==================== tensor_xfer_port_flat
tensor_xfer_port_flat/placement.png
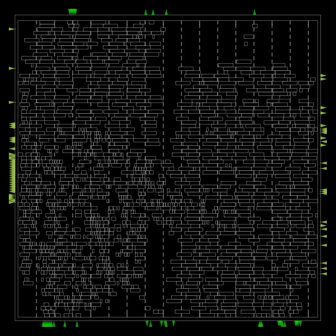

===== src/rtl/tensor_xfer_if.sv =====
// tensor_xfer_if: DMA-side transfer bundle between the DMA controller and the
// tensor unit's transfer port.
//   set          DMA target select (0=A, 1=B, 2=X pop, 3=reserved)
//   depth_in     column dimension of the matrix being moved
//   width_in     row dimension of the matrix being moved
//   busy_in      transfer in progress (rising edge starts a transfer)
//   finished_in  end-of-transfer pulse
//   tensor_wen   write strobe, memory -> operand buffer
//   tensor_ren   read strobe, X FIFO -> memory
//   wr_data      word written on tensor_wen
//   rd_data      popped X word (registered)
//   rd_valid     rd_data valid this cycle
// Modports: master = DMA controller, slave = tensor unit.
interface tensor_xfer_if #(
  parameter int DATAWIDTH = 8
);
  logic [1:0]           set;
  logic [DATAWIDTH-1:0] depth_in;
  logic [DATAWIDTH-1:0] width_in;
  logic                 busy_in;
  logic                 finished_in;
  logic                 tensor_wen;
  logic                 tensor_ren;
  logic [DATAWIDTH-1:0] wr_data;
  logic [DATAWIDTH-1:0] rd_data;
  logic                 rd_valid;

  modport master (
    output set, depth_in, width_in, busy_in, finished_in,
    output tensor_wen, tensor_ren, wr_data,
    input  rd_data, rd_valid
  );

  modport slave (
    input  set, depth_in, width_in, busy_in, finished_in,
    input  tensor_wen, tensor_ren, wr_data,
    output rd_data, rd_valid
  );
endinterface


===== src/rtl/tensor_xfer_port.sv =====
// tensor_xfer_port: tensor-unit responder for DMA transfers. Sinks DMA words
// into operand buffers A and B, sources result words from the X FIFO, and
// reports captured matrix dimensions and load status to the compute core.
// Ports:
//   clk, rst            clock; synchronous active-high reset
//   dma                 DMA transfer bundle (slave side)
//   x_push, x_data      compute core pushes a result word into X
//   x_full, x_empty     X FIFO status (from registers)
//   x_count             X FIFO occupancy
//   a_raddr, b_raddr    compute-side read addresses
//   a_rdata, b_rdata    buffer read data, one cycle after the address
//   a_loaded, b_loaded  buffer holds a complete matrix
//   dim_rows, dim_cols  dimensions captured at the last completed load
//   err                 sticky error: overflow, underflow, short/bad load
module tensor_xfer_port #(
  parameter int DATAWIDTH = 8,
  parameter int DEPTH     = 16,
  parameter int AW        = $clog2(DEPTH)
) (
  input  logic                 clk,
  input  logic                 rst,
  tensor_xfer_if.slave         dma,
  input  logic                 x_push,
  input  logic [DATAWIDTH-1:0] x_data,
  output logic                 x_full,
  output logic                 x_empty,
  output logic [AW:0]          x_count,
  input  logic [AW-1:0]        a_raddr,
  input  logic [AW-1:0]        b_raddr,
  output logic [DATAWIDTH-1:0] a_rdata,
  output logic [DATAWIDTH-1:0] b_rdata,
  output logic                 a_loaded,
  output logic                 b_loaded,
  output logic [DATAWIDTH-1:0] dim_rows,
  output logic [DATAWIDTH-1:0] dim_cols,
  output logic                 err
);

  localparam int EW = 2 * DATAWIDTH;
  localparam logic [AW:0] DEPTH_P = (AW + 1)'(DEPTH);
  localparam logic [EW-1:0] DEPTH_E = EW'(DEPTH);

  typedef enum logic [2:0] {IDLE, LOAD_A, LOAD_B, PRIME, DRAIN, DONE} state_t;

  state_t               state_reg, state_next;
  logic                 busy_prev_reg;
  logic [EW-1:0]        exp_reg;
  logic [DATAWIDTH-1:0] depth_reg, width_reg;
  logic [AW:0]          wptr_reg;
  logic [1:0]           loaded_reg;   // bit 0 = A, bit 1 = B
  logic [DATAWIDTH-1:0] dim_rows_reg, dim_cols_reg;
  logic                 err_reg;

  logic [AW-1:0]        x_wptr_reg, x_rptr_reg;
  logic [AW:0]          x_count_reg;
  logic [DATAWIDTH-1:0] x_mem [DEPTH];
  logic [DATAWIDTH-1:0] rd_data_reg;
  logic                 rd_valid_reg;

  logic          busy_rise, busy_fall;
  logic          in_load, load_sel, in_x;
  logic          wr_accept, wr_drop;
  logic          load_end, load_ok;
  logic          start_load, exp_bad, bad_set;
  logic [EW-1:0] exp_new;
  logic          pop, pop_ok, underflow, push_ok, push_drop;

  assign busy_rise = dma.busy_in & ~busy_prev_reg;
  assign busy_fall = ~dma.busy_in & busy_prev_reg;

  assign in_load  = (state_reg == LOAD_A) || (state_reg == LOAD_B);
  assign load_sel = (state_reg == LOAD_B);
  assign in_x     = (state_reg == PRIME) || (state_reg == DRAIN);

  // wptr saturates at DEPTH; further strobes are dropped as overflow.
  assign wr_accept = in_load & dma.tensor_wen & (wptr_reg < DEPTH_P);
  assign wr_drop   = in_load & dma.tensor_wen & ~(wptr_reg < DEPTH_P);

  // A load completes on finished_in, or on busy falling without it.
  assign load_end = in_load & (dma.finished_in | busy_fall);
  assign load_ok  = (EW'(wptr_reg) == exp_reg);

  assign exp_new    = EW'(dma.depth_in) * EW'(dma.width_in);
  assign exp_bad    = (exp_new == '0) || (exp_new > DEPTH_E);
  assign start_load = (state_reg == IDLE) & busy_rise & ~dma.set[1] & ~dma.finished_in;
  assign bad_set    = (state_reg == IDLE) & busy_rise & (dma.set == 2'd3);

  assign pop       = in_x & dma.tensor_ren;
  assign pop_ok    = pop & ~x_empty;
  assign underflow = pop & x_empty;
  // A full FIFO still accepts a push when a pop frees a slot on the same edge.
  assign push_ok   = x_push & (~x_full | pop_ok);
  assign push_drop = x_push & ~push_ok;

  always_comb begin
    state_next = state_reg;
    unique case (state_reg)
      IDLE: begin
        if (busy_rise) begin
          case (dma.set)
            2'd0:    state_next = LOAD_A;
            2'd1:    state_next = LOAD_B;
            2'd2:    state_next = PRIME;
            default: state_next = IDLE;
          endcase
        end
      end
      LOAD_A, LOAD_B, DRAIN: begin
        if (busy_fall) state_next = IDLE;
      end
      PRIME: begin
        if (busy_fall) state_next = IDLE;
        else if (dma.tensor_ren) state_next = DRAIN;
      end
      DONE:    state_next = IDLE;
      default: state_next = IDLE;
    endcase
    if (dma.finished_in && (state_reg != DONE)) state_next = DONE;
  end

  always_ff @(posedge clk) begin
    if (rst) begin
      state_reg     <= IDLE;
      busy_prev_reg <= 1'b0;
      exp_reg       <= '0;
      depth_reg     <= '0;
      width_reg     <= '0;
      wptr_reg      <= '0;
      loaded_reg    <= '0;
      dim_rows_reg  <= '0;
      dim_cols_reg  <= '0;
      err_reg       <= 1'b0;
    end else begin
      state_reg     <= state_next;
      busy_prev_reg <= dma.busy_in;
      if (start_load) begin
        exp_reg               <= exp_new;
        depth_reg             <= dma.depth_in;
        width_reg             <= dma.width_in;
        wptr_reg              <= '0;
        loaded_reg[dma.set[0]] <= 1'b0;
      end else if (wr_accept) begin
        wptr_reg <= wptr_reg + (AW + 1)'(1);
      end
      if (load_end && load_ok) begin
        loaded_reg[load_sel] <= 1'b1;
        dim_rows_reg         <= width_reg;
        dim_cols_reg         <= depth_reg;
      end
      if (bad_set || (start_load && exp_bad) || wr_drop ||
          (load_end && !load_ok) || underflow || push_drop)
        err_reg <= 1'b1;
    end
  end

  // Operand buffers A (index 0) and B (index 1): write port from the DMA,
  // always-enabled registered read port for the compute core.
  logic [AW-1:0]        op_raddr [2];
  logic [DATAWIDTH-1:0] op_rdata [2];

  assign op_raddr[0] = a_raddr;
  assign op_raddr[1] = b_raddr;

  genvar gi;
  generate
    for (gi = 0; gi < 2; gi++) begin : g_op_buf
      logic [DATAWIDTH-1:0] mem [DEPTH];
      logic [DATAWIDTH-1:0] rdata_reg;
      logic                 we;

      assign we = wr_accept && (load_sel == gi[0]);

      always_ff @(posedge clk) begin
        if (we) mem[wptr_reg[AW-1:0]] <= dma.wr_data;
      end

      always_ff @(posedge clk) begin
        if (rst) rdata_reg <= '0;
        else     rdata_reg <= mem[op_raddr[gi]];
      end

      assign op_rdata[gi] = rdata_reg;
    end
  endgenerate

  // X FIFO storage (contents not reset).
  always_ff @(posedge clk) begin
    if (push_ok) x_mem[x_wptr_reg] <= x_data;
  end

  always_ff @(posedge clk) begin
    if (rst) begin
      x_wptr_reg   <= '0;
      x_rptr_reg   <= '0;
      x_count_reg  <= '0;
      rd_data_reg  <= '0;
      rd_valid_reg <= 1'b0;
    end else begin
      if (push_ok) x_wptr_reg <= x_wptr_reg + AW'(1);
      if (pop_ok)  x_rptr_reg <= x_rptr_reg + AW'(1);
      case ({push_ok, pop_ok})
        2'b10:   x_count_reg <= x_count_reg + (AW + 1)'(1);
        2'b01:   x_count_reg <= x_count_reg - (AW + 1)'(1);
        default: x_count_reg <= x_count_reg;
      endcase
      rd_valid_reg <= pop;
      // An underflowing pop still returns a valid beat, carrying zero.
      if (pop) rd_data_reg <= pop_ok ? x_mem[x_rptr_reg] : '0;
    end
  end

  assign x_count      = x_count_reg;
  assign x_full       = (x_count_reg == DEPTH_P);
  assign x_empty      = (x_count_reg == '0);
  assign dma.rd_data  = rd_data_reg;
  assign dma.rd_valid = rd_valid_reg;
  assign a_rdata      = op_rdata[0];
  assign b_rdata      = op_rdata[1];
  assign a_loaded     = loaded_reg[0];
  assign b_loaded     = loaded_reg[1];
  assign dim_rows     = dim_rows_reg;
  assign dim_cols     = dim_cols_reg;
  assign err          = err_reg;

endmodule


===== src/flat_wrapper.sv =====
// flat-port wrapper written by rule: the top's interface ports become plain ports
module tensor_xfer_port_flat 
#(
  parameter int DATAWIDTH = 8,
  parameter int DEPTH     = 16,
  parameter int AW        = $clog2(DEPTH)
)
  (clk, rst, x_push, x_data, x_full, x_empty, x_count, a_raddr, b_raddr, a_rdata, b_rdata, a_loaded, b_loaded, dim_rows, dim_cols, err, dma_set, dma_depth_in, dma_width_in, dma_busy_in, dma_finished_in, dma_tensor_wen, dma_tensor_ren, dma_wr_data, dma_rd_data, dma_rd_valid);
  tensor_xfer_if #(.DATAWIDTH(DATAWIDTH)) dma_i ();
  input  logic clk;
  input  logic rst;
  input  logic x_push;
  input  logic [DATAWIDTH-1:0] x_data;
  output logic x_full;
  output logic x_empty;
  output logic [AW:0] x_count;
  input  logic [AW-1:0] a_raddr;
  input  logic [AW-1:0] b_raddr;
  output logic [DATAWIDTH-1:0] a_rdata;
  output logic [DATAWIDTH-1:0] b_rdata;
  output logic a_loaded;
  output logic b_loaded;
  output logic [DATAWIDTH-1:0] dim_rows;
  output logic [DATAWIDTH-1:0] dim_cols;
  output logic err;
  input wire logic [$bits(dma_i.set)-1:0] dma_set;
  input wire logic [$bits(dma_i.depth_in)-1:0] dma_depth_in;
  input wire logic [$bits(dma_i.width_in)-1:0] dma_width_in;
  input wire logic [$bits(dma_i.busy_in)-1:0] dma_busy_in;
  input wire logic [$bits(dma_i.finished_in)-1:0] dma_finished_in;
  input wire logic [$bits(dma_i.tensor_wen)-1:0] dma_tensor_wen;
  input wire logic [$bits(dma_i.tensor_ren)-1:0] dma_tensor_ren;
  input wire logic [$bits(dma_i.wr_data)-1:0] dma_wr_data;
  output wire logic [$bits(dma_i.rd_data)-1:0] dma_rd_data;
  output wire logic [$bits(dma_i.rd_valid)-1:0] dma_rd_valid;
  assign dma_i.set = dma_set;
  assign dma_i.depth_in = dma_depth_in;
  assign dma_i.width_in = dma_width_in;
  assign dma_i.busy_in = dma_busy_in;
  assign dma_i.finished_in = dma_finished_in;
  assign dma_i.tensor_wen = dma_tensor_wen;
  assign dma_i.tensor_ren = dma_tensor_ren;
  assign dma_i.wr_data = dma_wr_data;
  assign dma_rd_data = dma_i.rd_data;
  assign dma_rd_valid = dma_i.rd_valid;
  tensor_xfer_port #(.DATAWIDTH(DATAWIDTH), .DEPTH(DEPTH), .AW(AW)) u_core (.clk(clk), .rst(rst), .dma(dma_i), .x_push(x_push), .x_data(x_data), .x_full(x_full), .x_empty(x_empty), .x_count(x_count), .a_raddr(a_raddr), .b_raddr(b_raddr), .a_rdata(a_rdata), .b_rdata(b_rdata), .a_loaded(a_loaded), .b_loaded(b_loaded), .dim_rows(dim_rows), .dim_cols(dim_cols), .err(err));
endmodule

===== config.mk =====
export PLATFORM = sky130hd
export DESIGN_NAME = tensor_xfer_port_flat
export DESIGN_NICKNAME = d
export VERILOG_FILES = /design/src/rtl/tensor_xfer_if.sv /design/src/rtl/tensor_xfer_port.sv /design/src/flat_wrapper.sv
export SDC_FILE = /design/constraint.sdc
export NUM_CORES = 1
export LEC_CHECK = 0
export ABC_CLOCK_PERIOD_IN_PS = 6300
export CAP_MARGIN = 20
export CORE_MARGIN = 2
export CORE_UTILIZATION = 40
export DETAILED_ROUTE_END_ITERATION = 8
export PLACE_DENSITY = 0.54
export SLEW_MARGIN = 0
export SYNTH_ARGS = -nofsm -noshare
export SYNTH_HDL_FRONTEND = slang
export SYNTH_SLANG_ARGS = --single-unit

===== constraint.sdc =====
create_clock -name clk -period 6.3 [get_ports clk]
set_input_delay 1.26 -clock clk [delete_from_list [all_inputs] [get_ports clk]]
set_output_delay 1.26 -clock clk [all_outputs]
set_load 0.05 [all_outputs]

==================== fetch_inst_queue
`config.mk`:
```
export PLATFORM = sky130hd
export DESIGN_NAME = fetch_inst_queue
export DESIGN_NICKNAME = d
export VERILOG_FILES = /design/src/rtl/fetch_inst_queue.sv
export SDC_FILE = /design/constraint.sdc
export NUM_CORES = 1
export LEC_CHECK = 0
export ABC_CLOCK_PERIOD_IN_PS = 44800
export CORE_MARGIN = 2
export CORE_UTILIZATION = 40
export CTS_BUF_LIST = sky130_fd_sc_hd__clkbuf_4 sky130_fd_sc_hd__clkbuf_8
export DETAILED_ROUTE_END_ITERATION = 6
export GPL_ROUTABILITY_DRIVEN = 0
export GPL_TIMING_DRIVEN = 0
export PLACE_DENSITY = 0.69
export SLEW_MARGIN = 20
export SYNTH_ARGS = -nofsm -noshare
export SYNTH_HDL_FRONTEND = slang
export SYNTH_SLANG_ARGS = --single-unit
```
`constraint.sdc`:
```
create_clock -name clk -period 44.8 [get_ports clk]
set_input_delay 8.96 -clock clk [delete_from_list [all_inputs] [get_ports clk]]
set_output_delay 8.96 -clock clk [all_outputs]
set_load 0.05 [all_outputs]
```
`src/rtl/fetch_inst_queue.sv`:
```
// fetch_inst_queue
//   Beat FIFO between the AXI instruction-fetch FSM and decode. Each 64-bit
//   read beat is stored with its fetch PC and then handed to decode as two
//   32-bit instructions, lower word first. A beat entered at PC[2]=1 yields
//   only its upper word.
//
// Ports
//   clk, reset        clock and synchronous active-high reset
//   flush             drop all buffered beats and the pending half-select
//   in_valid/in_ready beat handshake from the fetch FSM
//   in_data           beat: [31:0] at PC, [63:32] at PC+4
//   in_pc             beat PC (bits [1:0] ignored)
//   in_last           beat ends its burst
//   out_valid/out_ready instruction handshake to decode
//   out_inst, out_pc  current instruction and its PC
//   out_last          out_inst is the upper word of a last beat
//   out_zero          out_inst is all zeros (gated by out_valid)
//   inst_count        instructions delivered since reset (wraps)
module fetch_inst_queue #(
  parameter int DEPTH    = 8,
  parameter int PC_WIDTH = 64
) (
  input  logic                clk,
  input  logic                reset,
  input  logic                flush,
  input  logic                in_valid,
  output logic                in_ready,
  input  logic [63:0]         in_data,
  input  logic [PC_WIDTH-1:0] in_pc,
  input  logic                in_last,
  output logic                out_valid,
  input  logic                out_ready,
  output logic [31:0]         out_inst,
  output logic [PC_WIDTH-1:0] out_pc,
  output logic                out_last,
  output logic                out_zero,
  output logic [31:0]         inst_count
);

  localparam int          AW       = $clog2(DEPTH);
  localparam logic [AW:0] FULL_CNT = (AW+1)'(DEPTH);
  localparam logic [AW:0] ONE_CNT  = (AW+1)'(1);

  logic [63:0]         mem_data       [DEPTH];
  logic [PC_WIDTH-4:0] mem_pc         [DEPTH];
  logic                mem_start_half [DEPTH];
  logic                mem_last       [DEPTH];

  logic [AW-1:0] wr_ptr;
  logic [AW-1:0] rd_ptr;
  logic [AW-1:0] rd_ptr_nxt;
  logic [AW:0]   count;
  logic          half;

  logic          push;
  logic          pop;
  logic          pop_beat;
  logic [63:0]   head_data;
  logic          unused_pc_bits;

  assign unused_pc_bits = ^in_pc[1:0];

  // No bypass: a full queue refuses a beat even while decode is popping.
  assign in_ready  = (count != FULL_CNT) && !flush;
  assign out_valid = (count != '0);

  assign push       = in_valid && in_ready;
  assign pop        = out_valid && out_ready && !flush;
  assign pop_beat   = pop && half;
  assign rd_ptr_nxt = rd_ptr + 1'b1;

  assign head_data = mem_data[rd_ptr];
  assign out_inst  = half ? head_data[63:32] : head_data[31:0];
  assign out_pc    = {mem_pc[rd_ptr], half, 2'b00};
  assign out_last  = out_valid && half && mem_last[rd_ptr];
  // Gated so that unwritten storage can never raise the terminate hint.
  assign out_zero  = out_valid && (out_inst == 32'h0);

  // Beat storage: data path only, never reset.
  always_ff @(posedge clk) begin
    if (push) begin
      mem_data[wr_ptr]       <= in_data;
      mem_pc[wr_ptr]         <= in_pc[PC_WIDTH-1:3];
      mem_start_half[wr_ptr] <= in_pc[2];
      mem_last[wr_ptr]       <= in_last;
    end
  end

  // Pointer / occupancy / half-select control.
  always_ff @(posedge clk) begin
    if (reset || flush) begin
      wr_ptr <= '0;
      rd_ptr <= '0;
      count  <= '0;
      half   <= 1'b0;
    end else begin
      if (push)     wr_ptr <= wr_ptr + 1'b1;
      if (pop_beat) rd_ptr <= rd_ptr_nxt;

      case ({push, pop_beat})
        2'b10:   count <= count + 1'b1;
        2'b01:   count <= count - 1'b1;
        default: count <= count;
      endcase

      // Whenever a new entry becomes head, half takes its start_half. When the
      // last buffered beat retires in the same cycle a beat arrives, the new
      // head is the incoming beat, whose start_half is still on in_pc.
      if (pop_beat) begin
        if (count == ONE_CNT) half <= push ? in_pc[2] : 1'b0;
        else                  half <= mem_start_half[rd_ptr_nxt];
      end else if (pop) begin
        half <= 1'b1;
      end else if (push && (count == '0)) begin
        half <= in_pc[2];
      end
    end
  end

  // Delivered-instruction counter survives flush, clears on reset.
  always_ff @(posedge clk) begin
    if (reset)    inst_count <= '0;
    else if (pop) inst_count <= inst_count + 32'd1;
  end

endmodule

```

==> screenshots <==
Where the registers sit.
shot_01.png
The bar under the picture is 50 um long. Other sequential cells in the stronger grey, the rest of the logic in the fainter grey.
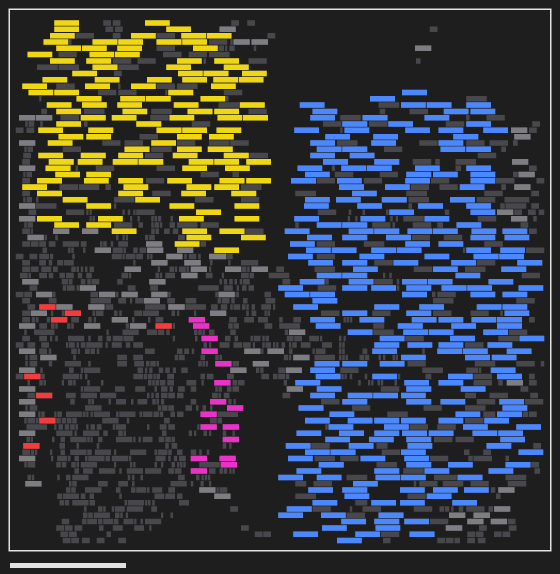
shot_02.png
The bar under the picture is 100 um long. Other sequential cells in the stronger grey, the rest of the logic in the fainter grey.
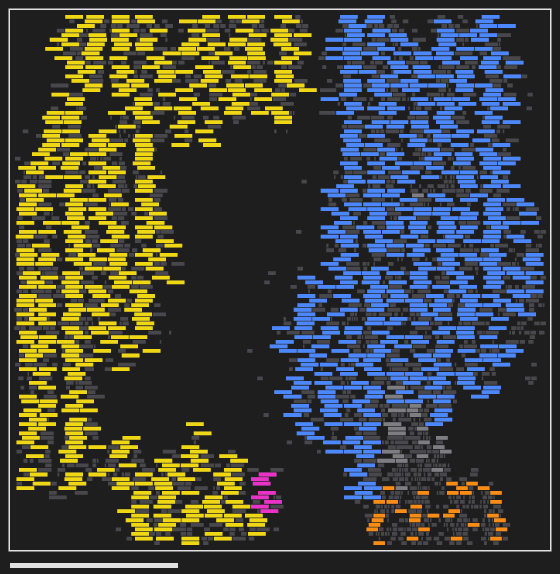
- most cells: shot_02.png
- most sequential cells: shot_02.png
shot_02.png: fetch_inst_queue
shot_01.png: tensor_xfer_port_flat

tensor_xfer_port_flat/metal_density.png
23 x 23 tiles, from dark blue (low) to red (high), scaled to the fullest tile. Values are wire area over tile area, all layers added.
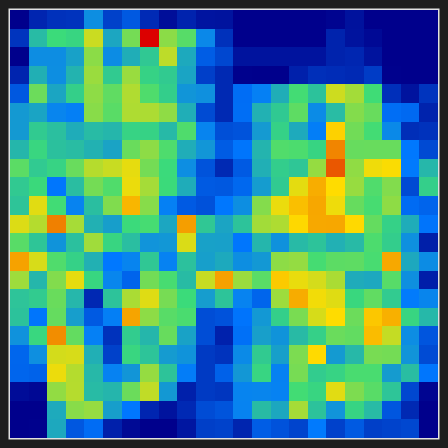
nearly empty tiles	7.6%
emptiest ninth of the die	north-east
mean over tiles	0.13
tiles over half the peak	31%
fullest tile	0.35

tensor_xfer_port_flat/sizes.png
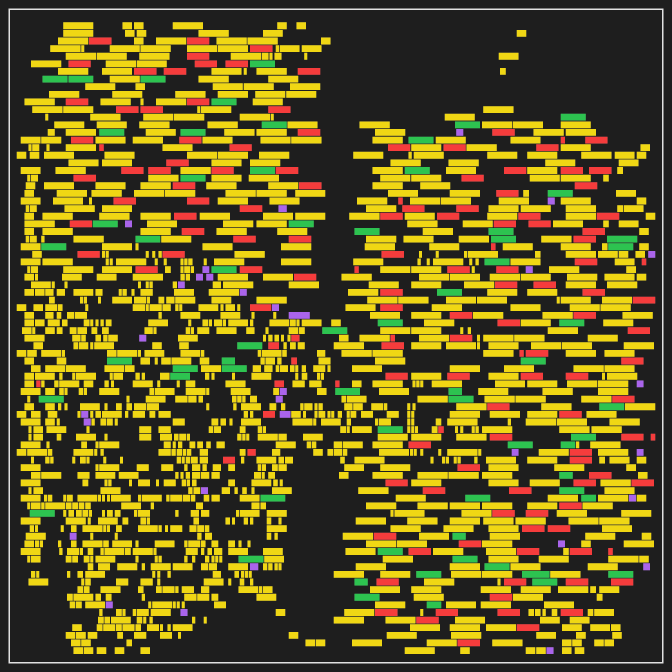
size	colour	cells	most used
_3 and _4 cells	purple	31	buf_4
_2 cells	red	141	mux4_2
_6 and larger	green	64	clkbuf_16
_0 and _1 cells	yellow	1234	edfxtp_1

About tensor_xfer_port_flat/placement.png:
fin cells: 2150
flop share of the area: 55.8%
core outline area: 51500 um2
Site Rows: 83
Fillers: 4574

==> ci_impl_report.md, tensor_xfer_port_flat <==
## PnR job results

| Metric | Value |
|---|---|
| Cell Count Post-Placement | `between 2000 and 2500` |
| Vias | `approximately 11000` |
| Synth unique cells | `61` |
| Sink Count | `486` |
| Crit path DRT | `between 6 and 7 ns` |
| # H-tree levels | `2` |
| Synth top cell by count | `edfxtp_1` |
| Initial antenna violation count | `2` |
| Clk tree area frac | `~6.6%` |
| Outcome | `completed` |
| Ant diodes | `0` |
| Final Net Count | `1566` |
| CTS resizes | `0` |
| Inverters | `70` |
| Hold Violations, Final | `0` |
tensor_xfer_port_flat: logic make-up after synthesis:
group                      Yosys count  share of synthesized area, %
DFF                                486                          64.9
and+or+nand+nor                    331                          7.56
muxes                              141                          13.9
buffers and inverters              130                          2.66
AOI/OAI and AO/OA                  102                          3.14
adders and majority gates           89                          6.65
xor gates and xnor gates            29                          1.21
tensor_xfer_port_flat: through the flow:
stage                     power, mW  utilization, %  worst slack [ns]
after floorplan                4.33               -             0.930
after global placement         4.64            44.0             0.255
after detailed placement       4.64            44.0             0.187
after CTS                      7.51            47.1             0.786
after global routing           7.77            47.2             0.370
final                          7.42            47.2             0.765
tensor_xfer_port_flat: worst max-delay path: stages:
cell,delay (ns)
clkdlybuf4s50_1,0.66
nand2_1,0.13
fa_1,0.53
fa_1,0.55
inv_1,0.05
fa_1,0.47
inv_1,0.05
fa_1,0.47
inv_1,0.04
ha_1,0.33
and3_1,0.21
a22oi_1,0.24
a21oi_1,0.14
o41ai_1,0.44
o31ai_1,0.15
nor4_2,0.14
a31oi_1,0.12
fetch_inst_queue/clk_routes.png
The bar under the picture is 100 um long.
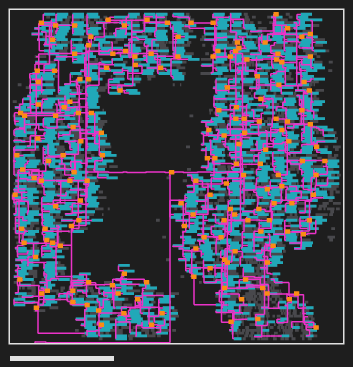
[clock wires] magenta | length: 12800 um
[flip-flops] cyan | count: 1062
[clock drivers] orange | count: 170
flops lie	all over the die

==> ci_impl_report.md, fetch_inst_queue <==
## PnR job results

| Metric | Value |
|---|---|
| DP HPWL | `about 64 mm` |
| Outcome | `completed` |
| # H-tree levels | `4` |
| Setup crit end | `in_ready` |
| Crit-path max FO | `3` |
| Cell Count Post-Placement | `around 3500` |
| Total congestion overflow | `0` |
| CTS tree | `built` |
| Most numerous logic cell after layout | `edfxtp_1` |
| P_seq | `1.10 mW` |
| Sequential share of power | `about 55%` |
| Die Height | `around 320 um` |
| Hold Violations, Final | `0` |
| WL met1 | `approximately 38 mm` |
| Post-Layout Inst Area | `around 49000 um2` |
| Final setup fails | `0` |
| Top-area cell type share of the netlist area | `between 70% and 80%` |
| Critical path's slowest cell | `clkdlybuf4s50_1` |
| Post-Syn Area | `40200 um2` |
| Layout Utilization | `49.3%` |
| Vias in the first global route | `21400` |
| Cts hold-fix bufs | `0` |
| Fin cells | `between 3000 and 4000` |
| Non-clk buf share | `approximately 9%` |
| Ant diodes | `6` |
| Crit-path max cell delay | `between 0.8 and 0.9 ns` |
| Crit path DRT | `between 30 and 40 ns` |
| Met3 Resource Use GR | `roughly 5.3%` |
| Avg WL per Cell | `between 20 and 30 um` |
| Syn_area_per_cell | `between 20 and 25 um2` |
| Num sequential | `1062` |
| Pint | `approximately 1.6 mW` |
| Logic pwr share | `3.7%` |
| Tapcells | `1298` |
| Clk tree area frac | `under 10%` |
| Sink Count | `roughly 1100` |
## fetch_inst_queue: cells in the mapped netlist (5+ instances only)
cell / number
mux4_2: 255
and3_1: 10
buf_2: 24
nor4_1: 8
ha_1: 7
mux2_2: 61
clkbuf_1: 44
xor2_1: 18
buf_1: 10
nand2_1: 45
dfxtp_1: 46
nor2b_1: 5
buf_6: 6
a22oi_1: 62
nand4_1: 11
a21oi_1: 5
edfxtp_1: 1016
nor2_1: 50
inv_1: 8
nand3_1: 12
buf_4: 7
nor3_1: 10
xnor2_1: 20
mux2i_1: 5
## fetch_inst_queue: state kept, by name (all words and copies together) (netlist names), named ones only
name,count
count,4
half,1
inst_count,32
mem_data,512
mem_last,8
mem_pc,488
mem_start_half,8
rd_ptr,3
wr_ptr,3
## fetch_inst_queue: cells by family after synthesis
| kind of cell | count (synthesis) | share of synthesized area, % |
|---|---|---|
| AOI/OAI and AO/OA | 74 | 1.36 |
| xor gates and xnor gates | 38 | 0.828 |
| adders and majority gates | 7 | 0.218 |
| buffers and inverters | 99 | 1.18 |
| DFF | 1062 | 78.2 |
| muxes | 321 | 16.1 |
| other | 1 | 0.00933 |
| and+or+nand+nor | 170 | 2.07 |

==================== accumulator_reg_flat
==> src/rtl/accumulator_reg_if.sv <==
// rtl/accumulator_reg_if.sv - opcode, bus and status signals between datapath control and the accumulator
// master drives op/data; slave is the accumulator register.
interface accumulator_reg_if #(
  parameter int WIDTH = 8
);
  logic [2:0]       op;
  logic [WIDTH-1:0] data_in;
  logic [WIDTH-1:0] alu_in;
  logic [WIDTH-1:0] alu_out;
  logic [WIDTH-1:0] bus_out;
  logic             bus_valid;
  logic             zero;
  logic             neg;
  logic             carry;
  logic             stk_full;
  logic             stk_empty;
  logic             stk_err;

  modport master (
    output op, data_in, alu_in,
    input  alu_out, bus_out, bus_valid, zero, neg, carry, stk_full, stk_empty, stk_err
  );

  modport slave (
    input  op, data_in, alu_in,
    output alu_out, bus_out, bus_valid, zero, neg, carry, stk_full, stk_empty, stk_err
  );
endinterface

==> src/rtl/accumulator_reg.sv <==
// rtl/accumulator_reg.sv - accumulator with load, shift, registered send and status flags
// Optional LIFO save stack enabled by defining ACC_STACK_EN.
module accumulator_reg #(
  parameter int WIDTH = 8,
  parameter int DEPTH = 4
) (
  input  logic              clk,
  input  logic              reset_n,
  accumulator_reg_if.slave  bus
);
  typedef enum logic [2:0] {
    OP_NOP      = 3'd0,
    OP_LOAD     = 3'd1,
    OP_LOAD_ALU = 3'd2,
    OP_SEND     = 3'd3,
    OP_SHL      = 3'd4,
    OP_SHR      = 3'd5,
    OP_PUSH     = 3'd6,
    OP_POP      = 3'd7
  } op_e;

  op_e              op;
  logic [WIDTH-1:0] acc_q, acc_d;
  logic [WIDTH-1:0] bus_out_q, bus_out_d;
  logic             carry_q, carry_d;
  logic             bus_valid_q, bus_valid_d;
  logic             pop_ok;
  logic [WIDTH-1:0] pop_data;

  assign op = op_e'(bus.op);

  always_comb begin
    acc_d       = acc_q;
    carry_d     = carry_q;
    bus_out_d   = bus_out_q;
    bus_valid_d = 1'b0;
    case (op)
      OP_LOAD:     acc_d = bus.data_in;
      OP_LOAD_ALU: acc_d = bus.alu_in;
      OP_SEND: begin
        bus_out_d   = acc_q;
        bus_valid_d = 1'b1;
      end
      OP_SHL: begin
        carry_d = acc_q[WIDTH-1];
        acc_d   = {acc_q[WIDTH-2:0], 1'b0};
      end
      OP_SHR: begin
        carry_d = acc_q[0];
        acc_d   = {1'b0, acc_q[WIDTH-1:1]};
      end
      OP_POP: if (pop_ok) acc_d = pop_data;
      default: ;
    endcase
  end

  always_ff @(posedge clk or negedge reset_n) begin
    if (!reset_n) begin
      acc_q       <= '0;
      carry_q     <= 1'b0;
      bus_out_q   <= '0;
      bus_valid_q <= 1'b0;
    end else begin
      acc_q       <= acc_d;
      carry_q     <= carry_d;
      bus_out_q   <= bus_out_d;
      bus_valid_q <= bus_valid_d;
    end
  end

`ifdef ACC_STACK_EN
  localparam int CW = $clog2(DEPTH + 1);
  localparam int AW = (DEPTH > 1) ? $clog2(DEPTH) : 1;

  logic [WIDTH-1:0] stack_q [DEPTH];
  logic [CW-1:0]    count_q, count_d;
  logic             stk_err_q, stk_err_d;
  logic             full, empty, push_ok;
  logic [AW-1:0]    push_idx, pop_idx;

  assign full     = (count_q == CW'(DEPTH));
  assign empty    = (count_q == '0);
  assign push_ok  = (op == OP_PUSH) && !full;
  assign pop_ok   = (op == OP_POP) && !empty;
  assign push_idx = AW'(count_q);
  assign pop_idx  = AW'(count_q - CW'(1));
  assign pop_data = stack_q[pop_idx];

  always_comb begin
    count_d   = count_q;
    stk_err_d = 1'b0;
    if (push_ok)
      count_d = count_q + CW'(1);
    else if (pop_ok)
      count_d = count_q - CW'(1);
    else if ((op == OP_PUSH) || (op == OP_POP))
      stk_err_d = 1'b1;
  end

  always_ff @(posedge clk or negedge reset_n) begin
    if (!reset_n) begin
      count_q   <= '0;
      stk_err_q <= 1'b0;
    end else begin
      count_q   <= count_d;
      stk_err_q <= stk_err_d;
    end
  end

  // Entries above count are don't-care, so storage needs no reset.
  always_ff @(posedge clk) begin
    if (push_ok)
      stack_q[push_idx] <= acc_q;
  end

  assign bus.stk_full  = full;
  assign bus.stk_empty = empty;
  assign bus.stk_err   = stk_err_q;
`else
  wire unused_depth = (DEPTH > 0);

  assign pop_ok        = 1'b0;
  assign pop_data      = '0;
  assign bus.stk_full  = 1'b0;
  assign bus.stk_empty = 1'b1;
  assign bus.stk_err   = 1'b0;
`endif

  assign bus.alu_out   = acc_q;
  assign bus.bus_out   = bus_out_q;
  assign bus.bus_valid = bus_valid_q;
  assign bus.carry     = carry_q;
  assign bus.zero      = (acc_q == '0);
  assign bus.neg       = acc_q[WIDTH-1];
endmodule

==> src/flat_wrapper.sv <==
// flat-port wrapper written by rule: the top's interface ports become plain ports
module accumulator_reg_flat 
#(
  parameter int WIDTH = 8,
  parameter int DEPTH = 4
)
  (clk, reset_n, bus_op, bus_data_in, bus_alu_in, bus_alu_out, bus_bus_out, bus_bus_valid, bus_zero, bus_neg, bus_carry, bus_stk_full, bus_stk_empty, bus_stk_err);
  accumulator_reg_if #(.WIDTH(WIDTH)) bus_i ();
  input  logic clk;
  input  logic reset_n;
  input wire logic [$bits(bus_i.op)-1:0] bus_op;
  input wire logic [$bits(bus_i.data_in)-1:0] bus_data_in;
  input wire logic [$bits(bus_i.alu_in)-1:0] bus_alu_in;
  output wire logic [$bits(bus_i.alu_out)-1:0] bus_alu_out;
  output wire logic [$bits(bus_i.bus_out)-1:0] bus_bus_out;
  output wire logic [$bits(bus_i.bus_valid)-1:0] bus_bus_valid;
  output wire logic [$bits(bus_i.zero)-1:0] bus_zero;
  output wire logic [$bits(bus_i.neg)-1:0] bus_neg;
  output wire logic [$bits(bus_i.carry)-1:0] bus_carry;
  output wire logic [$bits(bus_i.stk_full)-1:0] bus_stk_full;
  output wire logic [$bits(bus_i.stk_empty)-1:0] bus_stk_empty;
  output wire logic [$bits(bus_i.stk_err)-1:0] bus_stk_err;
  assign bus_i.op = bus_op;
  assign bus_i.data_in = bus_data_in;
  assign bus_i.alu_in = bus_alu_in;
  assign bus_alu_out = bus_i.alu_out;
  assign bus_bus_out = bus_i.bus_out;
  assign bus_bus_valid = bus_i.bus_valid;
  assign bus_zero = bus_i.zero;
  assign bus_neg = bus_i.neg;
  assign bus_carry = bus_i.carry;
  assign bus_stk_full = bus_i.stk_full;
  assign bus_stk_empty = bus_i.stk_empty;
  assign bus_stk_err = bus_i.stk_err;
  accumulator_reg #(.WIDTH(WIDTH), .DEPTH(DEPTH)) u_core (.clk(clk), .reset_n(reset_n), .bus(bus_i));
endmodule
==> config.mk <==
export PLATFORM = sky130hd
export DESIGN_NAME = accumulator_reg_flat
export DESIGN_NICKNAME = d
export VERILOG_FILES = /design/src/rtl/accumulator_reg_if.sv /design/src/rtl/accumulator_reg.sv /design/src/flat_wrapper.sv
export SDC_FILE = /design/constraint.sdc
export NUM_CORES = 1
export LEC_CHECK = 0
export CAP_MARGIN = 20
export CORE_MARGIN = 5
export CORE_UTILIZATION = 36
export DETAILED_ROUTE_END_ITERATION = 16
export GPL_ROUTABILITY_DRIVEN = 0
export GPL_TIMING_DRIVEN = 1
export PLACE_DENSITY_LB_ADDON = 0.08
export SYNTH_ARGS = -nofsm -noshare
export SYNTH_HDL_FRONTEND = slang
export SYNTH_SLANG_ARGS = --single-unit
export TNS_END_PERCENT = 50
==> constraint.sdc <==
create_clock -name clk -period 1.3 [get_ports clk]
set_input_delay 0.26 -clock clk [delete_from_list [all_inputs] [get_ports clk]]
set_output_delay 0.26 -clock clk [all_outputs]
set_load 0.05 [all_outputs]
==================== div_ctrl
--- src/rtl/div_pkg.sv ---
// Shared definitions for the divide/modulo execute-stage controller.
package div_pkg;

    typedef logic [31:0] word_t;

    localparam logic [1:0] DIV_W  = 2'b00;
    localparam logic [1:0] MOD_W  = 2'b01;
    localparam logic [1:0] DIV_WU = 2'b10;
    localparam logic [1:0] MOD_WU = 2'b11;

    localparam word_t INT_MIN  = 32'h8000_0000;
    localparam word_t ALL_ONES = 32'hffff_ffff;

    typedef enum logic [1:0] {
        StIdle,
        StStart,
        StWait,
        StDone
    } state_e;

    function automatic logic is_signed_op(input logic [1:0] op);
        return (op == DIV_W) || (op == MOD_W);
    endfunction

    function automatic logic is_mod_op(input logic [1:0] op);
        return (op == MOD_W) || (op == MOD_WU);
    endfunction

endpackage

--- src/rtl/div_result_cache.sv ---
// Single-entry cache of the last divider result, tagged by operands and signedness.
module div_result_cache
    import div_pkg::*;
(
    input  logic  clk,
    input  logic  rst,
    input  logic  wr_en,
    input  word_t wr_dividend,
    input  word_t wr_divisor,
    input  logic  wr_sign,
    input  word_t wr_quotient,
    input  word_t wr_remainder,
    input  word_t lookup_dividend,
    input  word_t lookup_divisor,
    input  logic  lookup_sign,
    output logic  hit,
    output word_t quotient,
    output word_t remainder
);

    logic  valid_q;
    word_t dividend_q;
    word_t divisor_q;
    logic  sign_q;
    word_t quotient_q;
    word_t remainder_q;

    always_ff @(posedge clk) begin
        if (rst) begin
            valid_q     <= 1'b0;
            dividend_q  <= '0;
            divisor_q   <= '0;
            sign_q      <= 1'b0;
            quotient_q  <= '0;
            remainder_q <= '0;
        end else if (wr_en) begin
            valid_q     <= 1'b1;
            dividend_q  <= wr_dividend;
            divisor_q   <= wr_divisor;
            sign_q      <= wr_sign;
            quotient_q  <= wr_quotient;
            remainder_q <= wr_remainder;
        end
    end

    always_comb begin
        hit = valid_q && (dividend_q == lookup_dividend) && (divisor_q == lookup_divisor)
              && (sign_q == lookup_sign);
        quotient  = quotient_q;
        remainder = remainder_q;
    end

endmodule

--- src/rtl/div_ctrl.sv ---
// EX-stage control for div/mod: bypasses trivial cases, sequences the divider, holds the result.
module div_ctrl
    import div_pkg::*;
(
    input  logic        clk,
    input  logic        rst,
    input  logic        op_valid,
    input  logic [1:0]  op_code,
    input  logic [31:0] src1,
    input  logic [31:0] src2,
    input  logic        flush,
    input  logic        ex_advance,
    output logic        ex_stall,
    output logic        res_valid,
    output logic [31:0] res,
    output logic        div_en,
    output logic [31:0] div_dividend,
    output logic [31:0] div_divisor,
    output logic        div_sign,
    output logic        div_flush,
    input  logic [31:0] div_quotient,
    input  logic [31:0] div_remainder,
    input  logic        div_ready
);

    state_e state_q, state_d;

    logic [1:0] op_q;
    word_t      dividend_q;
    word_t      divisor_q;
    logic       sign_q;
    word_t      quot_q;
    word_t      rem_q;

    logic  req_sign;
    logic  accept;
    logic  capture;
    logic  bypass;
    word_t byp_quot;
    word_t byp_rem;
    logic  cache_hit;
    word_t cache_quot;
    word_t cache_rem;

    assign req_sign = is_signed_op(op_code);

    div_result_cache u_cache (
        .clk             (clk),
        .rst             (rst),
        .wr_en           (capture),
        .wr_dividend     (dividend_q),
        .wr_divisor      (divisor_q),
        .wr_sign         (sign_q),
        .wr_quotient     (div_quotient),
        .wr_remainder    (div_remainder),
        .lookup_dividend (src1),
        .lookup_divisor  (src2),
        .lookup_sign     (req_sign),
        .hit             (cache_hit),
        .quotient        (cache_quot),
        .remainder       (cache_rem)
    );

    // Bypass priority: divide-by-zero, then signed overflow, then cache hit.
    always_comb begin
        bypass   = 1'b1;
        byp_quot = cache_quot;
        byp_rem  = cache_rem;
        if (src2 == '0) begin
            byp_quot = ALL_ONES;
            byp_rem  = src1;
        end else if (req_sign && (src1 == INT_MIN) && (src2 == ALL_ONES)) begin
            byp_quot = INT_MIN;
            byp_rem  = '0;
        end else if (!cache_hit) begin
            bypass = 1'b0;
        end
    end

    assign accept  = (state_q == StIdle) && op_valid && !flush;
    assign capture = (state_q == StWait) && div_ready && !flush;

    always_ff @(posedge clk) begin
        if (rst) begin
            state_q <= StIdle;
        end else begin
            state_q <= state_d;
        end
    end

    always_comb begin
        state_d = state_q;
        if (flush) begin
            state_d = StIdle;
        end else begin
            unique case (state_q)
                StIdle:  if (op_valid) state_d = bypass ? StDone : StStart;
                StStart: state_d = StWait;
                StWait:  if (div_ready) state_d = StDone;
                StDone:  if (ex_advance) state_d = StIdle;
                default: state_d = StIdle;
            endcase
        end
    end

    always_ff @(posedge clk) begin
        if (rst) begin
            op_q       <= DIV_W;
            dividend_q <= '0;
            divisor_q  <= '0;
            sign_q     <= 1'b0;
            quot_q     <= '0;
            rem_q      <= '0;
        end else if (accept) begin
            op_q       <= op_code;
            dividend_q <= src1;
            divisor_q  <= src2;
            sign_q     <= req_sign;
            if (bypass) begin
                quot_q <= byp_quot;
                rem_q  <= byp_rem;
            end
        end else if (capture) begin
            quot_q <= div_quotient;
            rem_q  <= div_remainder;
        end
    end

    always_comb begin
        ex_stall     = op_valid && (state_q != StDone);
        res_valid    = (state_q == StDone);
        res          = '0;
        if (res_valid) begin
            res = is_mod_op(op_q) ? rem_q : quot_q;
        end
        div_en       = (state_q == StStart) && !flush;
        div_flush    = flush && ((state_q == StStart) || (state_q == StWait));
        div_dividend = dividend_q;
        div_divisor  = divisor_q;
        div_sign     = sign_q;
    end

endmodule

--- config.mk ---
export PLATFORM = sky130hd
export DESIGN_NAME = div_ctrl
export DESIGN_NICKNAME = d
export VERILOG_FILES = /design/src/rtl/div_pkg.sv /design/src/rtl/div_result_cache.sv /design/src/rtl/div_ctrl.sv
export SDC_FILE = /design/constraint.sdc
export NUM_CORES = 1
export LEC_CHECK = 0
export ABC_AREA = 1
export CORE_ASPECT_RATIO = 0.8
export CORE_MARGIN = 2
export CORE_UTILIZATION = 53
export CTS_CLUSTER_DIAMETER = 50
export DETAILED_ROUTE_END_ITERATION = 8
export PLACE_DENSITY = 0.86
export SYNTH_ARGS = -nofsm -noshare
export SYNTH_HDL_FRONTEND = slang
export SYNTH_SLANG_ARGS = --single-unit
--- constraint.sdc ---
create_clock -name clk -period 2.5 [get_ports clk]
set_input_delay 0.5 -clock clk [delete_from_list [all_inputs] [get_ports clk]]
set_output_delay 0.5 -clock clk [all_outputs]
set_load 0.01 [all_outputs]
accumulator_reg_flat/clk_routes.png
The bar under the picture is 20 um long.
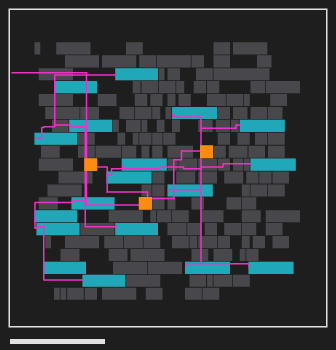
[flip-flops] cyan | count: 18
[clock drivers] orange | count: 3
[clock wires] magenta | length: 307 um
routed clock nets	4

accumulator_reg_flat/sizes.png
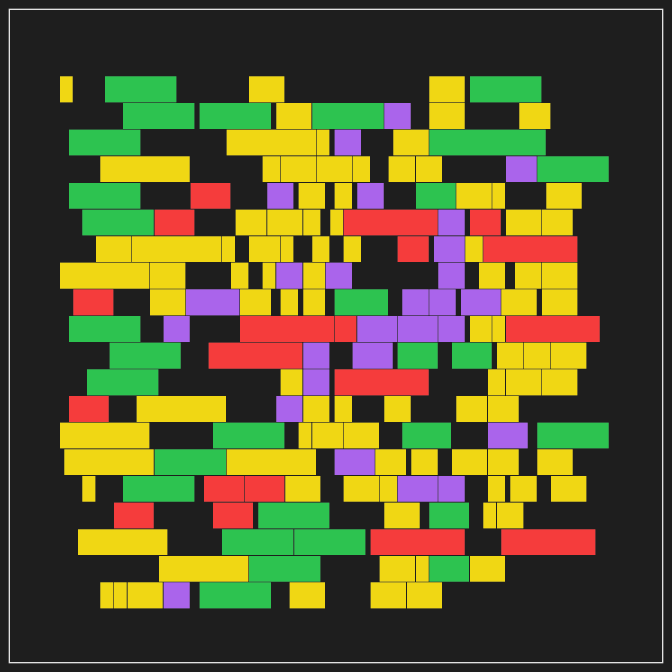
size	colour	cells
_6 and larger	green	29
_0 and _1 cells	yellow	96
_3 and _4 cells	purple	27
_2 cells	red	19

==> ci_impl_report.md, accumulator_reg_flat <==
## PnR job results

| Metric | Value |
|---|---|
| I/O pin total | `between 40 and 50` |
| Die area | `approximately 4400 um2` |
| Final worst setup slack | `-0.535 ns` |
| Failing checks | `negative setup slack` |
| Non-clk buf share | `40.2%` |
| Outcome | `finished with violations` |
| WP data arrival | `1.58 ns` |
| Pre-CTS WS | `-0.605 ns` |
| Clk_buf instances | `4` |
| Synth top cell by count | `dfrtp_1` |
| DRC | `0` |
| Fin crit share | `141%` |
| Crit path max-delay family | `simple AND/OR/NAND/NOR gates` |
| Max_cap viols | `0` |
| CTS resizes | `15` |
| Hold Violations, Final | `0` |
| Final setup fails | `12` |
| CTS tree | `built` |
| Vias in the first global route | `1077` |
| CP Cell Sequence | `or4_4 > nor2_4 > buf_12` |
| Origin of the worst setup path | `u_core.bus.alu_out[7]` |
[accumulator_reg_flat: cells by family after synthesis]
logic type / share of synthesized area, %
AND-OR/OR-AND: 8.14
buffers and inverters: 7.71
flip-flops: 39.1
multiplexers: 21.0
other: 0.652
AND/OR/NAND/NOR: 23.5
[accumulator_reg_flat: per-layer routing]
layer  track usage (%)  share of wire [%]  up-vias  routed length [um]
met1              21.3                 45      534                1500
met2              25.6                 47       30                1570
li1                  -                  -      524                   -
met5                 0                  0        -                   0
met3              6.41                7.3        4                 244
met4              4.57                1.1        0                  36
[accumulator_reg_flat: per-stage QoR]
| step | hold slack [ns] | instances | total power, mW | TNS (ns) | area (um2) |
|---|---|---|---|---|---|
| floorplan | -0.0356 | 118 | 1.67 | -1.15 | 1200 |
| global placement | 0.528 | 207 | 2.58 | -8.12 | 1910 |
| detailed placement | 0.538 | 207 | 2.60 | -8.24 | 1910 |
| CTS | 0.273 | 212 | 3.03 | -0.921 | 2020 |
| global route | 0.281 | 215 | 3.20 | -1.91 | 2060 |
| finish | 0.263 | 215 | 3.04 | -1.31 | 2060 |
div_ctrl/placement.png
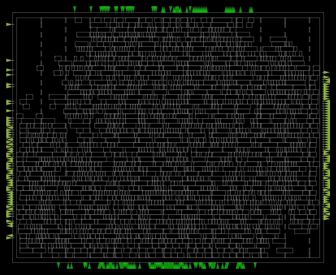
Site Rows: 50
num sequential: 262

==> ci_impl_report.md, div_ctrl <==
## PnR job results

| Metric | Value |
|---|---|
| Logic pwr share | `12.3%` |
| Die W | `roughly 180 um` |
| Layout Utilization | `72.8%` |
| Wirelength, routed | `about 42 mm` |
| Register area share after synthesis | `between 40% and 50%` |
| Syn_area_per_cell | `between 6 and 7 um2` |
| Yosys aoi share | `18.7%` |
| Vias in the first global route | `approximately 13000` |
| Syn_nets | `a little over 2000` |
| Clock power frac | `~45%` |
| Inverters | `between 150 and 200` |
| Power, Total | `approximately 10 mW` |
| Crit-path max cell delay | `~0.38 ns` |
| Buf/Inv on CP | `2` |
| Outcome | `completed` |
## div_ctrl: placed cells by master, fill, tap and decap left out, types with 21 or more instances in the layout
cell type        Yosys  layout
nor2_1             397     396
inv_2               21      21
dfxtp_1            262     259
o21ai_0            203     203
a21oi_2             20      22
clkdlybuf4s50_1      0     202
clkbuf_16            0      31
nand2_1            360     360
dlygate4sd2_1        0      28
inv_1              136     133
a21oi_1            214     212
buf_4                3     107
nand3_1             75      75
## div_ctrl: cell usage after synthesis
cell type	instances	share of area, %
clkbuf_1	81	2.4
nor3_2	1	0.080
buf_1	14	0.42
a21oi_2	20	1.4
o22ai_1	1	0.050
inv_1	136	4.1
nor2_1	397	12
o21ai_0	203	8.1
xnor2_1	19	1.3
nand3_1	75	3.0
o21bai_1	1	0.060
buf_6	3	0.27
nand2_2	2	0.10
ha_1	5	0.50
nor2_4	2	0.18
nor3_4	1	0.13
nor3_1	5	0.20
buf_4	3	0.18
nand4_1	19	0.95
inv_2	21	0.63
a22oi_1	8	0.48
nand2_1	360	11
dfxtp_1	262	42
o21ai_1	1	0.040
and3_1	1	0.050
nor4_1	1	0.050
buf_2	24	0.96
a211oi_1	1	0.060
nand3b_1	19	1.1
a21oi_1	214	8.5
or2_2	7	0.35

==================== proc_in_fifo
proc_in_fifo/sizes.png
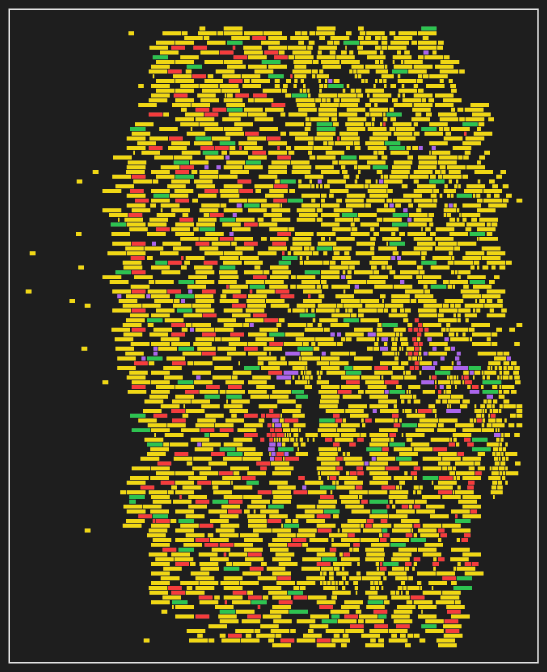

File: src/rtl/proc_in_fifo_pkg.sv
// Shared defaults and helpers for the processor input buffer stage.
package proc_in_fifo_pkg;

  localparam int unsigned DEF_NUBITS = 32;
  localparam int unsigned DEF_NCH    = 2;
  localparam int unsigned DEF_DEPTH  = 16;

  // Width of an index that selects one of n items; never narrower than 1 bit.
  function automatic int unsigned idx_w(input int unsigned n);
    return (n > 1) ? $clog2(n) : 1;
  endfunction

endpackage

File: src/rtl/proc_in_fifo_sync_fifo.sv
// One channel of the input buffer: a register-array FIFO with a synchronous write
// and a combinational head output. level disambiguates full from empty, so the
// pointers simply wrap modulo DEPTH.
module sync_fifo #(
  parameter int NUBITS = 32,
  parameter int DEPTH  = 16
) (
  input  logic                       clk,
  input  logic                       rst,
  input  logic                       push,
  input  logic                       pop,
  input  logic [NUBITS-1:0]          din,
  output logic [NUBITS-1:0]          dout,
  output logic [$clog2(DEPTH):0]     level,
  output logic                       full,
  output logic                       empty
);

  localparam int AW = $clog2(DEPTH);

  logic [NUBITS-1:0] mem_q [DEPTH];
  logic [AW-1:0]     wptr_q, wptr_d;
  logic [AW-1:0]     rptr_q, rptr_d;
  logic [AW:0]       level_q, level_d;
  logic              do_push;
  logic              do_pop;

  // Guard locally too so a misbehaving parent can never corrupt the pointers.
  assign do_push = push && !full;
  assign do_pop  = pop && !empty;

  assign full  = (level_q == (AW+1)'(DEPTH));
  assign empty = (level_q == '0);
  assign level = level_q;
  assign dout  = mem_q[rptr_q];

  // Next pointer and occupancy values from this cycle's push/pop pair.
  always_comb begin
    wptr_d  = wptr_q;
    rptr_d  = rptr_q;
    level_d = level_q;
    if (do_push) wptr_d = wptr_q + 1'b1;
    if (do_pop)  rptr_d = rptr_q + 1'b1;
    if (do_push && !do_pop) level_d = level_q + 1'b1;
    if (!do_push && do_pop) level_d = level_q - 1'b1;
  end

  // Pointer and occupancy registers; reset discards every queued sample.
  always_ff @(posedge clk) begin
    if (rst) begin
      wptr_q  <= '0;
      rptr_q  <= '0;
      level_q <= '0;
    end else begin
      wptr_q  <= wptr_d;
      rptr_q  <= rptr_d;
      level_q <= level_d;
    end
  end

  // Sample storage; contents are meaningless until level says otherwise.
  always_ff @(posedge clk) begin
    if (do_push) mem_q[wptr_q] <= din;
  end

endmodule

File: src/rtl/proc_in_fifo.sv
// Input buffer stage in front of the processor's io_in/req_in port pair.
// Handshake: producer side is valid/ready -- a sample transfers on a rising edge
// where s_valid[k] and s_ready[k] are both high; s_valid may be held while ready
// is low and nothing is consumed. Processor side is strobe-only: req_in[k] is a
// one-cycle read, io_in is valid in the same cycle, and a pop happens at the edge
// if the channel had data (otherwise the last popped value is repeated and the
// channel's sticky underrun flag is set).
module proc_in_fifo
  import proc_in_fifo_pkg::*;
#(
  parameter int NUBITS = DEF_NUBITS,
  parameter int NCH    = DEF_NCH,
  parameter int DEPTH  = DEF_DEPTH
) (
  input  logic                             clk,
  input  logic                             rst,
  input  logic [NCH*NUBITS-1:0]            s_data,
  input  logic [NCH-1:0]                   s_valid,
  output logic [NCH-1:0]                   s_ready,
  input  logic [NCH-1:0]                   req_in,
  output logic [NUBITS-1:0]                io_in,
  output logic [NCH*($clog2(DEPTH)+1)-1:0] level,
  output logic [NCH-1:0]                   underrun,
  input  logic                             clr_err
);

  localparam int AW = $clog2(DEPTH);
  localparam int CW = idx_w(NCH);

  logic [NUBITS-1:0] head [NCH];
  logic [NCH-1:0]    full;
  logic [NCH-1:0]    empty;
  logic [NCH-1:0]    pop;

  logic [CW-1:0]     sel_idx;
  logic              sel_any;
  logic              sel_empty;
  logic              rd_ok;

  logic [NUBITS-1:0] hold_q, hold_d;
  logic [NCH-1:0]    underrun_q, underrun_d;

  assign s_ready  = {NCH{~rst}} & ~full;
  assign underrun = underrun_q;

  for (genvar k = 0; k < NCH; k++) begin : g_ch
    assign pop[k] = rd_ok && (sel_idx == CW'(k));

    sync_fifo #(
      .NUBITS (NUBITS),
      .DEPTH  (DEPTH)
    ) u_fifo (
      .clk   (clk),
      .rst   (rst),
      .push  (s_valid[k] && s_ready[k]),
      .pop   (pop[k]),
      .din   (s_data[k*NUBITS +: NUBITS]),
      .dout  (head[k]),
      .level (level[k*(AW+1) +: (AW+1)]),
      .full  (full[k]),
      .empty (empty[k])
    );
  end

  // Lowest set req_in bit wins; a multi-hot strobe services only that channel.
  always_comb begin
    sel_idx = '0;
    for (int i = NCH - 1; i >= 0; i--) begin
      if (req_in[i]) sel_idx = CW'(i);
    end
    sel_any   = |req_in;
    sel_empty = empty[sel_idx];
    rd_ok     = sel_any && !sel_empty;
    io_in     = rd_ok ? head[sel_idx] : hold_q;
  end

  // Hold tracks the last popped sample; underrun sets beat a same-cycle clear.
  always_comb begin
    hold_d     = rd_ok ? head[sel_idx] : hold_q;
    underrun_d = clr_err ? '0 : underrun_q;
    if (sel_any && sel_empty) underrun_d[sel_idx] = 1'b1;
  end

  // Hold register and sticky underrun flags.
  always_ff @(posedge clk) begin
    if (rst) begin
      hold_q     <= '0;
      underrun_q <= '0;
    end else begin
      hold_q     <= hold_d;
      underrun_q <= underrun_d;
    end
  end

endmodule

File: config.mk
export PLATFORM = sky130hd
export DESIGN_NAME = proc_in_fifo
export DESIGN_NICKNAME = d
export VERILOG_FILES = /design/src/rtl/proc_in_fifo_pkg.sv /design/src/rtl/proc_in_fifo_sync_fifo.sv /design/src/rtl/proc_in_fifo.sv
export SDC_FILE = /design/constraint.sdc
export NUM_CORES = 1
export LEC_CHECK = 0
export ABC_AREA = 0
export CORE_ASPECT_RATIO = 1.25
export CORE_MARGIN = 8
export CORE_UTILIZATION = 42
export CTS_CLUSTER_SIZE = 30
export DETAILED_ROUTE_END_ITERATION = 10
export PLACE_DENSITY = 0.62
export SYNTH_ARGS = -nofsm -noshare
export SYNTH_HDL_FRONTEND = slang
export SYNTH_SLANG_ARGS = --single-unit
File: constraint.sdc
create_clock -name clk -period 6.5 [get_ports clk]
set_input_delay 1.3 -clock clk [delete_from_list [all_inputs] [get_ports clk]]
set_output_delay 1.3 -clock clk [all_outputs]
set_load 0.02 [all_outputs]
==================== arbitro_roteamento
--- src/rtl/roteamento_pkg.sv ---
// Shared types and constants for the routing path: word width, arbiter states, source ids.
package roteamento_pkg;

   localparam int unsigned N = 4;

   typedef logic [N-1:0] palavra_t;

   typedef enum logic {
      OCIOSO = 1'b0,
      ENVIA  = 1'b1
   } estado_t;

   localparam logic FONTE_A = 1'b0;
   localparam logic FONTE_B = 1'b1;

endpackage

--- src/rtl/arbitro_roteamento_buffer_entrada.sv ---
// One-entry input buffer: accepts a word on req && ack, holds it until the arbiter clears it.
module buffer_entrada
   import roteamento_pkg::*;
(
   input  logic     clock,
   input  logic     reset,
   input  palavra_t palavra,
   input  logic     req,
   output logic     ack,
   input  logic     limpa,
   output logic     cheio,
   output palavra_t dado
);

   // ack is kept as the registered complement of cheio; a drain never coincides with a capture
   always_ff @(posedge clock) begin
      if (reset) begin
         cheio <= 1'b0;
         ack   <= 1'b1;
         dado  <= '0;
      end else if (limpa) begin
         cheio <= 1'b0;
         ack   <= 1'b1;
      end else if (req && ack) begin
         cheio <= 1'b1;
         ack   <= 1'b0;
         dado  <= palavra;
      end
   end

endmodule

--- src/rtl/arbitro_roteamento.sv ---
// Round-robin arbiter feeding the 2:1 routing channel from two one-entry source buffers.
// Optional per-source consumed-word counters when ROTEAMENTO_CONTADORES_EN is defined.
module arbitro_roteamento
   import roteamento_pkg::*;
(
   input  logic     clock,
   input  logic     reset,
   input  palavra_t A,
   input  logic     req_a,
   output logic     ack_a,
   input  palavra_t B,
   input  logic     req_b,
   output logic     ack_b,
   output logic     SEL,
   output palavra_t Saida,
   output logic     saida_valida,
   input  logic     canal_pronto
`ifdef ROTEAMENTO_CONTADORES_EN
   ,
   output logic [7:0] cont_a,
   output logic [7:0] cont_b
`endif
);

   logic     cheio_a, cheio_b;
   logic     limpa_a, limpa_b;
   palavra_t dado_a, dado_b;

   estado_t  estado, estado_n;
   logic     ponteiro, ponteiro_n;
   logic     sel_n;
   palavra_t saida_n;
   logic     carrega;

   buffer_entrada u_buf_a (
      .clock   (clock),
      .reset   (reset),
      .palavra (A),
      .req     (req_a),
      .ack     (ack_a),
      .limpa   (limpa_a),
      .cheio   (cheio_a),
      .dado    (dado_a)
   );

   buffer_entrada u_buf_b (
      .clock   (clock),
      .reset   (reset),
      .palavra (B),
      .req     (req_b),
      .ack     (ack_b),
      .limpa   (limpa_b),
      .cheio   (cheio_b),
      .dado    (dado_b)
   );

   // Load a new word when the channel is empty or the current word is consumed this cycle
   always_comb begin
      estado_n   = estado;
      ponteiro_n = ponteiro;
      saida_n    = Saida;
      sel_n      = SEL;
      limpa_a    = 1'b0;
      limpa_b    = 1'b0;
      carrega    = (estado == OCIOSO) || canal_pronto;

      if (carrega) begin
         if (cheio_a && (!cheio_b || (ponteiro == FONTE_A))) begin
            saida_n    = dado_a;
            sel_n      = FONTE_A;
            limpa_a    = 1'b1;
            ponteiro_n = FONTE_B;
            estado_n   = ENVIA;
         end else if (cheio_b) begin
            saida_n    = dado_b;
            sel_n      = FONTE_B;
            limpa_b    = 1'b1;
            ponteiro_n = FONTE_A;
            estado_n   = ENVIA;
         end else begin
            estado_n   = OCIOSO;
         end
      end
   end

   always_ff @(posedge clock) begin
      if (reset) begin
         estado       <= OCIOSO;
         ponteiro     <= FONTE_A;
         Saida        <= '0;
         SEL          <= FONTE_A;
         saida_valida <= 1'b0;
      end else begin
         estado       <= estado_n;
         ponteiro     <= ponteiro_n;
         Saida        <= saida_n;
         SEL          <= sel_n;
         saida_valida <= (estado_n == ENVIA);
      end
   end

`ifdef ROTEAMENTO_CONTADORES_EN
   // Words consumed by the channel, attributed to the source tagged by SEL
   always_ff @(posedge clock) begin
      if (reset) begin
         cont_a <= 8'd0;
         cont_b <= 8'd0;
      end else if (saida_valida && canal_pronto) begin
         if (SEL == FONTE_B) cont_b <= cont_b + 8'd1;
         else                cont_a <= cont_a + 8'd1;
      end
   end
`endif

endmodule

--- config.mk ---
export PLATFORM = sky130hd
export DESIGN_NAME = arbitro_roteamento
export DESIGN_NICKNAME = d
export VERILOG_FILES = /design/src/rtl/roteamento_pkg.sv /design/src/rtl/arbitro_roteamento_buffer_entrada.sv /design/src/rtl/arbitro_roteamento.sv
export SDC_FILE = /design/constraint.sdc
export NUM_CORES = 1
export LEC_CHECK = 0
export CAP_MARGIN = 25
export CORE_MARGIN = 10
export CORE_UTILIZATION = 52
export DETAILED_ROUTE_END_ITERATION = 10
export PLACE_DENSITY = 0.85
export SYNTH_ARGS = -nofsm -noshare
export SYNTH_HDL_FRONTEND = slang
export SYNTH_SLANG_ARGS = --single-unit
export TNS_END_PERCENT = 1
--- constraint.sdc ---
create_clock -name clock -period 2.7 [get_ports clock]
set_clock_uncertainty 0.1 [all_clocks]
set_input_delay 0.405 -clock clock [delete_from_list [all_inputs] [get_ports clock]]
set_output_delay 0.405 -clock clock [all_outputs]
set_load 0.05 [all_outputs]
==================== fport_frame_parser
===== src/rtl/fport_pkg.sv =====
// Shared constants, state encoding and arithmetic helpers for the F.Port receive path.
package fport_pkg;

  localparam logic [7:0] FPORT_DELIM     = 8'h7E;
  localparam logic [7:0] FPORT_ESC       = 8'h7D;
  localparam logic [7:0] FPORT_XOR       = 8'h20;
  localparam logic [7:0] FPORT_LEN_CTRL  = 8'h19;
  localparam logic [7:0] FPORT_TYPE_CTRL = 8'h00;
  localparam int         FPORT_CHANNELS  = 16;
  localparam int         FPORT_CH_BITS   = 11;
  localparam int         FPORT_DATA_BITS = FPORT_CHANNELS * FPORT_CH_BITS;
  localparam int         FPORT_DATA_BYTES = FPORT_DATA_BITS / 8;

  typedef enum logic [2:0] {
    ST_IDLE,
    ST_LEN,
    ST_TYPE,
    ST_DATA,
    ST_FLAGS,
    ST_RSSI,
    ST_CRC,
    ST_END
  } fport_state_t;

  // 8-bit one's-complement add: the carry out is folded back into bit 0.
  function automatic logic [7:0] ones_add(input logic [7:0] a, input logic [7:0] b);
    logic [8:0] s;
    s = {1'b0, a} + {1'b0, b};
    return s[7:0] + {7'd0, s[8]};
  endfunction

  function automatic logic [7:0] sat_inc(input logic [7:0] v);
    return (v == 8'hFF) ? v : v + 8'd1;
  endfunction

endpackage


===== src/rtl/fport_unstuff.sv =====
// Byte-stuffing removal: drops 0x7D, XORs the following byte with 0x20, and
// flags 0x7E bytes that arrived unescaped (frame delimiters).
module fport_unstuff
  import fport_pkg::*;
(
  input  logic       clock,
  input  logic       reset,
  input  logic       clear,
  input  logic       in_valid,
  input  logic [7:0] in_data,
  output logic       out_valid,
  output logic [7:0] out_data,
  output logic       out_delim
);

  logic esc;

  always_ff @(posedge clock or posedge reset) begin
    if (reset) begin
      esc <= 1'b0;
    end else if (clear) begin
      esc <= 1'b0;
    end else if (in_valid) begin
      esc <= !esc && (in_data == FPORT_ESC);
    end
  end

  always_comb begin
    out_valid = in_valid && (esc || (in_data != FPORT_ESC));
    out_data  = esc ? (in_data ^ FPORT_XOR) : in_data;
    out_delim = out_valid && !esc && (in_data == FPORT_DELIM);
  end

endmodule


===== src/rtl/fport_frame_parser.sv =====
// F.Port control-frame parser: validates length/type/checksum and publishes
// 16 x 11-bit channels, RSSI and flags once per good frame.
module fport_frame_parser
  import fport_pkg::*;
#(
  parameter int BASE_FREQ  = 16_000_000,
  parameter int TIMEOUT_US = 500
) (
  input  logic                       clock,
  input  logic                       reset,
  input  logic                       rxDataReady,
  input  logic [7:0]                 rxData,
  output logic [FPORT_DATA_BITS-1:0] channels,
  output logic [7:0]                 rssi,
  output logic                       failsafe,
  output logic                       frameLost,
  output logic                       frameValid,
  output logic [7:0]                 errCount,
  output fport_state_t               state
);

  // Handshake: rxDataReady is a one-cycle strobe qualifying rxData. There is no
  // ready back to the source; every strobed byte is consumed on that clock.

  localparam int TIMEOUT_CLKS = BASE_FREQ / 1_000_000 * TIMEOUT_US;
  localparam int TW           = $clog2(TIMEOUT_CLKS + 1);

  logic                       b_valid;
  logic [7:0]                 b_data;
  logic                       b_delim;
  logic [TW-1:0]              tmo_cnt;
  logic                       tmo_hit;
  logic [FPORT_DATA_BITS-1:0] shift_q;
  logic [7:0]                 sum_q;
  logic [7:0]                 rssi_q;
  logic                       fs_q;
  logic                       fl_q;
  logic [4:0]                 data_cnt;

  assign tmo_hit = (state != ST_IDLE) && !rxDataReady &&
                   (tmo_cnt == TW'(TIMEOUT_CLKS - 1));

  fport_unstuff u_unstuff (
    .clock     (clock),
    .reset     (reset),
    .clear     (tmo_hit),
    .in_valid  (rxDataReady),
    .in_data   (rxData),
    .out_valid (b_valid),
    .out_data  (b_data),
    .out_delim (b_delim)
  );

  always_ff @(posedge clock or posedge reset) begin
    if (reset) begin
      state      <= ST_IDLE;
      tmo_cnt    <= '0;
      sum_q      <= 8'd0;
      shift_q    <= '0;
      rssi_q     <= 8'd0;
      fs_q       <= 1'b0;
      fl_q       <= 1'b0;
      data_cnt   <= 5'd0;
      channels   <= '0;
      rssi       <= 8'd0;
      failsafe   <= 1'b1;
      frameLost  <= 1'b1;
      frameValid <= 1'b0;
      errCount   <= 8'd0;
    end else begin
      frameValid <= 1'b0;
      // Raw bytes (escapes included) restart the inter-byte gap timer.
      if (rxDataReady || state == ST_IDLE || tmo_hit) tmo_cnt <= '0;
      else                                            tmo_cnt <= tmo_cnt + 1'b1;

      if (tmo_hit) begin
        state    <= ST_IDLE;
        errCount <= sat_inc(errCount);
      end else if (b_valid) begin
        if (b_delim && (state inside {ST_TYPE, ST_DATA, ST_FLAGS, ST_RSSI, ST_CRC})) begin
          state    <= ST_LEN;
          errCount <= sat_inc(errCount);
        end else begin
          case (state)
            ST_IDLE: if (b_delim) state <= ST_LEN;
            ST_LEN: begin
              if (b_delim) begin
                state <= ST_LEN;
              end else if (b_data == FPORT_LEN_CTRL) begin
                state <= ST_TYPE;
                sum_q <= b_data;
              end else begin
                state    <= ST_IDLE;
                errCount <= sat_inc(errCount);
              end
            end
            ST_TYPE: begin
              if (b_data == FPORT_TYPE_CTRL) begin
                state    <= ST_DATA;
                sum_q    <= ones_add(sum_q, b_data);
                data_cnt <= 5'd0;
              end else begin
                state <= ST_IDLE;
              end
            end
            ST_DATA: begin
              shift_q  <= {b_data, shift_q[FPORT_DATA_BITS-1:8]};
              sum_q    <= ones_add(sum_q, b_data);
              data_cnt <= data_cnt + 5'd1;
              if (data_cnt == 5'(FPORT_DATA_BYTES - 1)) state <= ST_FLAGS;
            end
            ST_FLAGS: begin
              fs_q  <= b_data[3];
              fl_q  <= b_data[2];
              sum_q <= ones_add(sum_q, b_data);
              state <= ST_RSSI;
            end
            ST_RSSI: begin
              rssi_q <= b_data;
              sum_q  <= ones_add(sum_q, b_data);
              state  <= ST_CRC;
            end
            ST_CRC: begin
              if (ones_add(sum_q, b_data) == 8'hFF) begin
                state <= ST_END;
              end else begin
                state    <= ST_IDLE;
                errCount <= sat_inc(errCount);
              end
            end
            ST_END: begin
              if (b_delim) begin
                channels   <= shift_q;
                rssi       <= rssi_q;
                failsafe   <= fs_q;
                frameLost  <= fl_q;
                frameValid <= 1'b1;
                state      <= ST_LEN;
              end else begin
                state    <= ST_IDLE;
                errCount <= sat_inc(errCount);
              end
            end
            default: state <= ST_IDLE;
          endcase
        end
      end
    end
  end

endmodule


===== config.mk =====
export PLATFORM = sky130hd
export DESIGN_NAME = fport_frame_parser
export DESIGN_NICKNAME = d
export VERILOG_FILES = /design/src/rtl/fport_pkg.sv /design/src/rtl/fport_unstuff.sv /design/src/rtl/fport_frame_parser.sv
export SDC_FILE = /design/constraint.sdc
export NUM_CORES = 1
export LEC_CHECK = 0
export ABC_AREA = 0
export CORE_MARGIN = 2
export CORE_UTILIZATION = 55
export CTS_BUF_LIST = sky130_fd_sc_hd__clkbuf_16
export DETAILED_ROUTE_END_ITERATION = 10
export HOLD_SLACK_MARGIN = 0.05
export PLACE_DENSITY = 0.79
export SLEW_MARGIN = 0
export SYNTH_ARGS = -nofsm -noshare
export SYNTH_HDL_FRONTEND = slang
export SYNTH_SLANG_ARGS = --single-unit

===== constraint.sdc =====
create_clock -name clock -period 24.7 [get_ports clock]
set_clock_uncertainty 0.05 [all_clocks]
set_input_delay 4.94 -clock clock [delete_from_list [all_inputs] [get_ports clock]]
set_output_delay 4.94 -clock clock [all_outputs]
set_load 0.01 [all_outputs]

==================== mem_port_arbiter
<file path="src/rtl/mem_arb_pkg.sv">
// mem_arb_pkg: shared state/owner types and constants for the memory-port arbiter.
package mem_arb_pkg;

    typedef enum logic [1:0] {
        IDLE,
        BUSY_IF,
        BUSY_LS
    } arb_state_t;

    typedef enum logic {
        OWN_IF,
        OWN_LS
    } owner_t;

    localparam logic [3:0] BE_FULL = 4'hF;
    localparam int         WAIT_W  = 4;
    localparam int         TO_W    = 7;

endpackage

</file>
<file path="src/rtl/arb_starve_cnt.sv">
// arb_starve_cnt: counts LS grants that beat a waiting IF request and raises
// force_if_o once IF has lost MAX_WAIT times in a row.
module arb_starve_cnt
    import mem_arb_pkg::*;
#(
    parameter int MAX_WAIT = 4
) (
    input  logic clk,
    input  logic rst,
    input  logic ls_gnt_i,
    input  logic if_gnt_i,
    input  logic if_req_i,
    output logic force_if_o
);

    localparam logic [WAIT_W-1:0] MAX_WAIT_C = WAIT_W'(MAX_WAIT);

    logic [WAIT_W-1:0] wait_cnt_q;
    logic [WAIT_W-1:0] wait_cnt_d;

    always_comb begin
        wait_cnt_d = wait_cnt_q;
        if (if_gnt_i) begin
            wait_cnt_d = '0;
        end else if (ls_gnt_i && if_req_i && (wait_cnt_q != MAX_WAIT_C)) begin
            wait_cnt_d = wait_cnt_q + 1'b1;
        end
    end

    // NOTE: state registers use non-blocking assignments so every flop samples pre-edge values.
    always_ff @(posedge clk or posedge rst) begin
        if (rst) begin
            wait_cnt_q <= '0;
        end else begin
            wait_cnt_q <= wait_cnt_d;
        end
    end

    assign force_if_o = (wait_cnt_q == MAX_WAIT_C);

endmodule

</file>
<file path="src/rtl/mem_port_arbiter.sv">
// mem_port_arbiter: one outstanding memory transaction shared by IF and LS, LS first.
// Define MEM_ARB_TIMEOUT_EN to abort transactions whose mem_ack never arrives.
module mem_port_arbiter
    import mem_arb_pkg::*;
#(
    parameter int ADDR_W         = 12,
    parameter int DATA_W         = 32,
    parameter int MAX_WAIT       = 4,
    parameter int TIMEOUT_CYCLES = 64
) (
    input  logic              clk,
    input  logic              rst,
    input  logic              if_req,
    input  logic [ADDR_W-1:0] if_addr,
    output logic              if_gnt,
    output logic              if_rvalid,
    output logic [DATA_W-1:0] if_rdata,
    output logic              if_err,
    input  logic              ls_req,
    input  logic              ls_we,
    input  logic [ADDR_W-1:0] ls_addr,
    input  logic [DATA_W-1:0] ls_wdata,
    input  logic [3:0]        ls_be,
    output logic              ls_gnt,
    output logic              ls_rvalid,
    output logic [DATA_W-1:0] ls_rdata,
    output logic              ls_err,
    output logic              mem_req,
    output logic              mem_we,
    output logic [ADDR_W-1:0] mem_addr,
    output logic [DATA_W-1:0] mem_wdata,
    output logic [3:0]        mem_be,
    input  logic              mem_ack,
    input  logic [DATA_W-1:0] mem_rdata
);

    if (MAX_WAIT < 1 || MAX_WAIT > 15) begin : g_bad_max_wait
        $error("mem_port_arbiter: MAX_WAIT must be within 1..15");
    end
    if (TIMEOUT_CYCLES < 1 || TIMEOUT_CYCLES > (1 << TO_W)) begin : g_bad_timeout
        $error("mem_port_arbiter: TIMEOUT_CYCLES does not fit the timeout counter");
    end

    arb_state_t        state_q,     state_d;
    logic              mem_req_q,   mem_req_d;
    logic              mem_we_q,    mem_we_d;
    logic [ADDR_W-1:0] mem_addr_q,  mem_addr_d;
    logic [DATA_W-1:0] mem_wdata_q, mem_wdata_d;
    logic [3:0]        mem_be_q,    mem_be_d;
    logic              if_rvalid_q, if_rvalid_d;
    logic              ls_rvalid_q, ls_rvalid_d;
    logic [DATA_W-1:0] if_rdata_q,  if_rdata_d;
    logic [DATA_W-1:0] ls_rdata_q,  ls_rdata_d;
    logic              force_if;
    logic              fin;
    logic              fin_err;
    owner_t            owner;

`ifdef MEM_ARB_TIMEOUT_EN
    localparam logic [TO_W-1:0] TO_LAST = TO_W'(TIMEOUT_CYCLES - 1);
    logic [TO_W-1:0] to_cnt_q, to_cnt_d;
    logic            if_err_q, if_err_d;
    logic            ls_err_q, ls_err_d;
`endif

    arb_starve_cnt #(
        .MAX_WAIT (MAX_WAIT)
    ) u_starve (
        .clk        (clk),
        .rst        (rst),
        .ls_gnt_i   (ls_gnt),
        .if_gnt_i   (if_gnt),
        .if_req_i   (if_req),
        .force_if_o (force_if)
    );

    assign owner = (state_q == BUSY_LS) ? OWN_LS : OWN_IF;

    always_comb begin
        // NOTE: every combinational output gets a default first so no path infers a latch.
        state_d     = state_q;
        mem_req_d   = mem_req_q;
        mem_we_d    = mem_we_q;
        mem_addr_d  = mem_addr_q;
        mem_wdata_d = mem_wdata_q;
        mem_be_d    = mem_be_q;
        if_rvalid_d = 1'b0;
        ls_rvalid_d = 1'b0;
        if_rdata_d  = if_rdata_q;
        ls_rdata_d  = ls_rdata_q;
        if_gnt      = 1'b0;
        ls_gnt      = 1'b0;
        fin         = 1'b0;
        fin_err     = 1'b0;
`ifdef MEM_ARB_TIMEOUT_EN
        to_cnt_d    = '0;
        if_err_d    = if_err_q;
        ls_err_d    = ls_err_q;
`endif

        unique case (state_q)
            IDLE: begin
                // Grants are combinational, so they are masked while reset is held.
                if (!rst) begin
                    if (ls_req && !(if_req && force_if)) begin
                        ls_gnt      = 1'b1;
                        state_d     = BUSY_LS;
                        mem_req_d   = 1'b1;
                        mem_we_d    = ls_we;
                        mem_addr_d  = ls_addr;
                        mem_wdata_d = ls_wdata;
                        mem_be_d    = ls_be;
                    end else if (if_req) begin
                        if_gnt      = 1'b1;
                        state_d     = BUSY_IF;
                        mem_req_d   = 1'b1;
                        mem_we_d    = 1'b0;
                        mem_addr_d  = if_addr;
                        mem_wdata_d = '0;
                        mem_be_d    = BE_FULL;
                    end
                end
            end
            BUSY_IF, BUSY_LS: begin
`ifdef MEM_ARB_TIMEOUT_EN
                to_cnt_d = to_cnt_q + 1'b1;
                if (to_cnt_q == TO_LAST) begin
                    fin     = 1'b1;
                    fin_err = 1'b1;
                end else begin
                    fin = mem_ack;
                end
`else
                fin = mem_ack;
`endif
            end
            default: state_d = IDLE;
        endcase

        if (fin) begin
            state_d   = IDLE;
            mem_req_d = 1'b0;
            if (owner == OWN_LS) begin
                ls_rvalid_d = 1'b1;
                ls_rdata_d  = (fin_err || mem_we_q) ? '0 : mem_rdata;
`ifdef MEM_ARB_TIMEOUT_EN
                ls_err_d    = fin_err;
`endif
            end else begin
                if_rvalid_d = 1'b1;
                if_rdata_d  = fin_err ? '0 : mem_rdata;
`ifdef MEM_ARB_TIMEOUT_EN
                if_err_d    = fin_err;
`endif
            end
        end
    end

    always_ff @(posedge clk or posedge rst) begin
        if (rst) begin
            state_q     <= IDLE;
            mem_req_q   <= 1'b0;
            mem_we_q    <= 1'b0;
            mem_addr_q  <= '0;
            mem_wdata_q <= '0;
            mem_be_q    <= '0;
            if_rvalid_q <= 1'b0;
            ls_rvalid_q <= 1'b0;
            if_rdata_q  <= '0;
            ls_rdata_q  <= '0;
        end else begin
            state_q     <= state_d;
            mem_req_q   <= mem_req_d;
            mem_we_q    <= mem_we_d;
            mem_addr_q  <= mem_addr_d;
            mem_wdata_q <= mem_wdata_d;
            mem_be_q    <= mem_be_d;
            if_rvalid_q <= if_rvalid_d;
            ls_rvalid_q <= ls_rvalid_d;
            if_rdata_q  <= if_rdata_d;
            ls_rdata_q  <= ls_rdata_d;
        end
    end

`ifdef MEM_ARB_TIMEOUT_EN
    always_ff @(posedge clk or posedge rst) begin
        if (rst) begin
            to_cnt_q <= '0;
            if_err_q <= 1'b0;
            ls_err_q <= 1'b0;
        end else begin
            to_cnt_q <= to_cnt_d;
            if_err_q <= if_err_d;
            ls_err_q <= ls_err_d;
        end
    end

    assign if_err = if_err_q;
    assign ls_err = ls_err_q;
`else
    assign if_err = 1'b0;
    assign ls_err = 1'b0;
`endif

    assign mem_req   = mem_req_q;
    assign mem_we    = mem_we_q;
    assign mem_addr  = mem_addr_q;
    assign mem_wdata = mem_wdata_q;
    assign mem_be    = mem_be_q;
    assign if_rvalid = if_rvalid_q;
    assign ls_rvalid = ls_rvalid_q;
    assign if_rdata  = if_rdata_q;
    assign ls_rdata  = ls_rdata_q;

endmodule

</file>
<file path="config.mk">
export PLATFORM = sky130hd
export DESIGN_NAME = mem_port_arbiter
export DESIGN_NICKNAME = d
export VERILOG_FILES = /design/src/rtl/mem_arb_pkg.sv /design/src/rtl/arb_starve_cnt.sv /design/src/rtl/mem_port_arbiter.sv
export SDC_FILE = /design/constraint.sdc
export NUM_CORES = 1
export LEC_CHECK = 0
export CAP_MARGIN = 15
export CORE_ASPECT_RATIO = 1.5
export CORE_MARGIN = 2
export CORE_UTILIZATION = 38
export DETAILED_ROUTE_END_ITERATION = 8
export PLACE_DENSITY = 0.84
export SLEW_MARGIN = 20
export SYNTH_ARGS = -nofsm -noshare
export SYNTH_HDL_FRONTEND = slang
export SYNTH_SLANG_ARGS = --single-unit
</file>
<file path="constraint.sdc">
create_clock -name clk -period 3.49 [get_ports clk]
set_clock_uncertainty 0.05 [all_clocks]
set_input_delay 0.5235 -clock clk [delete_from_list [all_inputs] [get_ports clk]]
set_output_delay 0.5235 -clock clk [all_outputs]
set_load 0.02 [all_outputs]
</file>
fport_frame_parser/clk_routes.png
The bar under the picture is 50 um long.
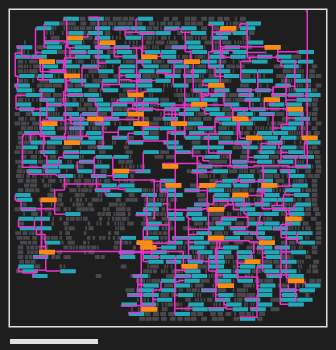
[flip-flops] cyan | count: 411
[clock drivers] orange | count: 41
[clock wires] magenta | length: 4570 um
routed clock nets	42
flops lie	all over the die

==> ci_impl_report.md, fport_frame_parser <==
## PnR job results

| Metric | Value |
|---|---|
| Tool warnings | `30` |
| Power Density | `slightly below 70 nW/um2` |
| Hold path cells | `2` |
| Most numerous logic cell after layout | `nand2_1` |
| R2R Path End | `errCount[1]` |
| GR Util All Layers | `a little under a quarter` |
| Die Height | `~180 um` |
| Clk_buf instances | `between 40 and 50` |
| Ant diodes | `0` |
| Outcome | `completed` |
| Synth warn | `0` |
| Synth top cell by count | `nand2_1` |
| Number of enable flip-flop cells | `0` |
| Reg clk slew, reported paths | `about 0.06 ns` |
| Latency at later pin | `about 0.53 ns` |
| Reg area | `10300 um2` |
| Fin crit share | `between 30% and 40%` |
| Hold Violations, Final | `0` |
| Area growth syn-to-layout | `20.4%` |
| Fillers | `2156` |
| Site Rows | `around 64` |
| Crit-path max FO | `8` |
| RSZ-0062 raised after global routing | `false` |
| Die W | `180 um` |
| Via-to-Cell Ratio | `5.30` |
| Placed Area | `approximately 19000 um2` |
| Mapped Cells | `approximately 1500` |
| Max_cap viols | `0` |
| CTS tree | `built` |
| IO Port Bufs | `between 200 and 250` |
| Wirelength, routed | `36.9 mm` |
| Yosys aoi share | `2.04%` |
| Final worst setup slack | `16.27 ns` |
| Pre-CTS WS | `roughly 16 ns` |
| Non-CTS buffers | `approximately 220` |
-- fport_frame_parser: report_power, final --
| part | leakage [nW] | internal (mW) | switching [mW] |
|---|---|---|---|
| sequential | 5.71 | 0.689 | 0.0164 |
| combinational | 4.06 | 0.0464 | 0.0644 |
| clock | 0.641 | 0.327 | 0.250 |
| total | 10.4 | 1.06 | 0.331 |
-- fport_frame_parser: metal layers --
| layer | GRT usage, % | part of all wire, % |
|---|---|---|
| met1 | 31.0 | 43 |
| met2 | 37.7 | 48 |
| met3 | 3.76 | 4.7 |
| met4 | 8.84 | 3.7 |
| met5 | 0 | 0 |
-- fport_frame_parser: worst max-delay path, stage by stage --
cell and delay (ns):
clkdlybuf4s50_1 0.59, ha_1 0.33, fa_1 0.41, nand3_1 0.12
a21oi_1 0.09, o21a_1 0.23, o21ai_0 0.17, nand2b_1 0.08
ha_1 0.22, ha_1 0.23, and2_1 0.20, o2111a_1 0.16
o211a_1 0.24, o211ai_2 0.31, nand2_1 0.15, mux2_1 0.33
proc_in_fifo/metal_density.png
30 x 37 tiles, from dark blue (low) to red (high), scaled to the fullest tile. Values are wire area over tile area, all layers added.
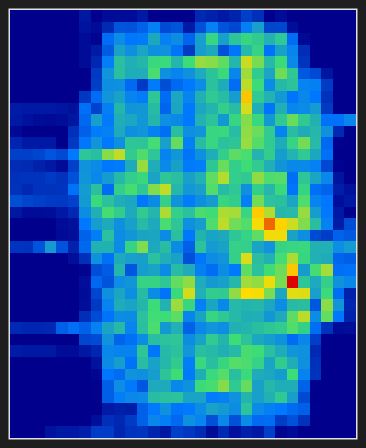
mean over tiles	0.14
nearly empty tiles	21%
fullest tile	0.57
tiles over half the peak	9.4%

## Picture notes: proc_in_fifo/sizes.png
size	colour	cells	most used
_3 and _4 cells	purple	75	buf_4
_6 and larger	green	123	clkbuf_16
_0 and _1 cells	yellow	1922	edfxtp_1
_2 cells	red	266	mux4_2

==> ci_impl_report.md, proc_in_fifo <==
## PnR job results

| Metric | Value |
|---|---|
| Clk_skew | `0.0338 ns` |
| Wirelength, routed | `approximately 100 mm` |
| Top sig layer | `met5` |
| Syn_area_per_cell | `19.7 um2` |
| Reg2reg start | `g_ch[1].u_fifo.level[2]` |
| Cell Count Post-Placement | `between 3000 and 4000` |
| Avg WL per Cell | `around 27 um` |
| Site Rows | `130` |
| Die area | `between 100000 and 150000 um2` |
| Pint | `12.3 mW` |
| Crit-path max cell delay | `0.61 ns` |
| Worst Hold Launch | `underrun[0]` |
| NetSw | `slightly above 4 mW` |
| Largest net degree at the start of global routing | `roughly 150` |
| Tapcells | `between 1000 and 1500` |
| Mi-comb count | `~900` |
| Sink Count | `1092` |
| Flops out of synthesis | `around 1100` |
| Met3 Resource Use GR | `under 10%` |
| R2R Path End | `g_ch[1].u_fifo.level[4]` |
| IO Port Bufs | `around 120` |
| Outcome | `completed` |
| Top area cell types | `edfxtp_1 73%, mux4_2 8.2%, mux2i_1 5.4%` |
| Register name with the most flops | `g_ch.u_fifo.mem_q` |
| Non-CTS buffers | `between 150 and 200` |
| GR Util All Layers | `between 15 and 20%` |
proc_in_fifo: worst min-delay path, stage by stage, from the launching register on:
cell and delay, ns:
dfxtp_1 0.31, nand2b_1 0.07, a21oi_1 0.06
proc_in_fifo: through the flow:
stage	hold slack (ns)	area, um2	setup WS [ns]	utilization [%]	total power, mW
floorplan	0.459	42300	0.854	-	9.85
global placement	0.466	45200	1.02	45.1	10.8
detailed placement	0.472	45200	0.971	45.1	10.8
CTS	0.484	48400	0.960	48.3	16.6
global route	0.522	48400	0.760	48.3	17.0
finish	0.485	48400	0.993	48.3	16.4
proc_in_fifo: synthesized netlist by cell type, types with 3 or more instances:
library cell  number
a21oi_1           19
o31a_1             8
nor4_1             6
and2_1            43
buf_1             17
o22ai_1           37
dfxtp_1           68
or3_1             14
mux2_2            54
buf_2             61
nor2_1            42
inv_1             18
ha_1              17
nand3_1           63
xor2_1            12
nor3_1            15
a22oi_1           77
mux4_2           154
nand2b_1           5
buf_6              4
a31oi_1            3
mux2i_1          229
nor2b_1            5
buf_4              4
xnor2_1            6
nand2_1           14
o21ai_0            7
nand4_1           22
and3_1             6
edfxtp_1        1024
clkbuf_1          36
o22a_1            21
a21o_1             9
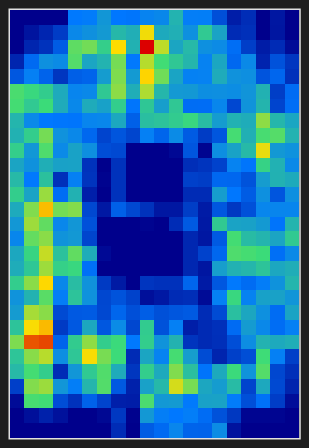
mem_port_arbiter/metal_density.png
20 x 29 tiles, from dark blue (low) to red (high), scaled to the fullest tile. Values are wire area over tile area, all layers added.
fullest tile	0.59
emptiest ninth of the die	centre
tiles over half the peak	12%
mean over tiles	0.16
nearly empty tiles	13%

==> ci_impl_report.md, mem_port_arbiter <==
## PnR job results

| Metric | Value |
|---|---|
| Cell Count Post-Placement | `around 770` |
| Post-synth ARST share | `100%` |
| Chip Area, Yosys | `between 5000 and 6000 um2` |
| NetSw | `2.80 mW` |
| Outcome | `completed` |
| Mapped Cells | `~420` |
| Most numerous logic cell after layout | `clkdlybuf4s50_1` |
| Max-Slew Margin vs Limit | `between 40 and 50%` |
| Sink Count | `about 120` |
| Die Height | `approximately 150 um` |
| Syn_area_per_cell | `approximately 12 um2` |
| Largest net degree at the start of global routing | `~66` |
| Crit-path max FO | `7` |
| # Cells Yosys | `around 420` |
| Origin of the worst setup path | `state_q[0]` |
## mem_port_arbiter: critical path, delay by kind of cell, from the launching register on
family / cells / cell delay [ns]
DFF: 1 / 0.38
and+or+nand+nor: 2 / 0.38
adders and majority gates: 1 / 0.31
buffers and inverters: 3 / 0.82
## mem_port_arbiter: power groups by stage
stage / Clock (mW) / Combinational [mW] / Sequential, mW
2_1_floorplan: 0 / 1.08 / 3.20
3_3_place_gp: 0 / 3.43 / 2.45
3_5_place_dp: 0 / 3.53 / 2.47
4_1_cts: 1.90 / 3.54 / 2.47
5_1_grt: 1.97 / 3.71 / 2.55
6_report: 1.87 / 3.50 / 2.46
## mem_port_arbiter: metal layers
layer  vias up  wire [um]
met4         0        351
met3        28        993
met1      1969       5230
met5         -          0
met2       198       7400
li1       1883          -
## mem_port_arbiter: state kept, by name, indices dropped and copies added, names as in the netlist, 2 cells and up
signal and cells:
state_q 2, mem_addr 12, if_rdata 32, mem_be 4, ls_rdata 32, mem_wdata 32
u_starve.wait_cnt_q 4
arbitro_roteamento/metal_density.png
12 x 12 tiles, from dark blue (low) to red (high), scaled to the fullest tile. Values are wire area over tile area, all layers added.
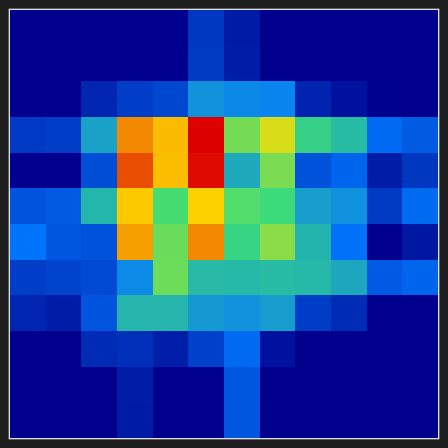
tiles over half the peak	13%
emptiest ninth of the die	south-east
nearly empty tiles	38%
densest ninth of the die	centre
mean over tiles	0.089

arbitro_roteamento/sizes.png
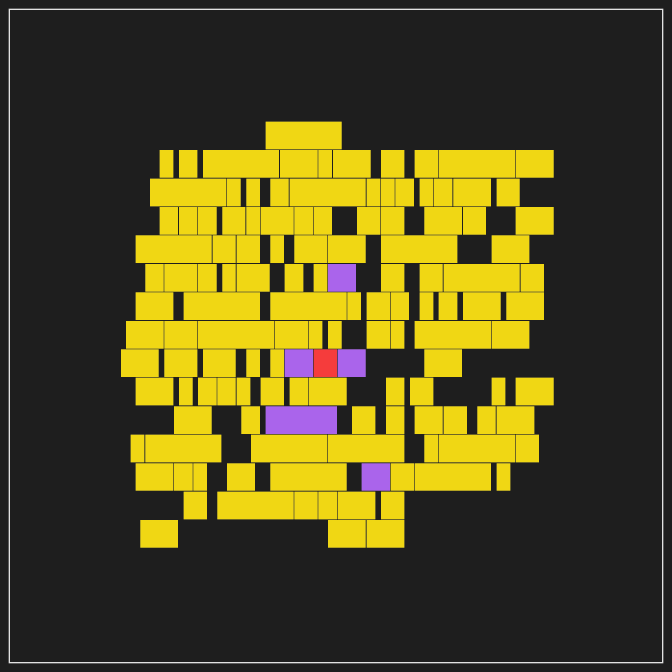
size	colour	cells	most used
_2 cells	red	1	or2_2
_0 and _1 cells	yellow	125	clkdlybuf4s50_1
_3 and _4 cells	purple	5	clkbuf_4

==> ci_impl_report.md, arbitro_roteamento <==
## PnR job results

| Metric | Value |
|---|---|
| Outcome | `completed` |
| Tool warnings | `26` |
| Total congestion overflow | `0` |
| Post-Syn Area | `a little over 900 um2` |
| Cell Count Post-Placement | `between 150 and 200` |
| Top cell type by total area after synthesis | `dfxtp_1` |
| Top-area cell type share of the netlist area | `between 40% and 50%` |
| Synth top cell by count | `dfxtp_1` |
| Vias | `857` |
| M2 GR Usage | `roughly 17%` |
| RSZ-0062 raised after global routing | `false` |
| Clk_buf instances | `4` |
| Number of enable flip-flop cells | `0` |
| # H-tree levels | `1` |
| Worst hold margin | `0.387 ns` |
| Clk tree area frac | `2.28%` |
| Most numerous logic cell after layout | `clkdlybuf4s50_1` |
| Register area share after synthesis | `slightly above 40%` |
| Core outline area | `approximately 1700 um2` |
| GR Util All Layers | `a little over a tenth` |
| Final min period | `1.99 ns` |
| Die Height | `62.3 um` |
| Flop share of the area | `between 30% and 40%` |
| Max_cap viols | `0` |
| Power Density | `slightly below 600 nW/um2` |
| Logic area | `494 um2` |
| Gpl congestion | `~0.77` |
| Final Net Count | `145` |
| Wirelength, routed | `roughly 2.2 mm` |
| Tapcells | `25` |
| Latency at later pin | `0.29 ns` |
| First-pass GRT wire length | `about 3.6 mm` |
| Dominant synthesized flop cell | `dfxtp_1` |
| Vias in the first global route | `827` |
| Ant diodes | `0` |
| Setup tns final | `0 ns` |
| Flops out of synthesis | `19` |
| Fillers | `141` |
| Top area cell types | `dfxtp_1 41%, nand2_1 7.3%, nor2b_1 6.7%` |
| DP HPWL | `between 1.5 and 2 mm` |
| Largest net degree at the start of global routing | `22` |
| Hold path cells | `2` |
| Type of the worst setup path | `reg2out` |
| Crit-path max FO | `4` |
| Share of layout cells above drive strength 1 | `roughly 4.6%` |
| Top Usage Layer GRT | `met2` |
[arbitro_roteamento: flip-flops by register name, indices dropped and copies added, names as in the netlist]
register,count
ponteiro,1
u_buf_a.ack,1
u_buf_b.dado,4
estado,1
SEL,1
u_buf_a.dado,4
u_buf_a.cheio,1
u_buf_b.ack,1
Saida,4
u_buf_b.cheio,1
[arbitro_roteamento: worst min-delay path by stage]
stage                     slack (ns)           to            start
after CTS                       0.39     Saida[2]  u_buf_a.dado[2]
after floorplan                 0.35     Saida[0]  u_buf_b.dado[0]
final                           0.39     Saida[2]  u_buf_a.dado[2]
after global placement          0.36  u_buf_b.ack      u_buf_b.ack
after global routing            0.42     Saida[3]  u_buf_a.dado[3]
after detailed placement        0.37     Saida[0]  u_buf_a.dado[0]
[arbitro_roteamento: report_power, final]
part / internal [mW] / leakage, nW / switching (mW)
combinational: 0.0805 / 0.260 / 0.123
sequential: 0.311 / 0.157 / 0.0258
clock: 0.0573 / 0.0150 / 0.0861
[arbitro_roteamento: cells by family after synthesis]
family | count (synthesis) | synth area share (%)
compound gates | 28 | 23.1
buf+inv | 11 | 6.05
flops | 19 | 40.9
simple gates | 55 | 30.0

==================== alu_arbiter
alu_arbiter/metal_density.png
21 x 21 tiles, from dark blue (low) to red (high), scaled to the fullest tile. Values are wire area over tile area, all layers added.
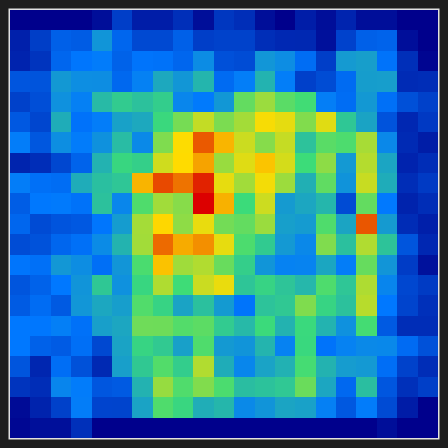

[config.mk]
export PLATFORM = sky130hd
export DESIGN_NAME = alu_arbiter
export DESIGN_NICKNAME = d
export VERILOG_FILES = /design/src/rtl/alu_arbiter_pkg.sv /design/src/rtl/alu.sv /design/src/rtl/alu_arbiter.sv
export SDC_FILE = /design/constraint.sdc
export NUM_CORES = 1
export LEC_CHECK = 0
export ABC_AREA = 1
export CORE_MARGIN = 3
export CORE_UTILIZATION = 59
export DETAILED_ROUTE_END_ITERATION = 6
export GPL_ROUTABILITY_DRIVEN = 1
export GPL_TIMING_DRIVEN = 0
export PLACE_DENSITY_LB_ADDON = 0.2
export SLEW_MARGIN = 20
export SYNTH_ARGS = -nofsm -noshare
export SYNTH_HDL_FRONTEND = slang
export SYNTH_SLANG_ARGS = --single-unit
[constraint.sdc]
create_clock -name clk -period 7.25 [get_ports clk]
set_clock_uncertainty 0.05 [all_clocks]
set_input_delay 1.45 -clock clk [delete_from_list [all_inputs] [get_ports clk]]
set_output_delay 1.45 -clock clk [all_outputs]
set_load 0.02 [all_outputs]
[src/rtl/alu_arbiter_pkg.sv]
`default_nettype none
// ============================================================================
// Module : alu_arbiter_pkg
// Shared FSM encodings, flag bit indices and datapath width.
// Rev    : 1.0
// ============================================================================
package alu_arbiter_pkg;

    localparam int ALU_W = 16;

    localparam int FLG_C = 0;
    localparam int FLG_V = 1;
    localparam int FLG_Z = 2;
    localparam int FLG_N = 3;

    typedef enum logic [1:0] {
        ST_IDLE = 2'd0,
        ST_EXEC = 2'd1,
        ST_RESP = 2'd2
    } state_t;

endpackage
`default_nettype wire

[src/rtl/alu.sv]
`default_nettype none
// ============================================================================
// Module : alu
// Combinational ALU: adder-based arithmetic unit and bitwise logic unit.
// Rev    : 1.0
// ============================================================================
module alu
    import alu_arbiter_pkg::*;
(
    input  logic             nau_lu,
    input  logic [2:0]       opcode,
    input  logic [ALU_W-1:0] arg1,
    input  logic [ALU_W-1:0] arg2,
    output logic [ALU_W-1:0] result,
    output logic             carry,
    output logic             overflow
);

    logic [ALU_W-1:0] x;
    logic [ALU_W-1:0] y;
    logic             cin;
    logic [ALU_W:0]   sum;

    // Every arithmetic op except the right shift is x + y + cin with a chosen x/y/cin.
    always_comb begin
        x   = arg1;
        y   = '0;
        cin = 1'b0;
        case (opcode)
            3'b000: y = arg2;
            3'b001: begin y = ~arg2; cin = 1'b1; end
            3'b010: cin = 1'b1;
            3'b011: y = '1;
            3'b100: begin x = '0; y = ~arg1; cin = 1'b1; end
            3'b110: y = arg1;
            default: ;
        endcase
    end

    assign sum = {1'b0, x} + {1'b0, y} + {{ALU_W{1'b0}}, cin};

    always_comb begin
        result   = '0;
        carry    = 1'b0;
        overflow = 1'b0;
        if (nau_lu) begin
            case (opcode)
                3'b000:  result = arg1 & arg2;
                3'b001:  result = arg1 | arg2;
                3'b010:  result = arg1 ^ arg2;
                3'b011:  result = ~arg1;
                3'b100:  result = ~(arg1 & arg2);
                3'b101:  result = ~(arg1 | arg2);
                3'b110:  result = ~(arg1 ^ arg2);
                default: result = arg2;
            endcase
        end else if (opcode == 3'b111) begin
            result = {1'b0, arg1[ALU_W-1:1]};
            carry  = arg1[0];
        end else begin
            result   = sum[ALU_W-1:0];
            carry    = sum[ALU_W];
            overflow = (x[ALU_W-1] == y[ALU_W-1]) && (sum[ALU_W-1] != x[ALU_W-1]);
        end
    end

endmodule
`default_nettype wire

[src/rtl/alu_arbiter.sv]
`default_nettype none
// ============================================================================
// Module : alu_arbiter
// Round-robin sharing of one alu between two requesters, valid/ready responses.
// Rev    : 1.0
// ============================================================================
module alu_arbiter
    import alu_arbiter_pkg::*;
#(
    parameter int WIDTH = ALU_W
) (
    input  logic               clk,
    input  logic               rst_n,
    input  logic [1:0]         req_valid,
    output logic [1:0]         req_ready,
    input  logic [7:0]         req_op,
    input  logic [2*WIDTH-1:0] req_a,
    input  logic [2*WIDTH-1:0] req_b,
    output logic [1:0]         rsp_valid,
    input  logic [1:0]         rsp_ready,
    output logic [WIDTH-1:0]   rsp_result,
    output logic               rsp_carry,
    output logic               rsp_overflow,
    output logic [3:0]         flags,
    output logic               busy
);

    state_t           state_q;
    logic             prio_q;
    logic             gid_q;
    logic [3:0]       op_q;
    logic [WIDTH-1:0] a_q;
    logic [WIDTH-1:0] b_q;
    logic [WIDTH-1:0] rsp_result_q;
    logic             rsp_carry_q;
    logic             rsp_overflow_q;
    logic [3:0]       flags_q;
    logic [1:0]       rsp_valid_q;
    logic             busy_q;

    logic [1:0]       grant;
    logic [WIDTH-1:0] alu_result;
    logic             alu_carry;
    logic             alu_overflow;

    // The pointer only matters when both requesters contend.
    always_comb begin
        grant    = 2'b00;
        grant[0] = req_valid[0] && (!req_valid[1] || !prio_q);
        grant[1] = req_valid[1] && (!req_valid[0] ||  prio_q);
        if (state_q != ST_IDLE || !rst_n)
            grant = 2'b00;
    end

    assign req_ready = grant;

    alu alu0 (
        .nau_lu   (op_q[3]),
        .opcode   (op_q[2:0]),
        .arg1     (a_q),
        .arg2     (b_q),
        .result   (alu_result),
        .carry    (alu_carry),
        .overflow (alu_overflow)
    );

    always_ff @(posedge clk or negedge rst_n) begin
        if (!rst_n) begin
            state_q        <= ST_IDLE;
            prio_q         <= 1'b0;
            gid_q          <= 1'b0;
            op_q           <= '0;
            a_q            <= '0;
            b_q            <= '0;
            rsp_result_q   <= '0;
            rsp_carry_q    <= 1'b0;
            rsp_overflow_q <= 1'b0;
            flags_q        <= '0;
            rsp_valid_q    <= 2'b00;
            busy_q         <= 1'b0;
        end else begin
            case (state_q)
                ST_IDLE: begin
                    if (|grant) begin
                        gid_q   <= grant[1];
                        prio_q  <= ~grant[1];
                        op_q    <= grant[1] ? req_op[7:4] : req_op[3:0];
                        a_q     <= grant[1] ? req_a[2*WIDTH-1:WIDTH] : req_a[WIDTH-1:0];
                        b_q     <= grant[1] ? req_b[2*WIDTH-1:WIDTH] : req_b[WIDTH-1:0];
                        busy_q  <= 1'b1;
                        state_q <= ST_EXEC;
                    end
                end
                ST_EXEC: begin
                    rsp_result_q       <= alu_result;
                    rsp_carry_q        <= alu_carry;
                    rsp_overflow_q     <= alu_overflow;
                    flags_q[FLG_C]     <= alu_carry;
                    flags_q[FLG_V]     <= alu_overflow;
                    flags_q[FLG_Z]     <= (alu_result == '0);
                    flags_q[FLG_N]     <= alu_result[WIDTH-1];
                    rsp_valid_q        <= 2'b00;
                    rsp_valid_q[gid_q] <= 1'b1;
                    state_q            <= ST_RESP;
                end
                ST_RESP: begin
                    if (rsp_ready[gid_q]) begin
                        rsp_valid_q <= 2'b00;
                        busy_q      <= 1'b0;
                        state_q     <= ST_IDLE;
                    end
                end
                default: begin
                    rsp_valid_q <= 2'b00;
                    busy_q      <= 1'b0;
                    state_q     <= ST_IDLE;
                end
            endcase
        end
    end

    assign rsp_valid    = rsp_valid_q;
    assign rsp_result   = rsp_result_q;
    assign rsp_carry    = rsp_carry_q;
    assign rsp_overflow = rsp_overflow_q;
    assign flags        = flags_q;
    assign busy         = busy_q;

endmodule
`default_nettype wire
==================== sorted_byte_buffer_flat
`src/rtl/sorted_byte_buffer_pkg.sv`:
```
// Shared types for the sorted byte buffer:
// FSM states, slot select codes and default sizes.
package sorted_buf_pkg;

    localparam int DEF_WIDTH = 8;
    localparam int DEF_DEPTH = 4;
    localparam int CNT_W     = $clog2(DEF_DEPTH + 1);

    typedef enum logic {
        FILL,
        DRAIN
    } state_t;

    typedef enum logic [1:0] {
        OP_HOLD,
        OP_LOAD,
        OP_UPPER,
        OP_LOWER
    } slot_op_t;

endpackage

```
`src/rtl/sorted_byte_buffer_if.sv`:
```
// Input and output valid/ready streams of the sorted byte buffer.
// master = producer/consumer side, slave = buffer side.
interface sorted_byte_buffer_if #(
    parameter int WIDTH = 8,
    parameter int DEPTH = 4
);
    localparam int CW = $clog2(DEPTH + 1);

    logic             in_valid;
    logic             in_ready;
    logic [WIDTH-1:0] in_data;
    logic             in_last;
    logic             out_valid;
    logic             out_ready;
    logic [WIDTH-1:0] out_data;
    logic             out_last;
    logic [CW-1:0]    count;

    modport master (
        output in_valid, in_data, in_last, out_ready,
        input  in_ready, out_valid, out_data, out_last, count
    );

    modport slave (
        input  in_valid, in_data, in_last, out_ready,
        output in_ready, out_valid, out_data, out_last, count
    );

endinterface

```
`src/rtl/sorted_byte_buffer_slot.sv`:
```
// One storage slot of the insertion-sort array.
// Reports slot >= in_data and loads from one of four sources.
module sort_slot
    import sorted_buf_pkg::*;
#(
    parameter int WIDTH = DEF_WIDTH
) (
    input  logic             clk,
    input  logic             rst,
    input  slot_op_t         op,
    input  logic [WIDTH-1:0] in_data,
    input  logic [WIDTH-1:0] upper,
    input  logic [WIDTH-1:0] lower,
    output logic [WIDTH-1:0] q,
    output logic             ge
);

    assign ge = (q >= in_data);

    // Slot register: hold, take the new word, shift down on insert, shift up on pop.
    always_ff @(posedge clk or posedge rst) begin
        if (rst) begin
            q <= '0;
        end else begin
            unique case (op)
                OP_HOLD:  q <= q;
                OP_LOAD:  q <= in_data;
                OP_UPPER: q <= upper;
                OP_LOWER: q <= lower;
            endcase
        end
    end

endmodule

```
`src/rtl/sorted_byte_buffer.sv`:
```
// Collects a burst of up to DEPTH bytes, keeps them sorted largest-first
// as they arrive, then streams them out with out_last on the final word.
module sorted_byte_buffer
    import sorted_buf_pkg::*;
#(
    parameter int WIDTH = DEF_WIDTH,
    parameter int DEPTH = DEF_DEPTH
) (
    input logic                 clk,
    input logic                 rst,
    sorted_byte_buffer_if.slave bus
);

    localparam int CW = $clog2(DEPTH + 1);

    state_t           state;
    logic [CW-1:0]    count;
    logic             in_ready_q;
    logic             out_valid_q;
    logic             out_last_q;

    logic [WIDTH-1:0] slot    [DEPTH];
    logic [WIDTH-1:0] upper_w [DEPTH];
    logic [WIDTH-1:0] lower_w [DEPTH];
    slot_op_t         op      [DEPTH];
    logic [DEPTH-1:0] ge;
    logic [CW-1:0]    k;
    logic [CW-1:0]    cnt_inc;
    logic [CW-1:0]    cnt_dec;
    logic             accept;
    logic             pop;

    assign accept  = bus.in_valid && in_ready_q;
    assign pop     = out_valid_q && bus.out_ready;
    assign cnt_inc = count + 1'b1;
    assign cnt_dec = count - 1'b1;

    // Held slots are descending, so the ge bits form a prefix;
    // counting them gives the insert index (equal values stay ahead).
    always_comb begin
        k = '0;
        for (int i = 0; i < DEPTH; i++) begin
            if (ge[i] && (i < int'(count))) begin
                k = k + 1'b1;
            end
        end
    end

    // Per-slot select: whole array shifts up on pop; on insert the
    // slot at k loads the word and everything below it shifts down.
    always_comb begin
        for (int i = 0; i < DEPTH; i++) begin
            op[i] = OP_HOLD;
            if (pop) begin
                op[i] = OP_LOWER;
            end else if (accept) begin
                if (i == int'(k)) begin
                    op[i] = OP_LOAD;
                end else if (i > int'(k)) begin
                    op[i] = OP_UPPER;
                end
            end
        end
    end

    for (genvar i = 0; i < DEPTH; i++) begin : g_slot
        if (i == 0) begin : g_head
            assign upper_w[i] = '0;
        end else begin : g_mid
            assign upper_w[i] = slot[i-1];
        end
        if (i == DEPTH - 1) begin : g_tail
            assign lower_w[i] = '0;
        end else begin : g_body
            assign lower_w[i] = slot[i+1];
        end

        sort_slot #(.WIDTH(WIDTH)) u_slot (
            .clk     (clk),
            .rst     (rst),
            .op      (op[i]),
            .in_data (bus.in_data),
            .upper   (upper_w[i]),
            .lower   (lower_w[i]),
            .q       (slot[i]),
            .ge      (ge[i])
        );
    end

    // FSM with counter and registered handshake outputs.
    always_ff @(posedge clk or posedge rst) begin
        if (rst) begin
            state       <= FILL;
            count       <= '0;
            in_ready_q  <= 1'b1;
            out_valid_q <= 1'b0;
            out_last_q  <= 1'b0;
        end else begin
            unique case (state)
                FILL: begin
                    if (accept) begin
                        count <= cnt_inc;
                        if (bus.in_last || (cnt_inc == CW'(DEPTH))) begin
                            state       <= DRAIN;
                            in_ready_q  <= 1'b0;
                            out_valid_q <= 1'b1;
                            out_last_q  <= (cnt_inc == CW'(1));
                        end
                    end
                end
                DRAIN: begin
                    if (pop) begin
                        count <= cnt_dec;
                        if (out_last_q) begin
                            state       <= FILL;
                            in_ready_q  <= 1'b1;
                            out_valid_q <= 1'b0;
                            out_last_q  <= 1'b0;
                        end else begin
                            out_last_q <= (cnt_dec == CW'(1));
                        end
                    end
                end
            endcase
        end
    end

    assign bus.in_ready  = in_ready_q;
    assign bus.out_valid = out_valid_q;
    assign bus.out_last  = out_last_q;
    assign bus.out_data  = slot[0];
    assign bus.count     = count;

endmodule

```
`src/flat_wrapper.sv`:
```
// flat-port wrapper written by rule: the top's interface ports become plain ports
module sorted_byte_buffer_flat import sorted_buf_pkg::*;
#(
    parameter int WIDTH = DEF_WIDTH,
    parameter int DEPTH = DEF_DEPTH
)
  (clk, rst, bus_in_valid, bus_in_data, bus_in_last, bus_out_ready, bus_in_ready, bus_out_valid, bus_out_data, bus_out_last, bus_count);
  sorted_byte_buffer_if #(.WIDTH(WIDTH), .DEPTH(DEPTH)) bus_i ();
  input logic clk;
  input logic rst;
  input wire logic [$bits(bus_i.in_valid)-1:0] bus_in_valid;
  input wire logic [$bits(bus_i.in_data)-1:0] bus_in_data;
  input wire logic [$bits(bus_i.in_last)-1:0] bus_in_last;
  input wire logic [$bits(bus_i.out_ready)-1:0] bus_out_ready;
  output wire logic [$bits(bus_i.in_ready)-1:0] bus_in_ready;
  output wire logic [$bits(bus_i.out_valid)-1:0] bus_out_valid;
  output wire logic [$bits(bus_i.out_data)-1:0] bus_out_data;
  output wire logic [$bits(bus_i.out_last)-1:0] bus_out_last;
  output wire logic [$bits(bus_i.count)-1:0] bus_count;
  assign bus_i.in_valid = bus_in_valid;
  assign bus_i.in_data = bus_in_data;
  assign bus_i.in_last = bus_in_last;
  assign bus_i.out_ready = bus_out_ready;
  assign bus_in_ready = bus_i.in_ready;
  assign bus_out_valid = bus_i.out_valid;
  assign bus_out_data = bus_i.out_data;
  assign bus_out_last = bus_i.out_last;
  assign bus_count = bus_i.count;
  sorted_byte_buffer #(.WIDTH(WIDTH), .DEPTH(DEPTH)) u_core (.clk(clk), .rst(rst), .bus(bus_i));
endmodule
```
`config.mk`:
```
export PLATFORM = sky130hd
export DESIGN_NAME = sorted_byte_buffer_flat
export DESIGN_NICKNAME = d
export VERILOG_FILES = /design/src/rtl/sorted_byte_buffer_pkg.sv /design/src/rtl/sorted_byte_buffer_if.sv /design/src/rtl/sorted_byte_buffer_slot.sv /design/src/rtl/sorted_byte_buffer.sv /design/src/flat_wrapper.sv
export SDC_FILE = /design/constraint.sdc
export NUM_CORES = 1
export LEC_CHECK = 0
export CORE_MARGIN = 4
export CORE_UTILIZATION = 54
export DETAILED_ROUTE_END_ITERATION = 6
export PLACE_DENSITY = 0.75
export SLEW_MARGIN = 20
export SYNTH_ARGS = -nofsm -noshare
export SYNTH_HDL_FRONTEND = slang
export SYNTH_SLANG_ARGS = --single-unit
```
`constraint.sdc`:
```
create_clock -name clk -period 9.4 [get_ports clk]
set_input_delay 1.88 -clock clk [delete_from_list [all_inputs] [get_ports clk]]
set_output_delay 1.88 -clock clk [all_outputs]
set_load 0.05 [all_outputs]
```
==================== fir_decim_out
===== src/rtl/fir_decim_out.sv =====
// Output stage of the 21-tap FIR: runtime decimation, FWFT sample FIFO with
// valid/ready drain, and clip/peak/overflow health statistics.
module fir_decim_out #(
    parameter int DEPTH   = 8,
    parameter int AW      = 3,
    parameter int DECIM_W = 4
) (
    input  logic                    clk,
    input  logic                    rst,
    input  logic signed [7:0]       in_sample,
    input  logic                    in_valid,
    input  logic [DECIM_W-1:0]      decim,
    output logic signed [7:0]       out_data,
    output logic                    out_valid,
    input  logic                    out_ready,
    output logic [AW:0]             fifo_level,
    output logic                    overflow,
    output logic [15:0]             clip_count,
    output logic [7:0]              peak_abs,
    input  logic                    clear
);

    logic [DECIM_W-1:0]   r_phase;
    logic [AW:0]          r_wr_ptr;
    logic [AW:0]          r_rd_ptr;
    logic signed [7:0]    r_mem [DEPTH];
    logic                 r_overflow;
    logic [15:0]          r_clip;
    logic [7:0]           r_peak;

    logic [DECIM_W-1:0]   w_deff_m1;
    logic                 w_keep;
    logic                 w_empty;
    logic                 w_full;
    logic                 w_pop;
    logic                 w_push;
    logic                 w_drop;
    logic                 w_clip;
    logic [8:0]           w_abs9;

    always_comb begin
        w_deff_m1 = (decim == '0) ? '0 : decim - DECIM_W'(1);
        w_keep    = in_valid && (r_phase == '0);
        w_empty   = (r_wr_ptr == r_rd_ptr);
        w_full    = (r_wr_ptr[AW] != r_rd_ptr[AW]) &&
                    (r_wr_ptr[AW-1:0] == r_rd_ptr[AW-1:0]);
        w_pop     = !w_empty && out_ready;
        // a pop in the same cycle frees the slot for a write into a full FIFO
        w_push    = w_keep && (!w_full || w_pop);
        w_drop    = w_keep && w_full && !w_pop;
        w_clip    = (in_sample == 8'sh7F) || (in_sample == 8'sh80);
        w_abs9    = in_sample[7] ? (9'd0 - {1'b1, in_sample}) : {1'b0, in_sample};
    end

    always_ff @(posedge clk) begin
        if (rst) begin
            r_phase <= '0;
        end else if (in_valid) begin
            if (r_phase >= w_deff_m1) r_phase <= '0;
            else                      r_phase <= r_phase + DECIM_W'(1);
        end
    end

    always_ff @(posedge clk) begin
        if (rst) begin
            r_wr_ptr <= '0;
            r_rd_ptr <= '0;
        end else begin
            if (w_push) r_wr_ptr <= r_wr_ptr + (AW+1)'(1);
            if (w_pop)  r_rd_ptr <= r_rd_ptr + (AW+1)'(1);
        end
    end

    // When full with a pop, the write slot equals the head being popped;
    // the head is read combinationally before the write lands.
    always_ff @(posedge clk) begin
        if (!rst && w_push) r_mem[r_wr_ptr[AW-1:0]] <= in_sample;
    end

    always_ff @(posedge clk) begin
        if (rst || clear) begin
            r_overflow <= 1'b0;
            r_clip     <= '0;
            r_peak     <= '0;
        end else begin
            if (w_drop) r_overflow <= 1'b1;
            if (in_valid) begin
                if (w_clip && r_clip != 16'hFFFF) r_clip <= r_clip + 16'd1;
                if (w_abs9 > {1'b0, r_peak})     r_peak <= w_abs9[7:0];
            end
        end
    end

    assign out_valid  = !w_empty;
    assign out_data   = w_empty ? 8'sd0 : r_mem[r_rd_ptr[AW-1:0]];
    assign fifo_level = r_wr_ptr - r_rd_ptr;
    assign overflow   = r_overflow;
    assign clip_count = r_clip;
    assign peak_abs   = r_peak;

endmodule


===== config.mk =====
export PLATFORM = sky130hd
export DESIGN_NAME = fir_decim_out
export DESIGN_NICKNAME = d
export VERILOG_FILES = /design/src/rtl/fir_decim_out.sv
export SDC_FILE = /design/constraint.sdc
export NUM_CORES = 1
export LEC_CHECK = 0
export CELL_PAD_IN_SITES_DETAIL_PLACEMENT = 0
export CELL_PAD_IN_SITES_GLOBAL_PLACEMENT = 1
export CORE_MARGIN = 5
export CORE_UTILIZATION = 49
export DETAILED_ROUTE_END_ITERATION = 8
export HOLD_SLACK_MARGIN = 0.05
export MAX_ROUTING_LAYER = met4
export PLACE_DENSITY = 0.87
export SLEW_MARGIN = 20
export SYNTH_ARGS = -nofsm -noshare
export SYNTH_HDL_FRONTEND = slang
export SYNTH_SLANG_ARGS = --single-unit

===== constraint.sdc =====
create_clock -name clk -period 9.15 [get_ports clk]
set_input_delay 1.83 -clock clk [delete_from_list [all_inputs] [get_ports clk]]
set_output_delay 1.83 -clock clk [all_outputs]
set_load 0.01 [all_outputs]


==> screenshots <==
Clock distribution.
The bar under the picture is 20 um long.
panel A
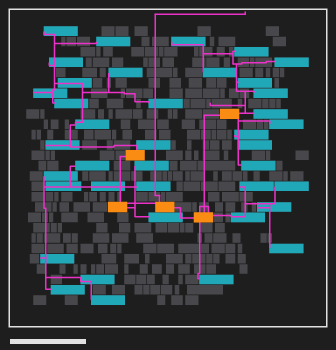
panel B
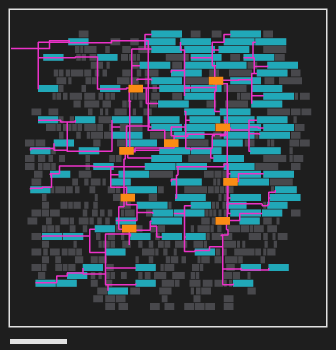
panel C
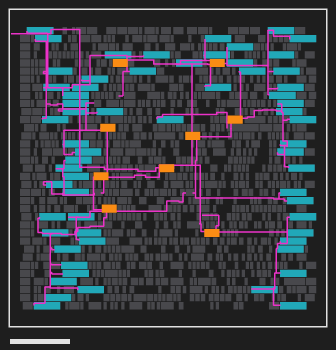
- panel A = sorted_byte_buffer_flat
- panel B = fir_decim_out
- panel C = alu_arbiter

Key to panel B:
[clock wires] magenta | length: 1140 um
[clock drivers] orange | count: 9
[flip-flops] cyan | count: 104
flops lie	all over the die

sorted_byte_buffer_flat/flops_by_reg.png
The bar under the picture is 20 um long. Other sequential cells in the stronger grey, the rest of the logic in the fainter grey.
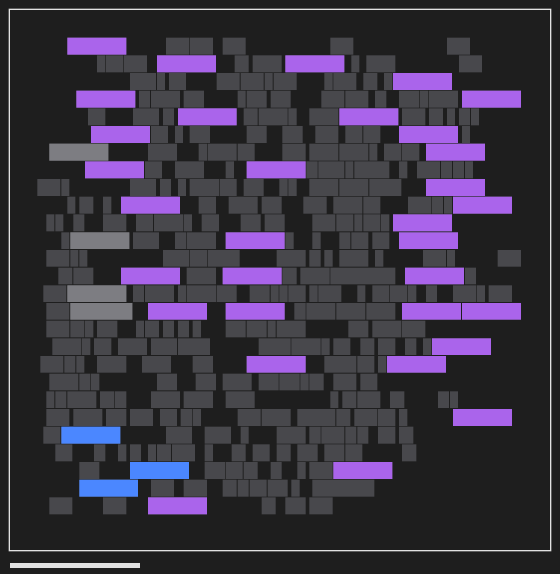
netlist name	colour	sequential cells
u_core.g_slot.u_slot.q	purple	32
u_core.bus.count	blue	3

==> ci_impl_report.md, sorted_byte_buffer_flat <==
## PnR job results

| Metric | Value |
|---|---|
| Clock Path Buffers | `2` |
| Top area cell types | `dfrtp_1 31%, ha_1 17%, mux2i_1 6.2%` |
| Layout Utilization | `62.8%` |
| Max-Slew Margin vs Limit | `38.1%` |
| Site Rows | `27` |
| Met2 wire length | `between 3 and 4 mm` |
| Top sig layer | `met4` |
| Register area share after synthesis | `32.1%` |
| Most numerous logic cell after layout | `ha_1` |
| Top Usage Layer GRT | `met2` |
| Number of enable flip-flop cells | `0` |
| Outcome | `completed` |
| Syn_nets | `368` |
| Max Freq | `approximately 0.14 GHz` |
| Fin crit share | `about three quarters` |
| Chip Area, Yosys | `3040 um2` |
| Final slew viol count | `0` |
| Worst hold margin | `approximately 0.53 ns` |
| Tool warnings | `31` |
| Met3 Resource Use GR | `about 3.5%` |
| Reg area | `977 um2` |
| Root Buffer | `clkbuf_8` |
| Post-CTS Setup Inserts | `0` |
| # H-tree levels | `2` |
| Logic area | `about 2000 um2` |
| Top cell type by total area after synthesis | `dfrtp_1` |
| Mux frac, synth | `about 8.8%` |
| Register name with the most flops | `u_core.g_slot.u_slot.q` |
| Vias in the first global route | `between 2000 and 3000` |
| Final min period | `7.00 ns` |
| Hold path cells | `2` |
-- sorted_byte_buffer_flat: critical path, stage by stage --
cell	delay, ns
clkdlybuf4s50_1	0.66
ha_1	0.28
nand2b_1	0.14
a21o_1	0.17
a21o_1	0.17
a21o_1	0.17
a21o_1	0.17
a21o_1	0.18
a211o_1	0.31
o221a_2	0.13
ha_1	0.36
or3_1	0.41
and2_4	0.18
inv_1	0.08
ha_1	0.21
a211o_1	0.19
nand3_1	0.18
a311oi_4	0.80
nand2_2	0.28
o211ai_1	0.26
-- sorted_byte_buffer_flat: area by class of cell --
class | instances | share of cell area [%]
inverters | 18 | 1.97
clock buffers | 7 | 2.22
multi-input cells | 245 | 56.5
repair buffers | 28 | 8.01
flip-flops and latches | 39 | 28.4
clock inverters | 1 | 0.218
well taps | 72 | 2.62
alu_arbiter/placement.png
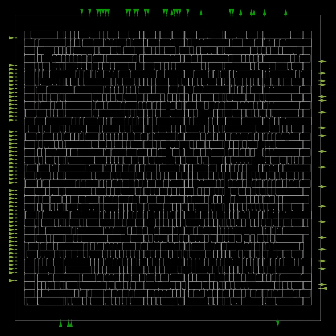
flop share of the area: 21.1%
core outline area: 9500 um2
num sequential: 62
Fillers: 778
fin cells: 1178

## Picture notes: alu_arbiter/metal_density.png
fullest tile	0.90
mean over tiles	0.29
tiles over half the peak	22%
nearly empty tiles	6.1%
densest ninth of the die	centre

==> ci_impl_report.md, alu_arbiter <==
## PnR job results

| Metric | Value |
|---|---|
| Layout Utilization | `between 70% and 80%` |
| GR Util All Layers | `about a third` |
| R2R Setup Slk | `~3.1 ns` |
| Top area cell types | `dfrtp_1 26%, nand2_1 17%, ha_1 9.9%` |
| Mapped Cells | `928` |
| Top-area cell type share of the netlist area | `between 20% and 30%` |
| Register area share after synthesis | `a little over a quarter` |
| CTS resizes | `0` |
| Final min period | `around 4.9 ns` |
| Worst Hold Launch | `rsp_result[9]` |
| Die W | `106 um` |
| Syn_nets | `roughly 1100` |
| Worst Setup End Kind | `output port` |
| Site Rows | `35` |
| DR pass1 iterations | `6` |
| Outcome | `completed` |
| Setup tns final | `0 ns` |
| Post-CTS Setup Inserts | `0` |
| R2R Path End | `flags[2]` |
| RSZ-0062 raised after global routing | `false` |
| Post-Layout Inst Area | `~7400 um2` |
| Dominant synthesized flop cell | `dfrtp_1` |
| Cts hold-fix bufs | `0` |
| Hold Violations, Final | `0` |
[alu_arbiter: metal layers]
metal	up-vias	share of wire [%]	GRT usage, %	wire [um]
met5	-	0	0	0
met4	0	4.3	16.2	826
met3	70	11	5.83	2070
met2	403	45	53.2	8510
met1	2967	40	45.0	7640
li1	3318	-	-	-
[alu_arbiter: critical path: cells and delay by family]
kind	cells	cell delay [ns]
buffers and inverters	6	1.75
and+or+nand+nor	2	0.20
[alu_arbiter: worst max path at each step]
stage	depth (start not counted)	start	endpoint	slack, ns
3_5_place_dp	8	rst_n	req_ready[1]	2.30
3_3_place_gp	7	rst_n	req_ready[1]	0.03
5_1_grt	8	rst_n	req_ready[1]	2.12
4_1_cts	8	rst_n	req_ready[1]	2.29
6_report	8	rst_n	req_ready[1]	2.30
2_1_floorplan	5	req_valid[1]	req_ready[1]	3.65
[alu_arbiter: cell type report]
type	count	area share, %
timing repair buffer	105	14.4
tap	129	2.20
sequential	62	21.1
multi-input combinational	711	50.4
clock buffer	10	1.87
inverter	107	5.50
buffer	48	3.64
clock inverter	6	0.919
fir_decim_out/metal_density.png
22 x 22 tiles, from dark blue (low) to red (high), scaled to the fullest tile. Values are wire area over tile area, all layers added.
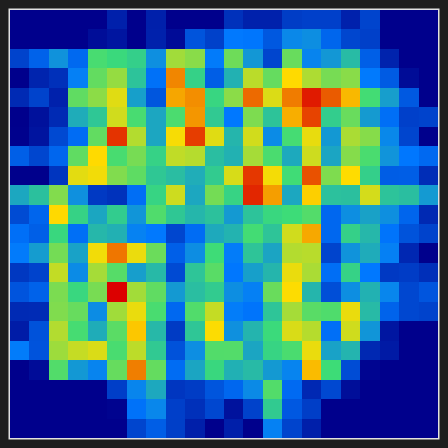
mean over tiles	0.13
tiles over half the peak	28%
nearly empty tiles	16%
emptiest ninth of the die	south-east

fir_decim_out/sizes.png
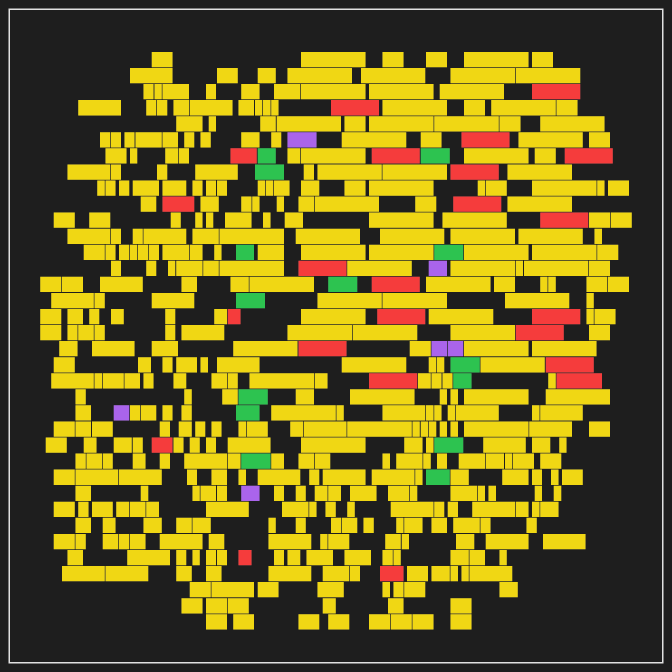
size	colour	cells	most used
_0 and _1 cells	yellow	427	edfxtp_1
_2 cells	red	23	mux4_2
_3 and _4 cells	purple	6	buf_4
_6 and larger	green	14	clkbuf_8

==> ci_impl_report.md, fir_decim_out <==
## PnR job results

| Metric | Value |
|---|---|
| Outcome | `completed` |
| Max reg flops | `between 60 and 70` |
| Mux frac, synth | `about 10%` |
| Largest net degree at the start of global routing | `27` |
| Top area cell types | `edfxtp_1 39%, dfxtp_1 16%, mux4_2 7.3%` |
| Non-CTS buffers | `57` |
| Register area share after synthesis | `a little under three fifths` |
| # Cells Yosys | `413` |
| Adder-Cell Fraction of Synth Area | `between 5 and 6%` |
==> fir_decim_out: worst paths after layout <==
kind                       to  slack, ns  cells after the start
hold / removal       overflow       0.50                      2
hold reg to reg      overflow       0.50                      2
setup reg to reg  r_mem[7][2]       6.48                      7
setup / recovery  peak_abs[7]       3.98                     12
==> fir_decim_out: Yosys cell counts (4+ instances only) <==
cell / n
edfxtp_1: 64
dfxtp_1: 40
nor2_1: 33
a21oi_1: 28
inv_1: 23
nand3_1: 23
ha_1: 22
nor3_1: 20
mux4_2: 16
nand2_1: 16
o31ai_1: 14
clkbuf_1: 12
mux2i_1: 11
xnor2_1: 11
or4_1: 10
o21ai_0: 8
and3_1: 6
nand2b_1: 6
a21o_1: 5
and4_1: 4
o21a_1: 4
==> fir_decim_out: cell families (layout without fill, tap and decap cells) <==
group           Yosys count  in the layout
simple gates            135            135
mux                      28             28
flops                   104            104
xor+xnor                 14             14
compound gates           70             70
buf+inv                  39             96
fa+ha+maj                23             23
==> fir_decim_out: tightest hold or removal path, delay by kind of cell (launching register included) <==
family / cells / cell delay [ns]
flops: 1 / 0.35
simple gates: 1 / 0.07
compound gates: 1 / 0.05


==> screenshots <==
Zoomed window.
Plate I
The bar under the picture is 10 um long. Window x 19 to 44, y 31 to 56 um. Cells in grey, sequential cells in the stronger grey; small squares are vias.
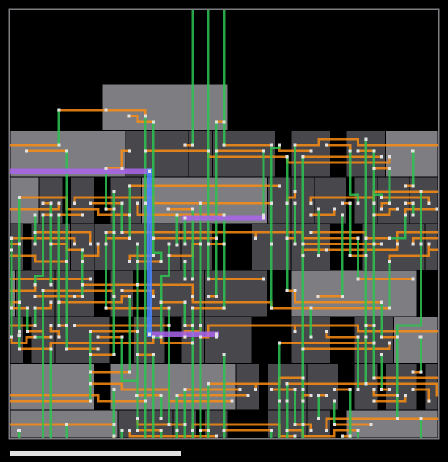
Plate II
The bar under the picture is 10 um long. Window x 21 to 46, y 34 to 59 um. Cells in grey, sequential cells in the stronger grey; small squares are vias.
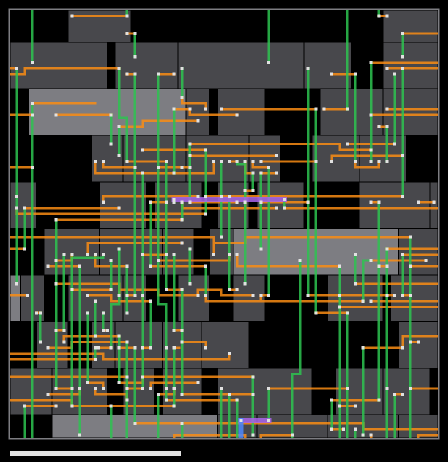
Plate III
The bar under the picture is 10 um long. Window x 76 to 101, y 87 to 112 um. Cells in grey, sequential cells in the stronger grey; small squares are vias.
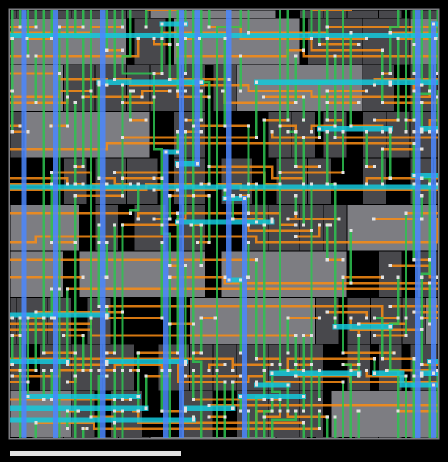
Of these, largest die: Plate III
Plate II is accumulator_reg_flat.
Plate III is div_ctrl.
Plate I is arbitro_roteamento.


==> gallery <==
Cell outlines without signal wires.
(a)
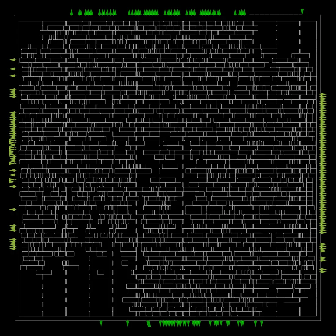
(b)
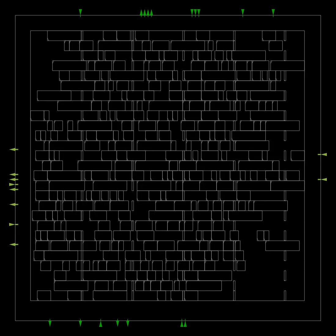
(c)
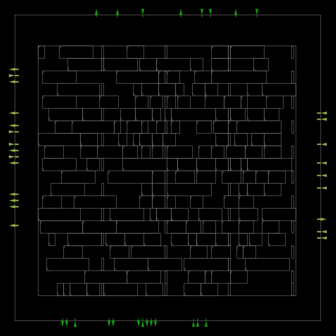
(d)
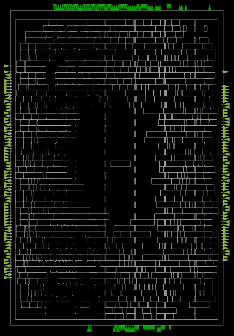
(e)
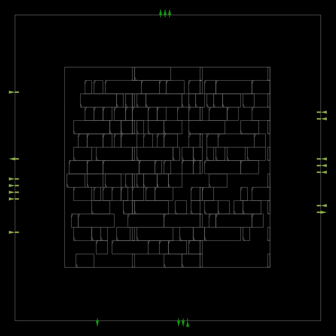
(f)
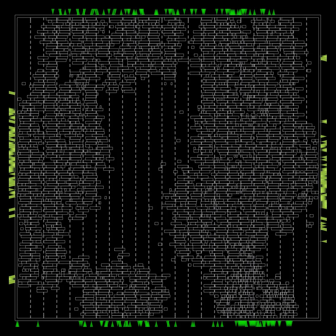
(e) comes from arbitro_roteamento.
(a) comes from fport_frame_parser.
(c) comes from accumulator_reg_flat.
(b) comes from sorted_byte_buffer_flat.
(d) comes from mem_port_arbiter.
(f) comes from fetch_inst_queue.

Power and IR drop assume default switching activity.
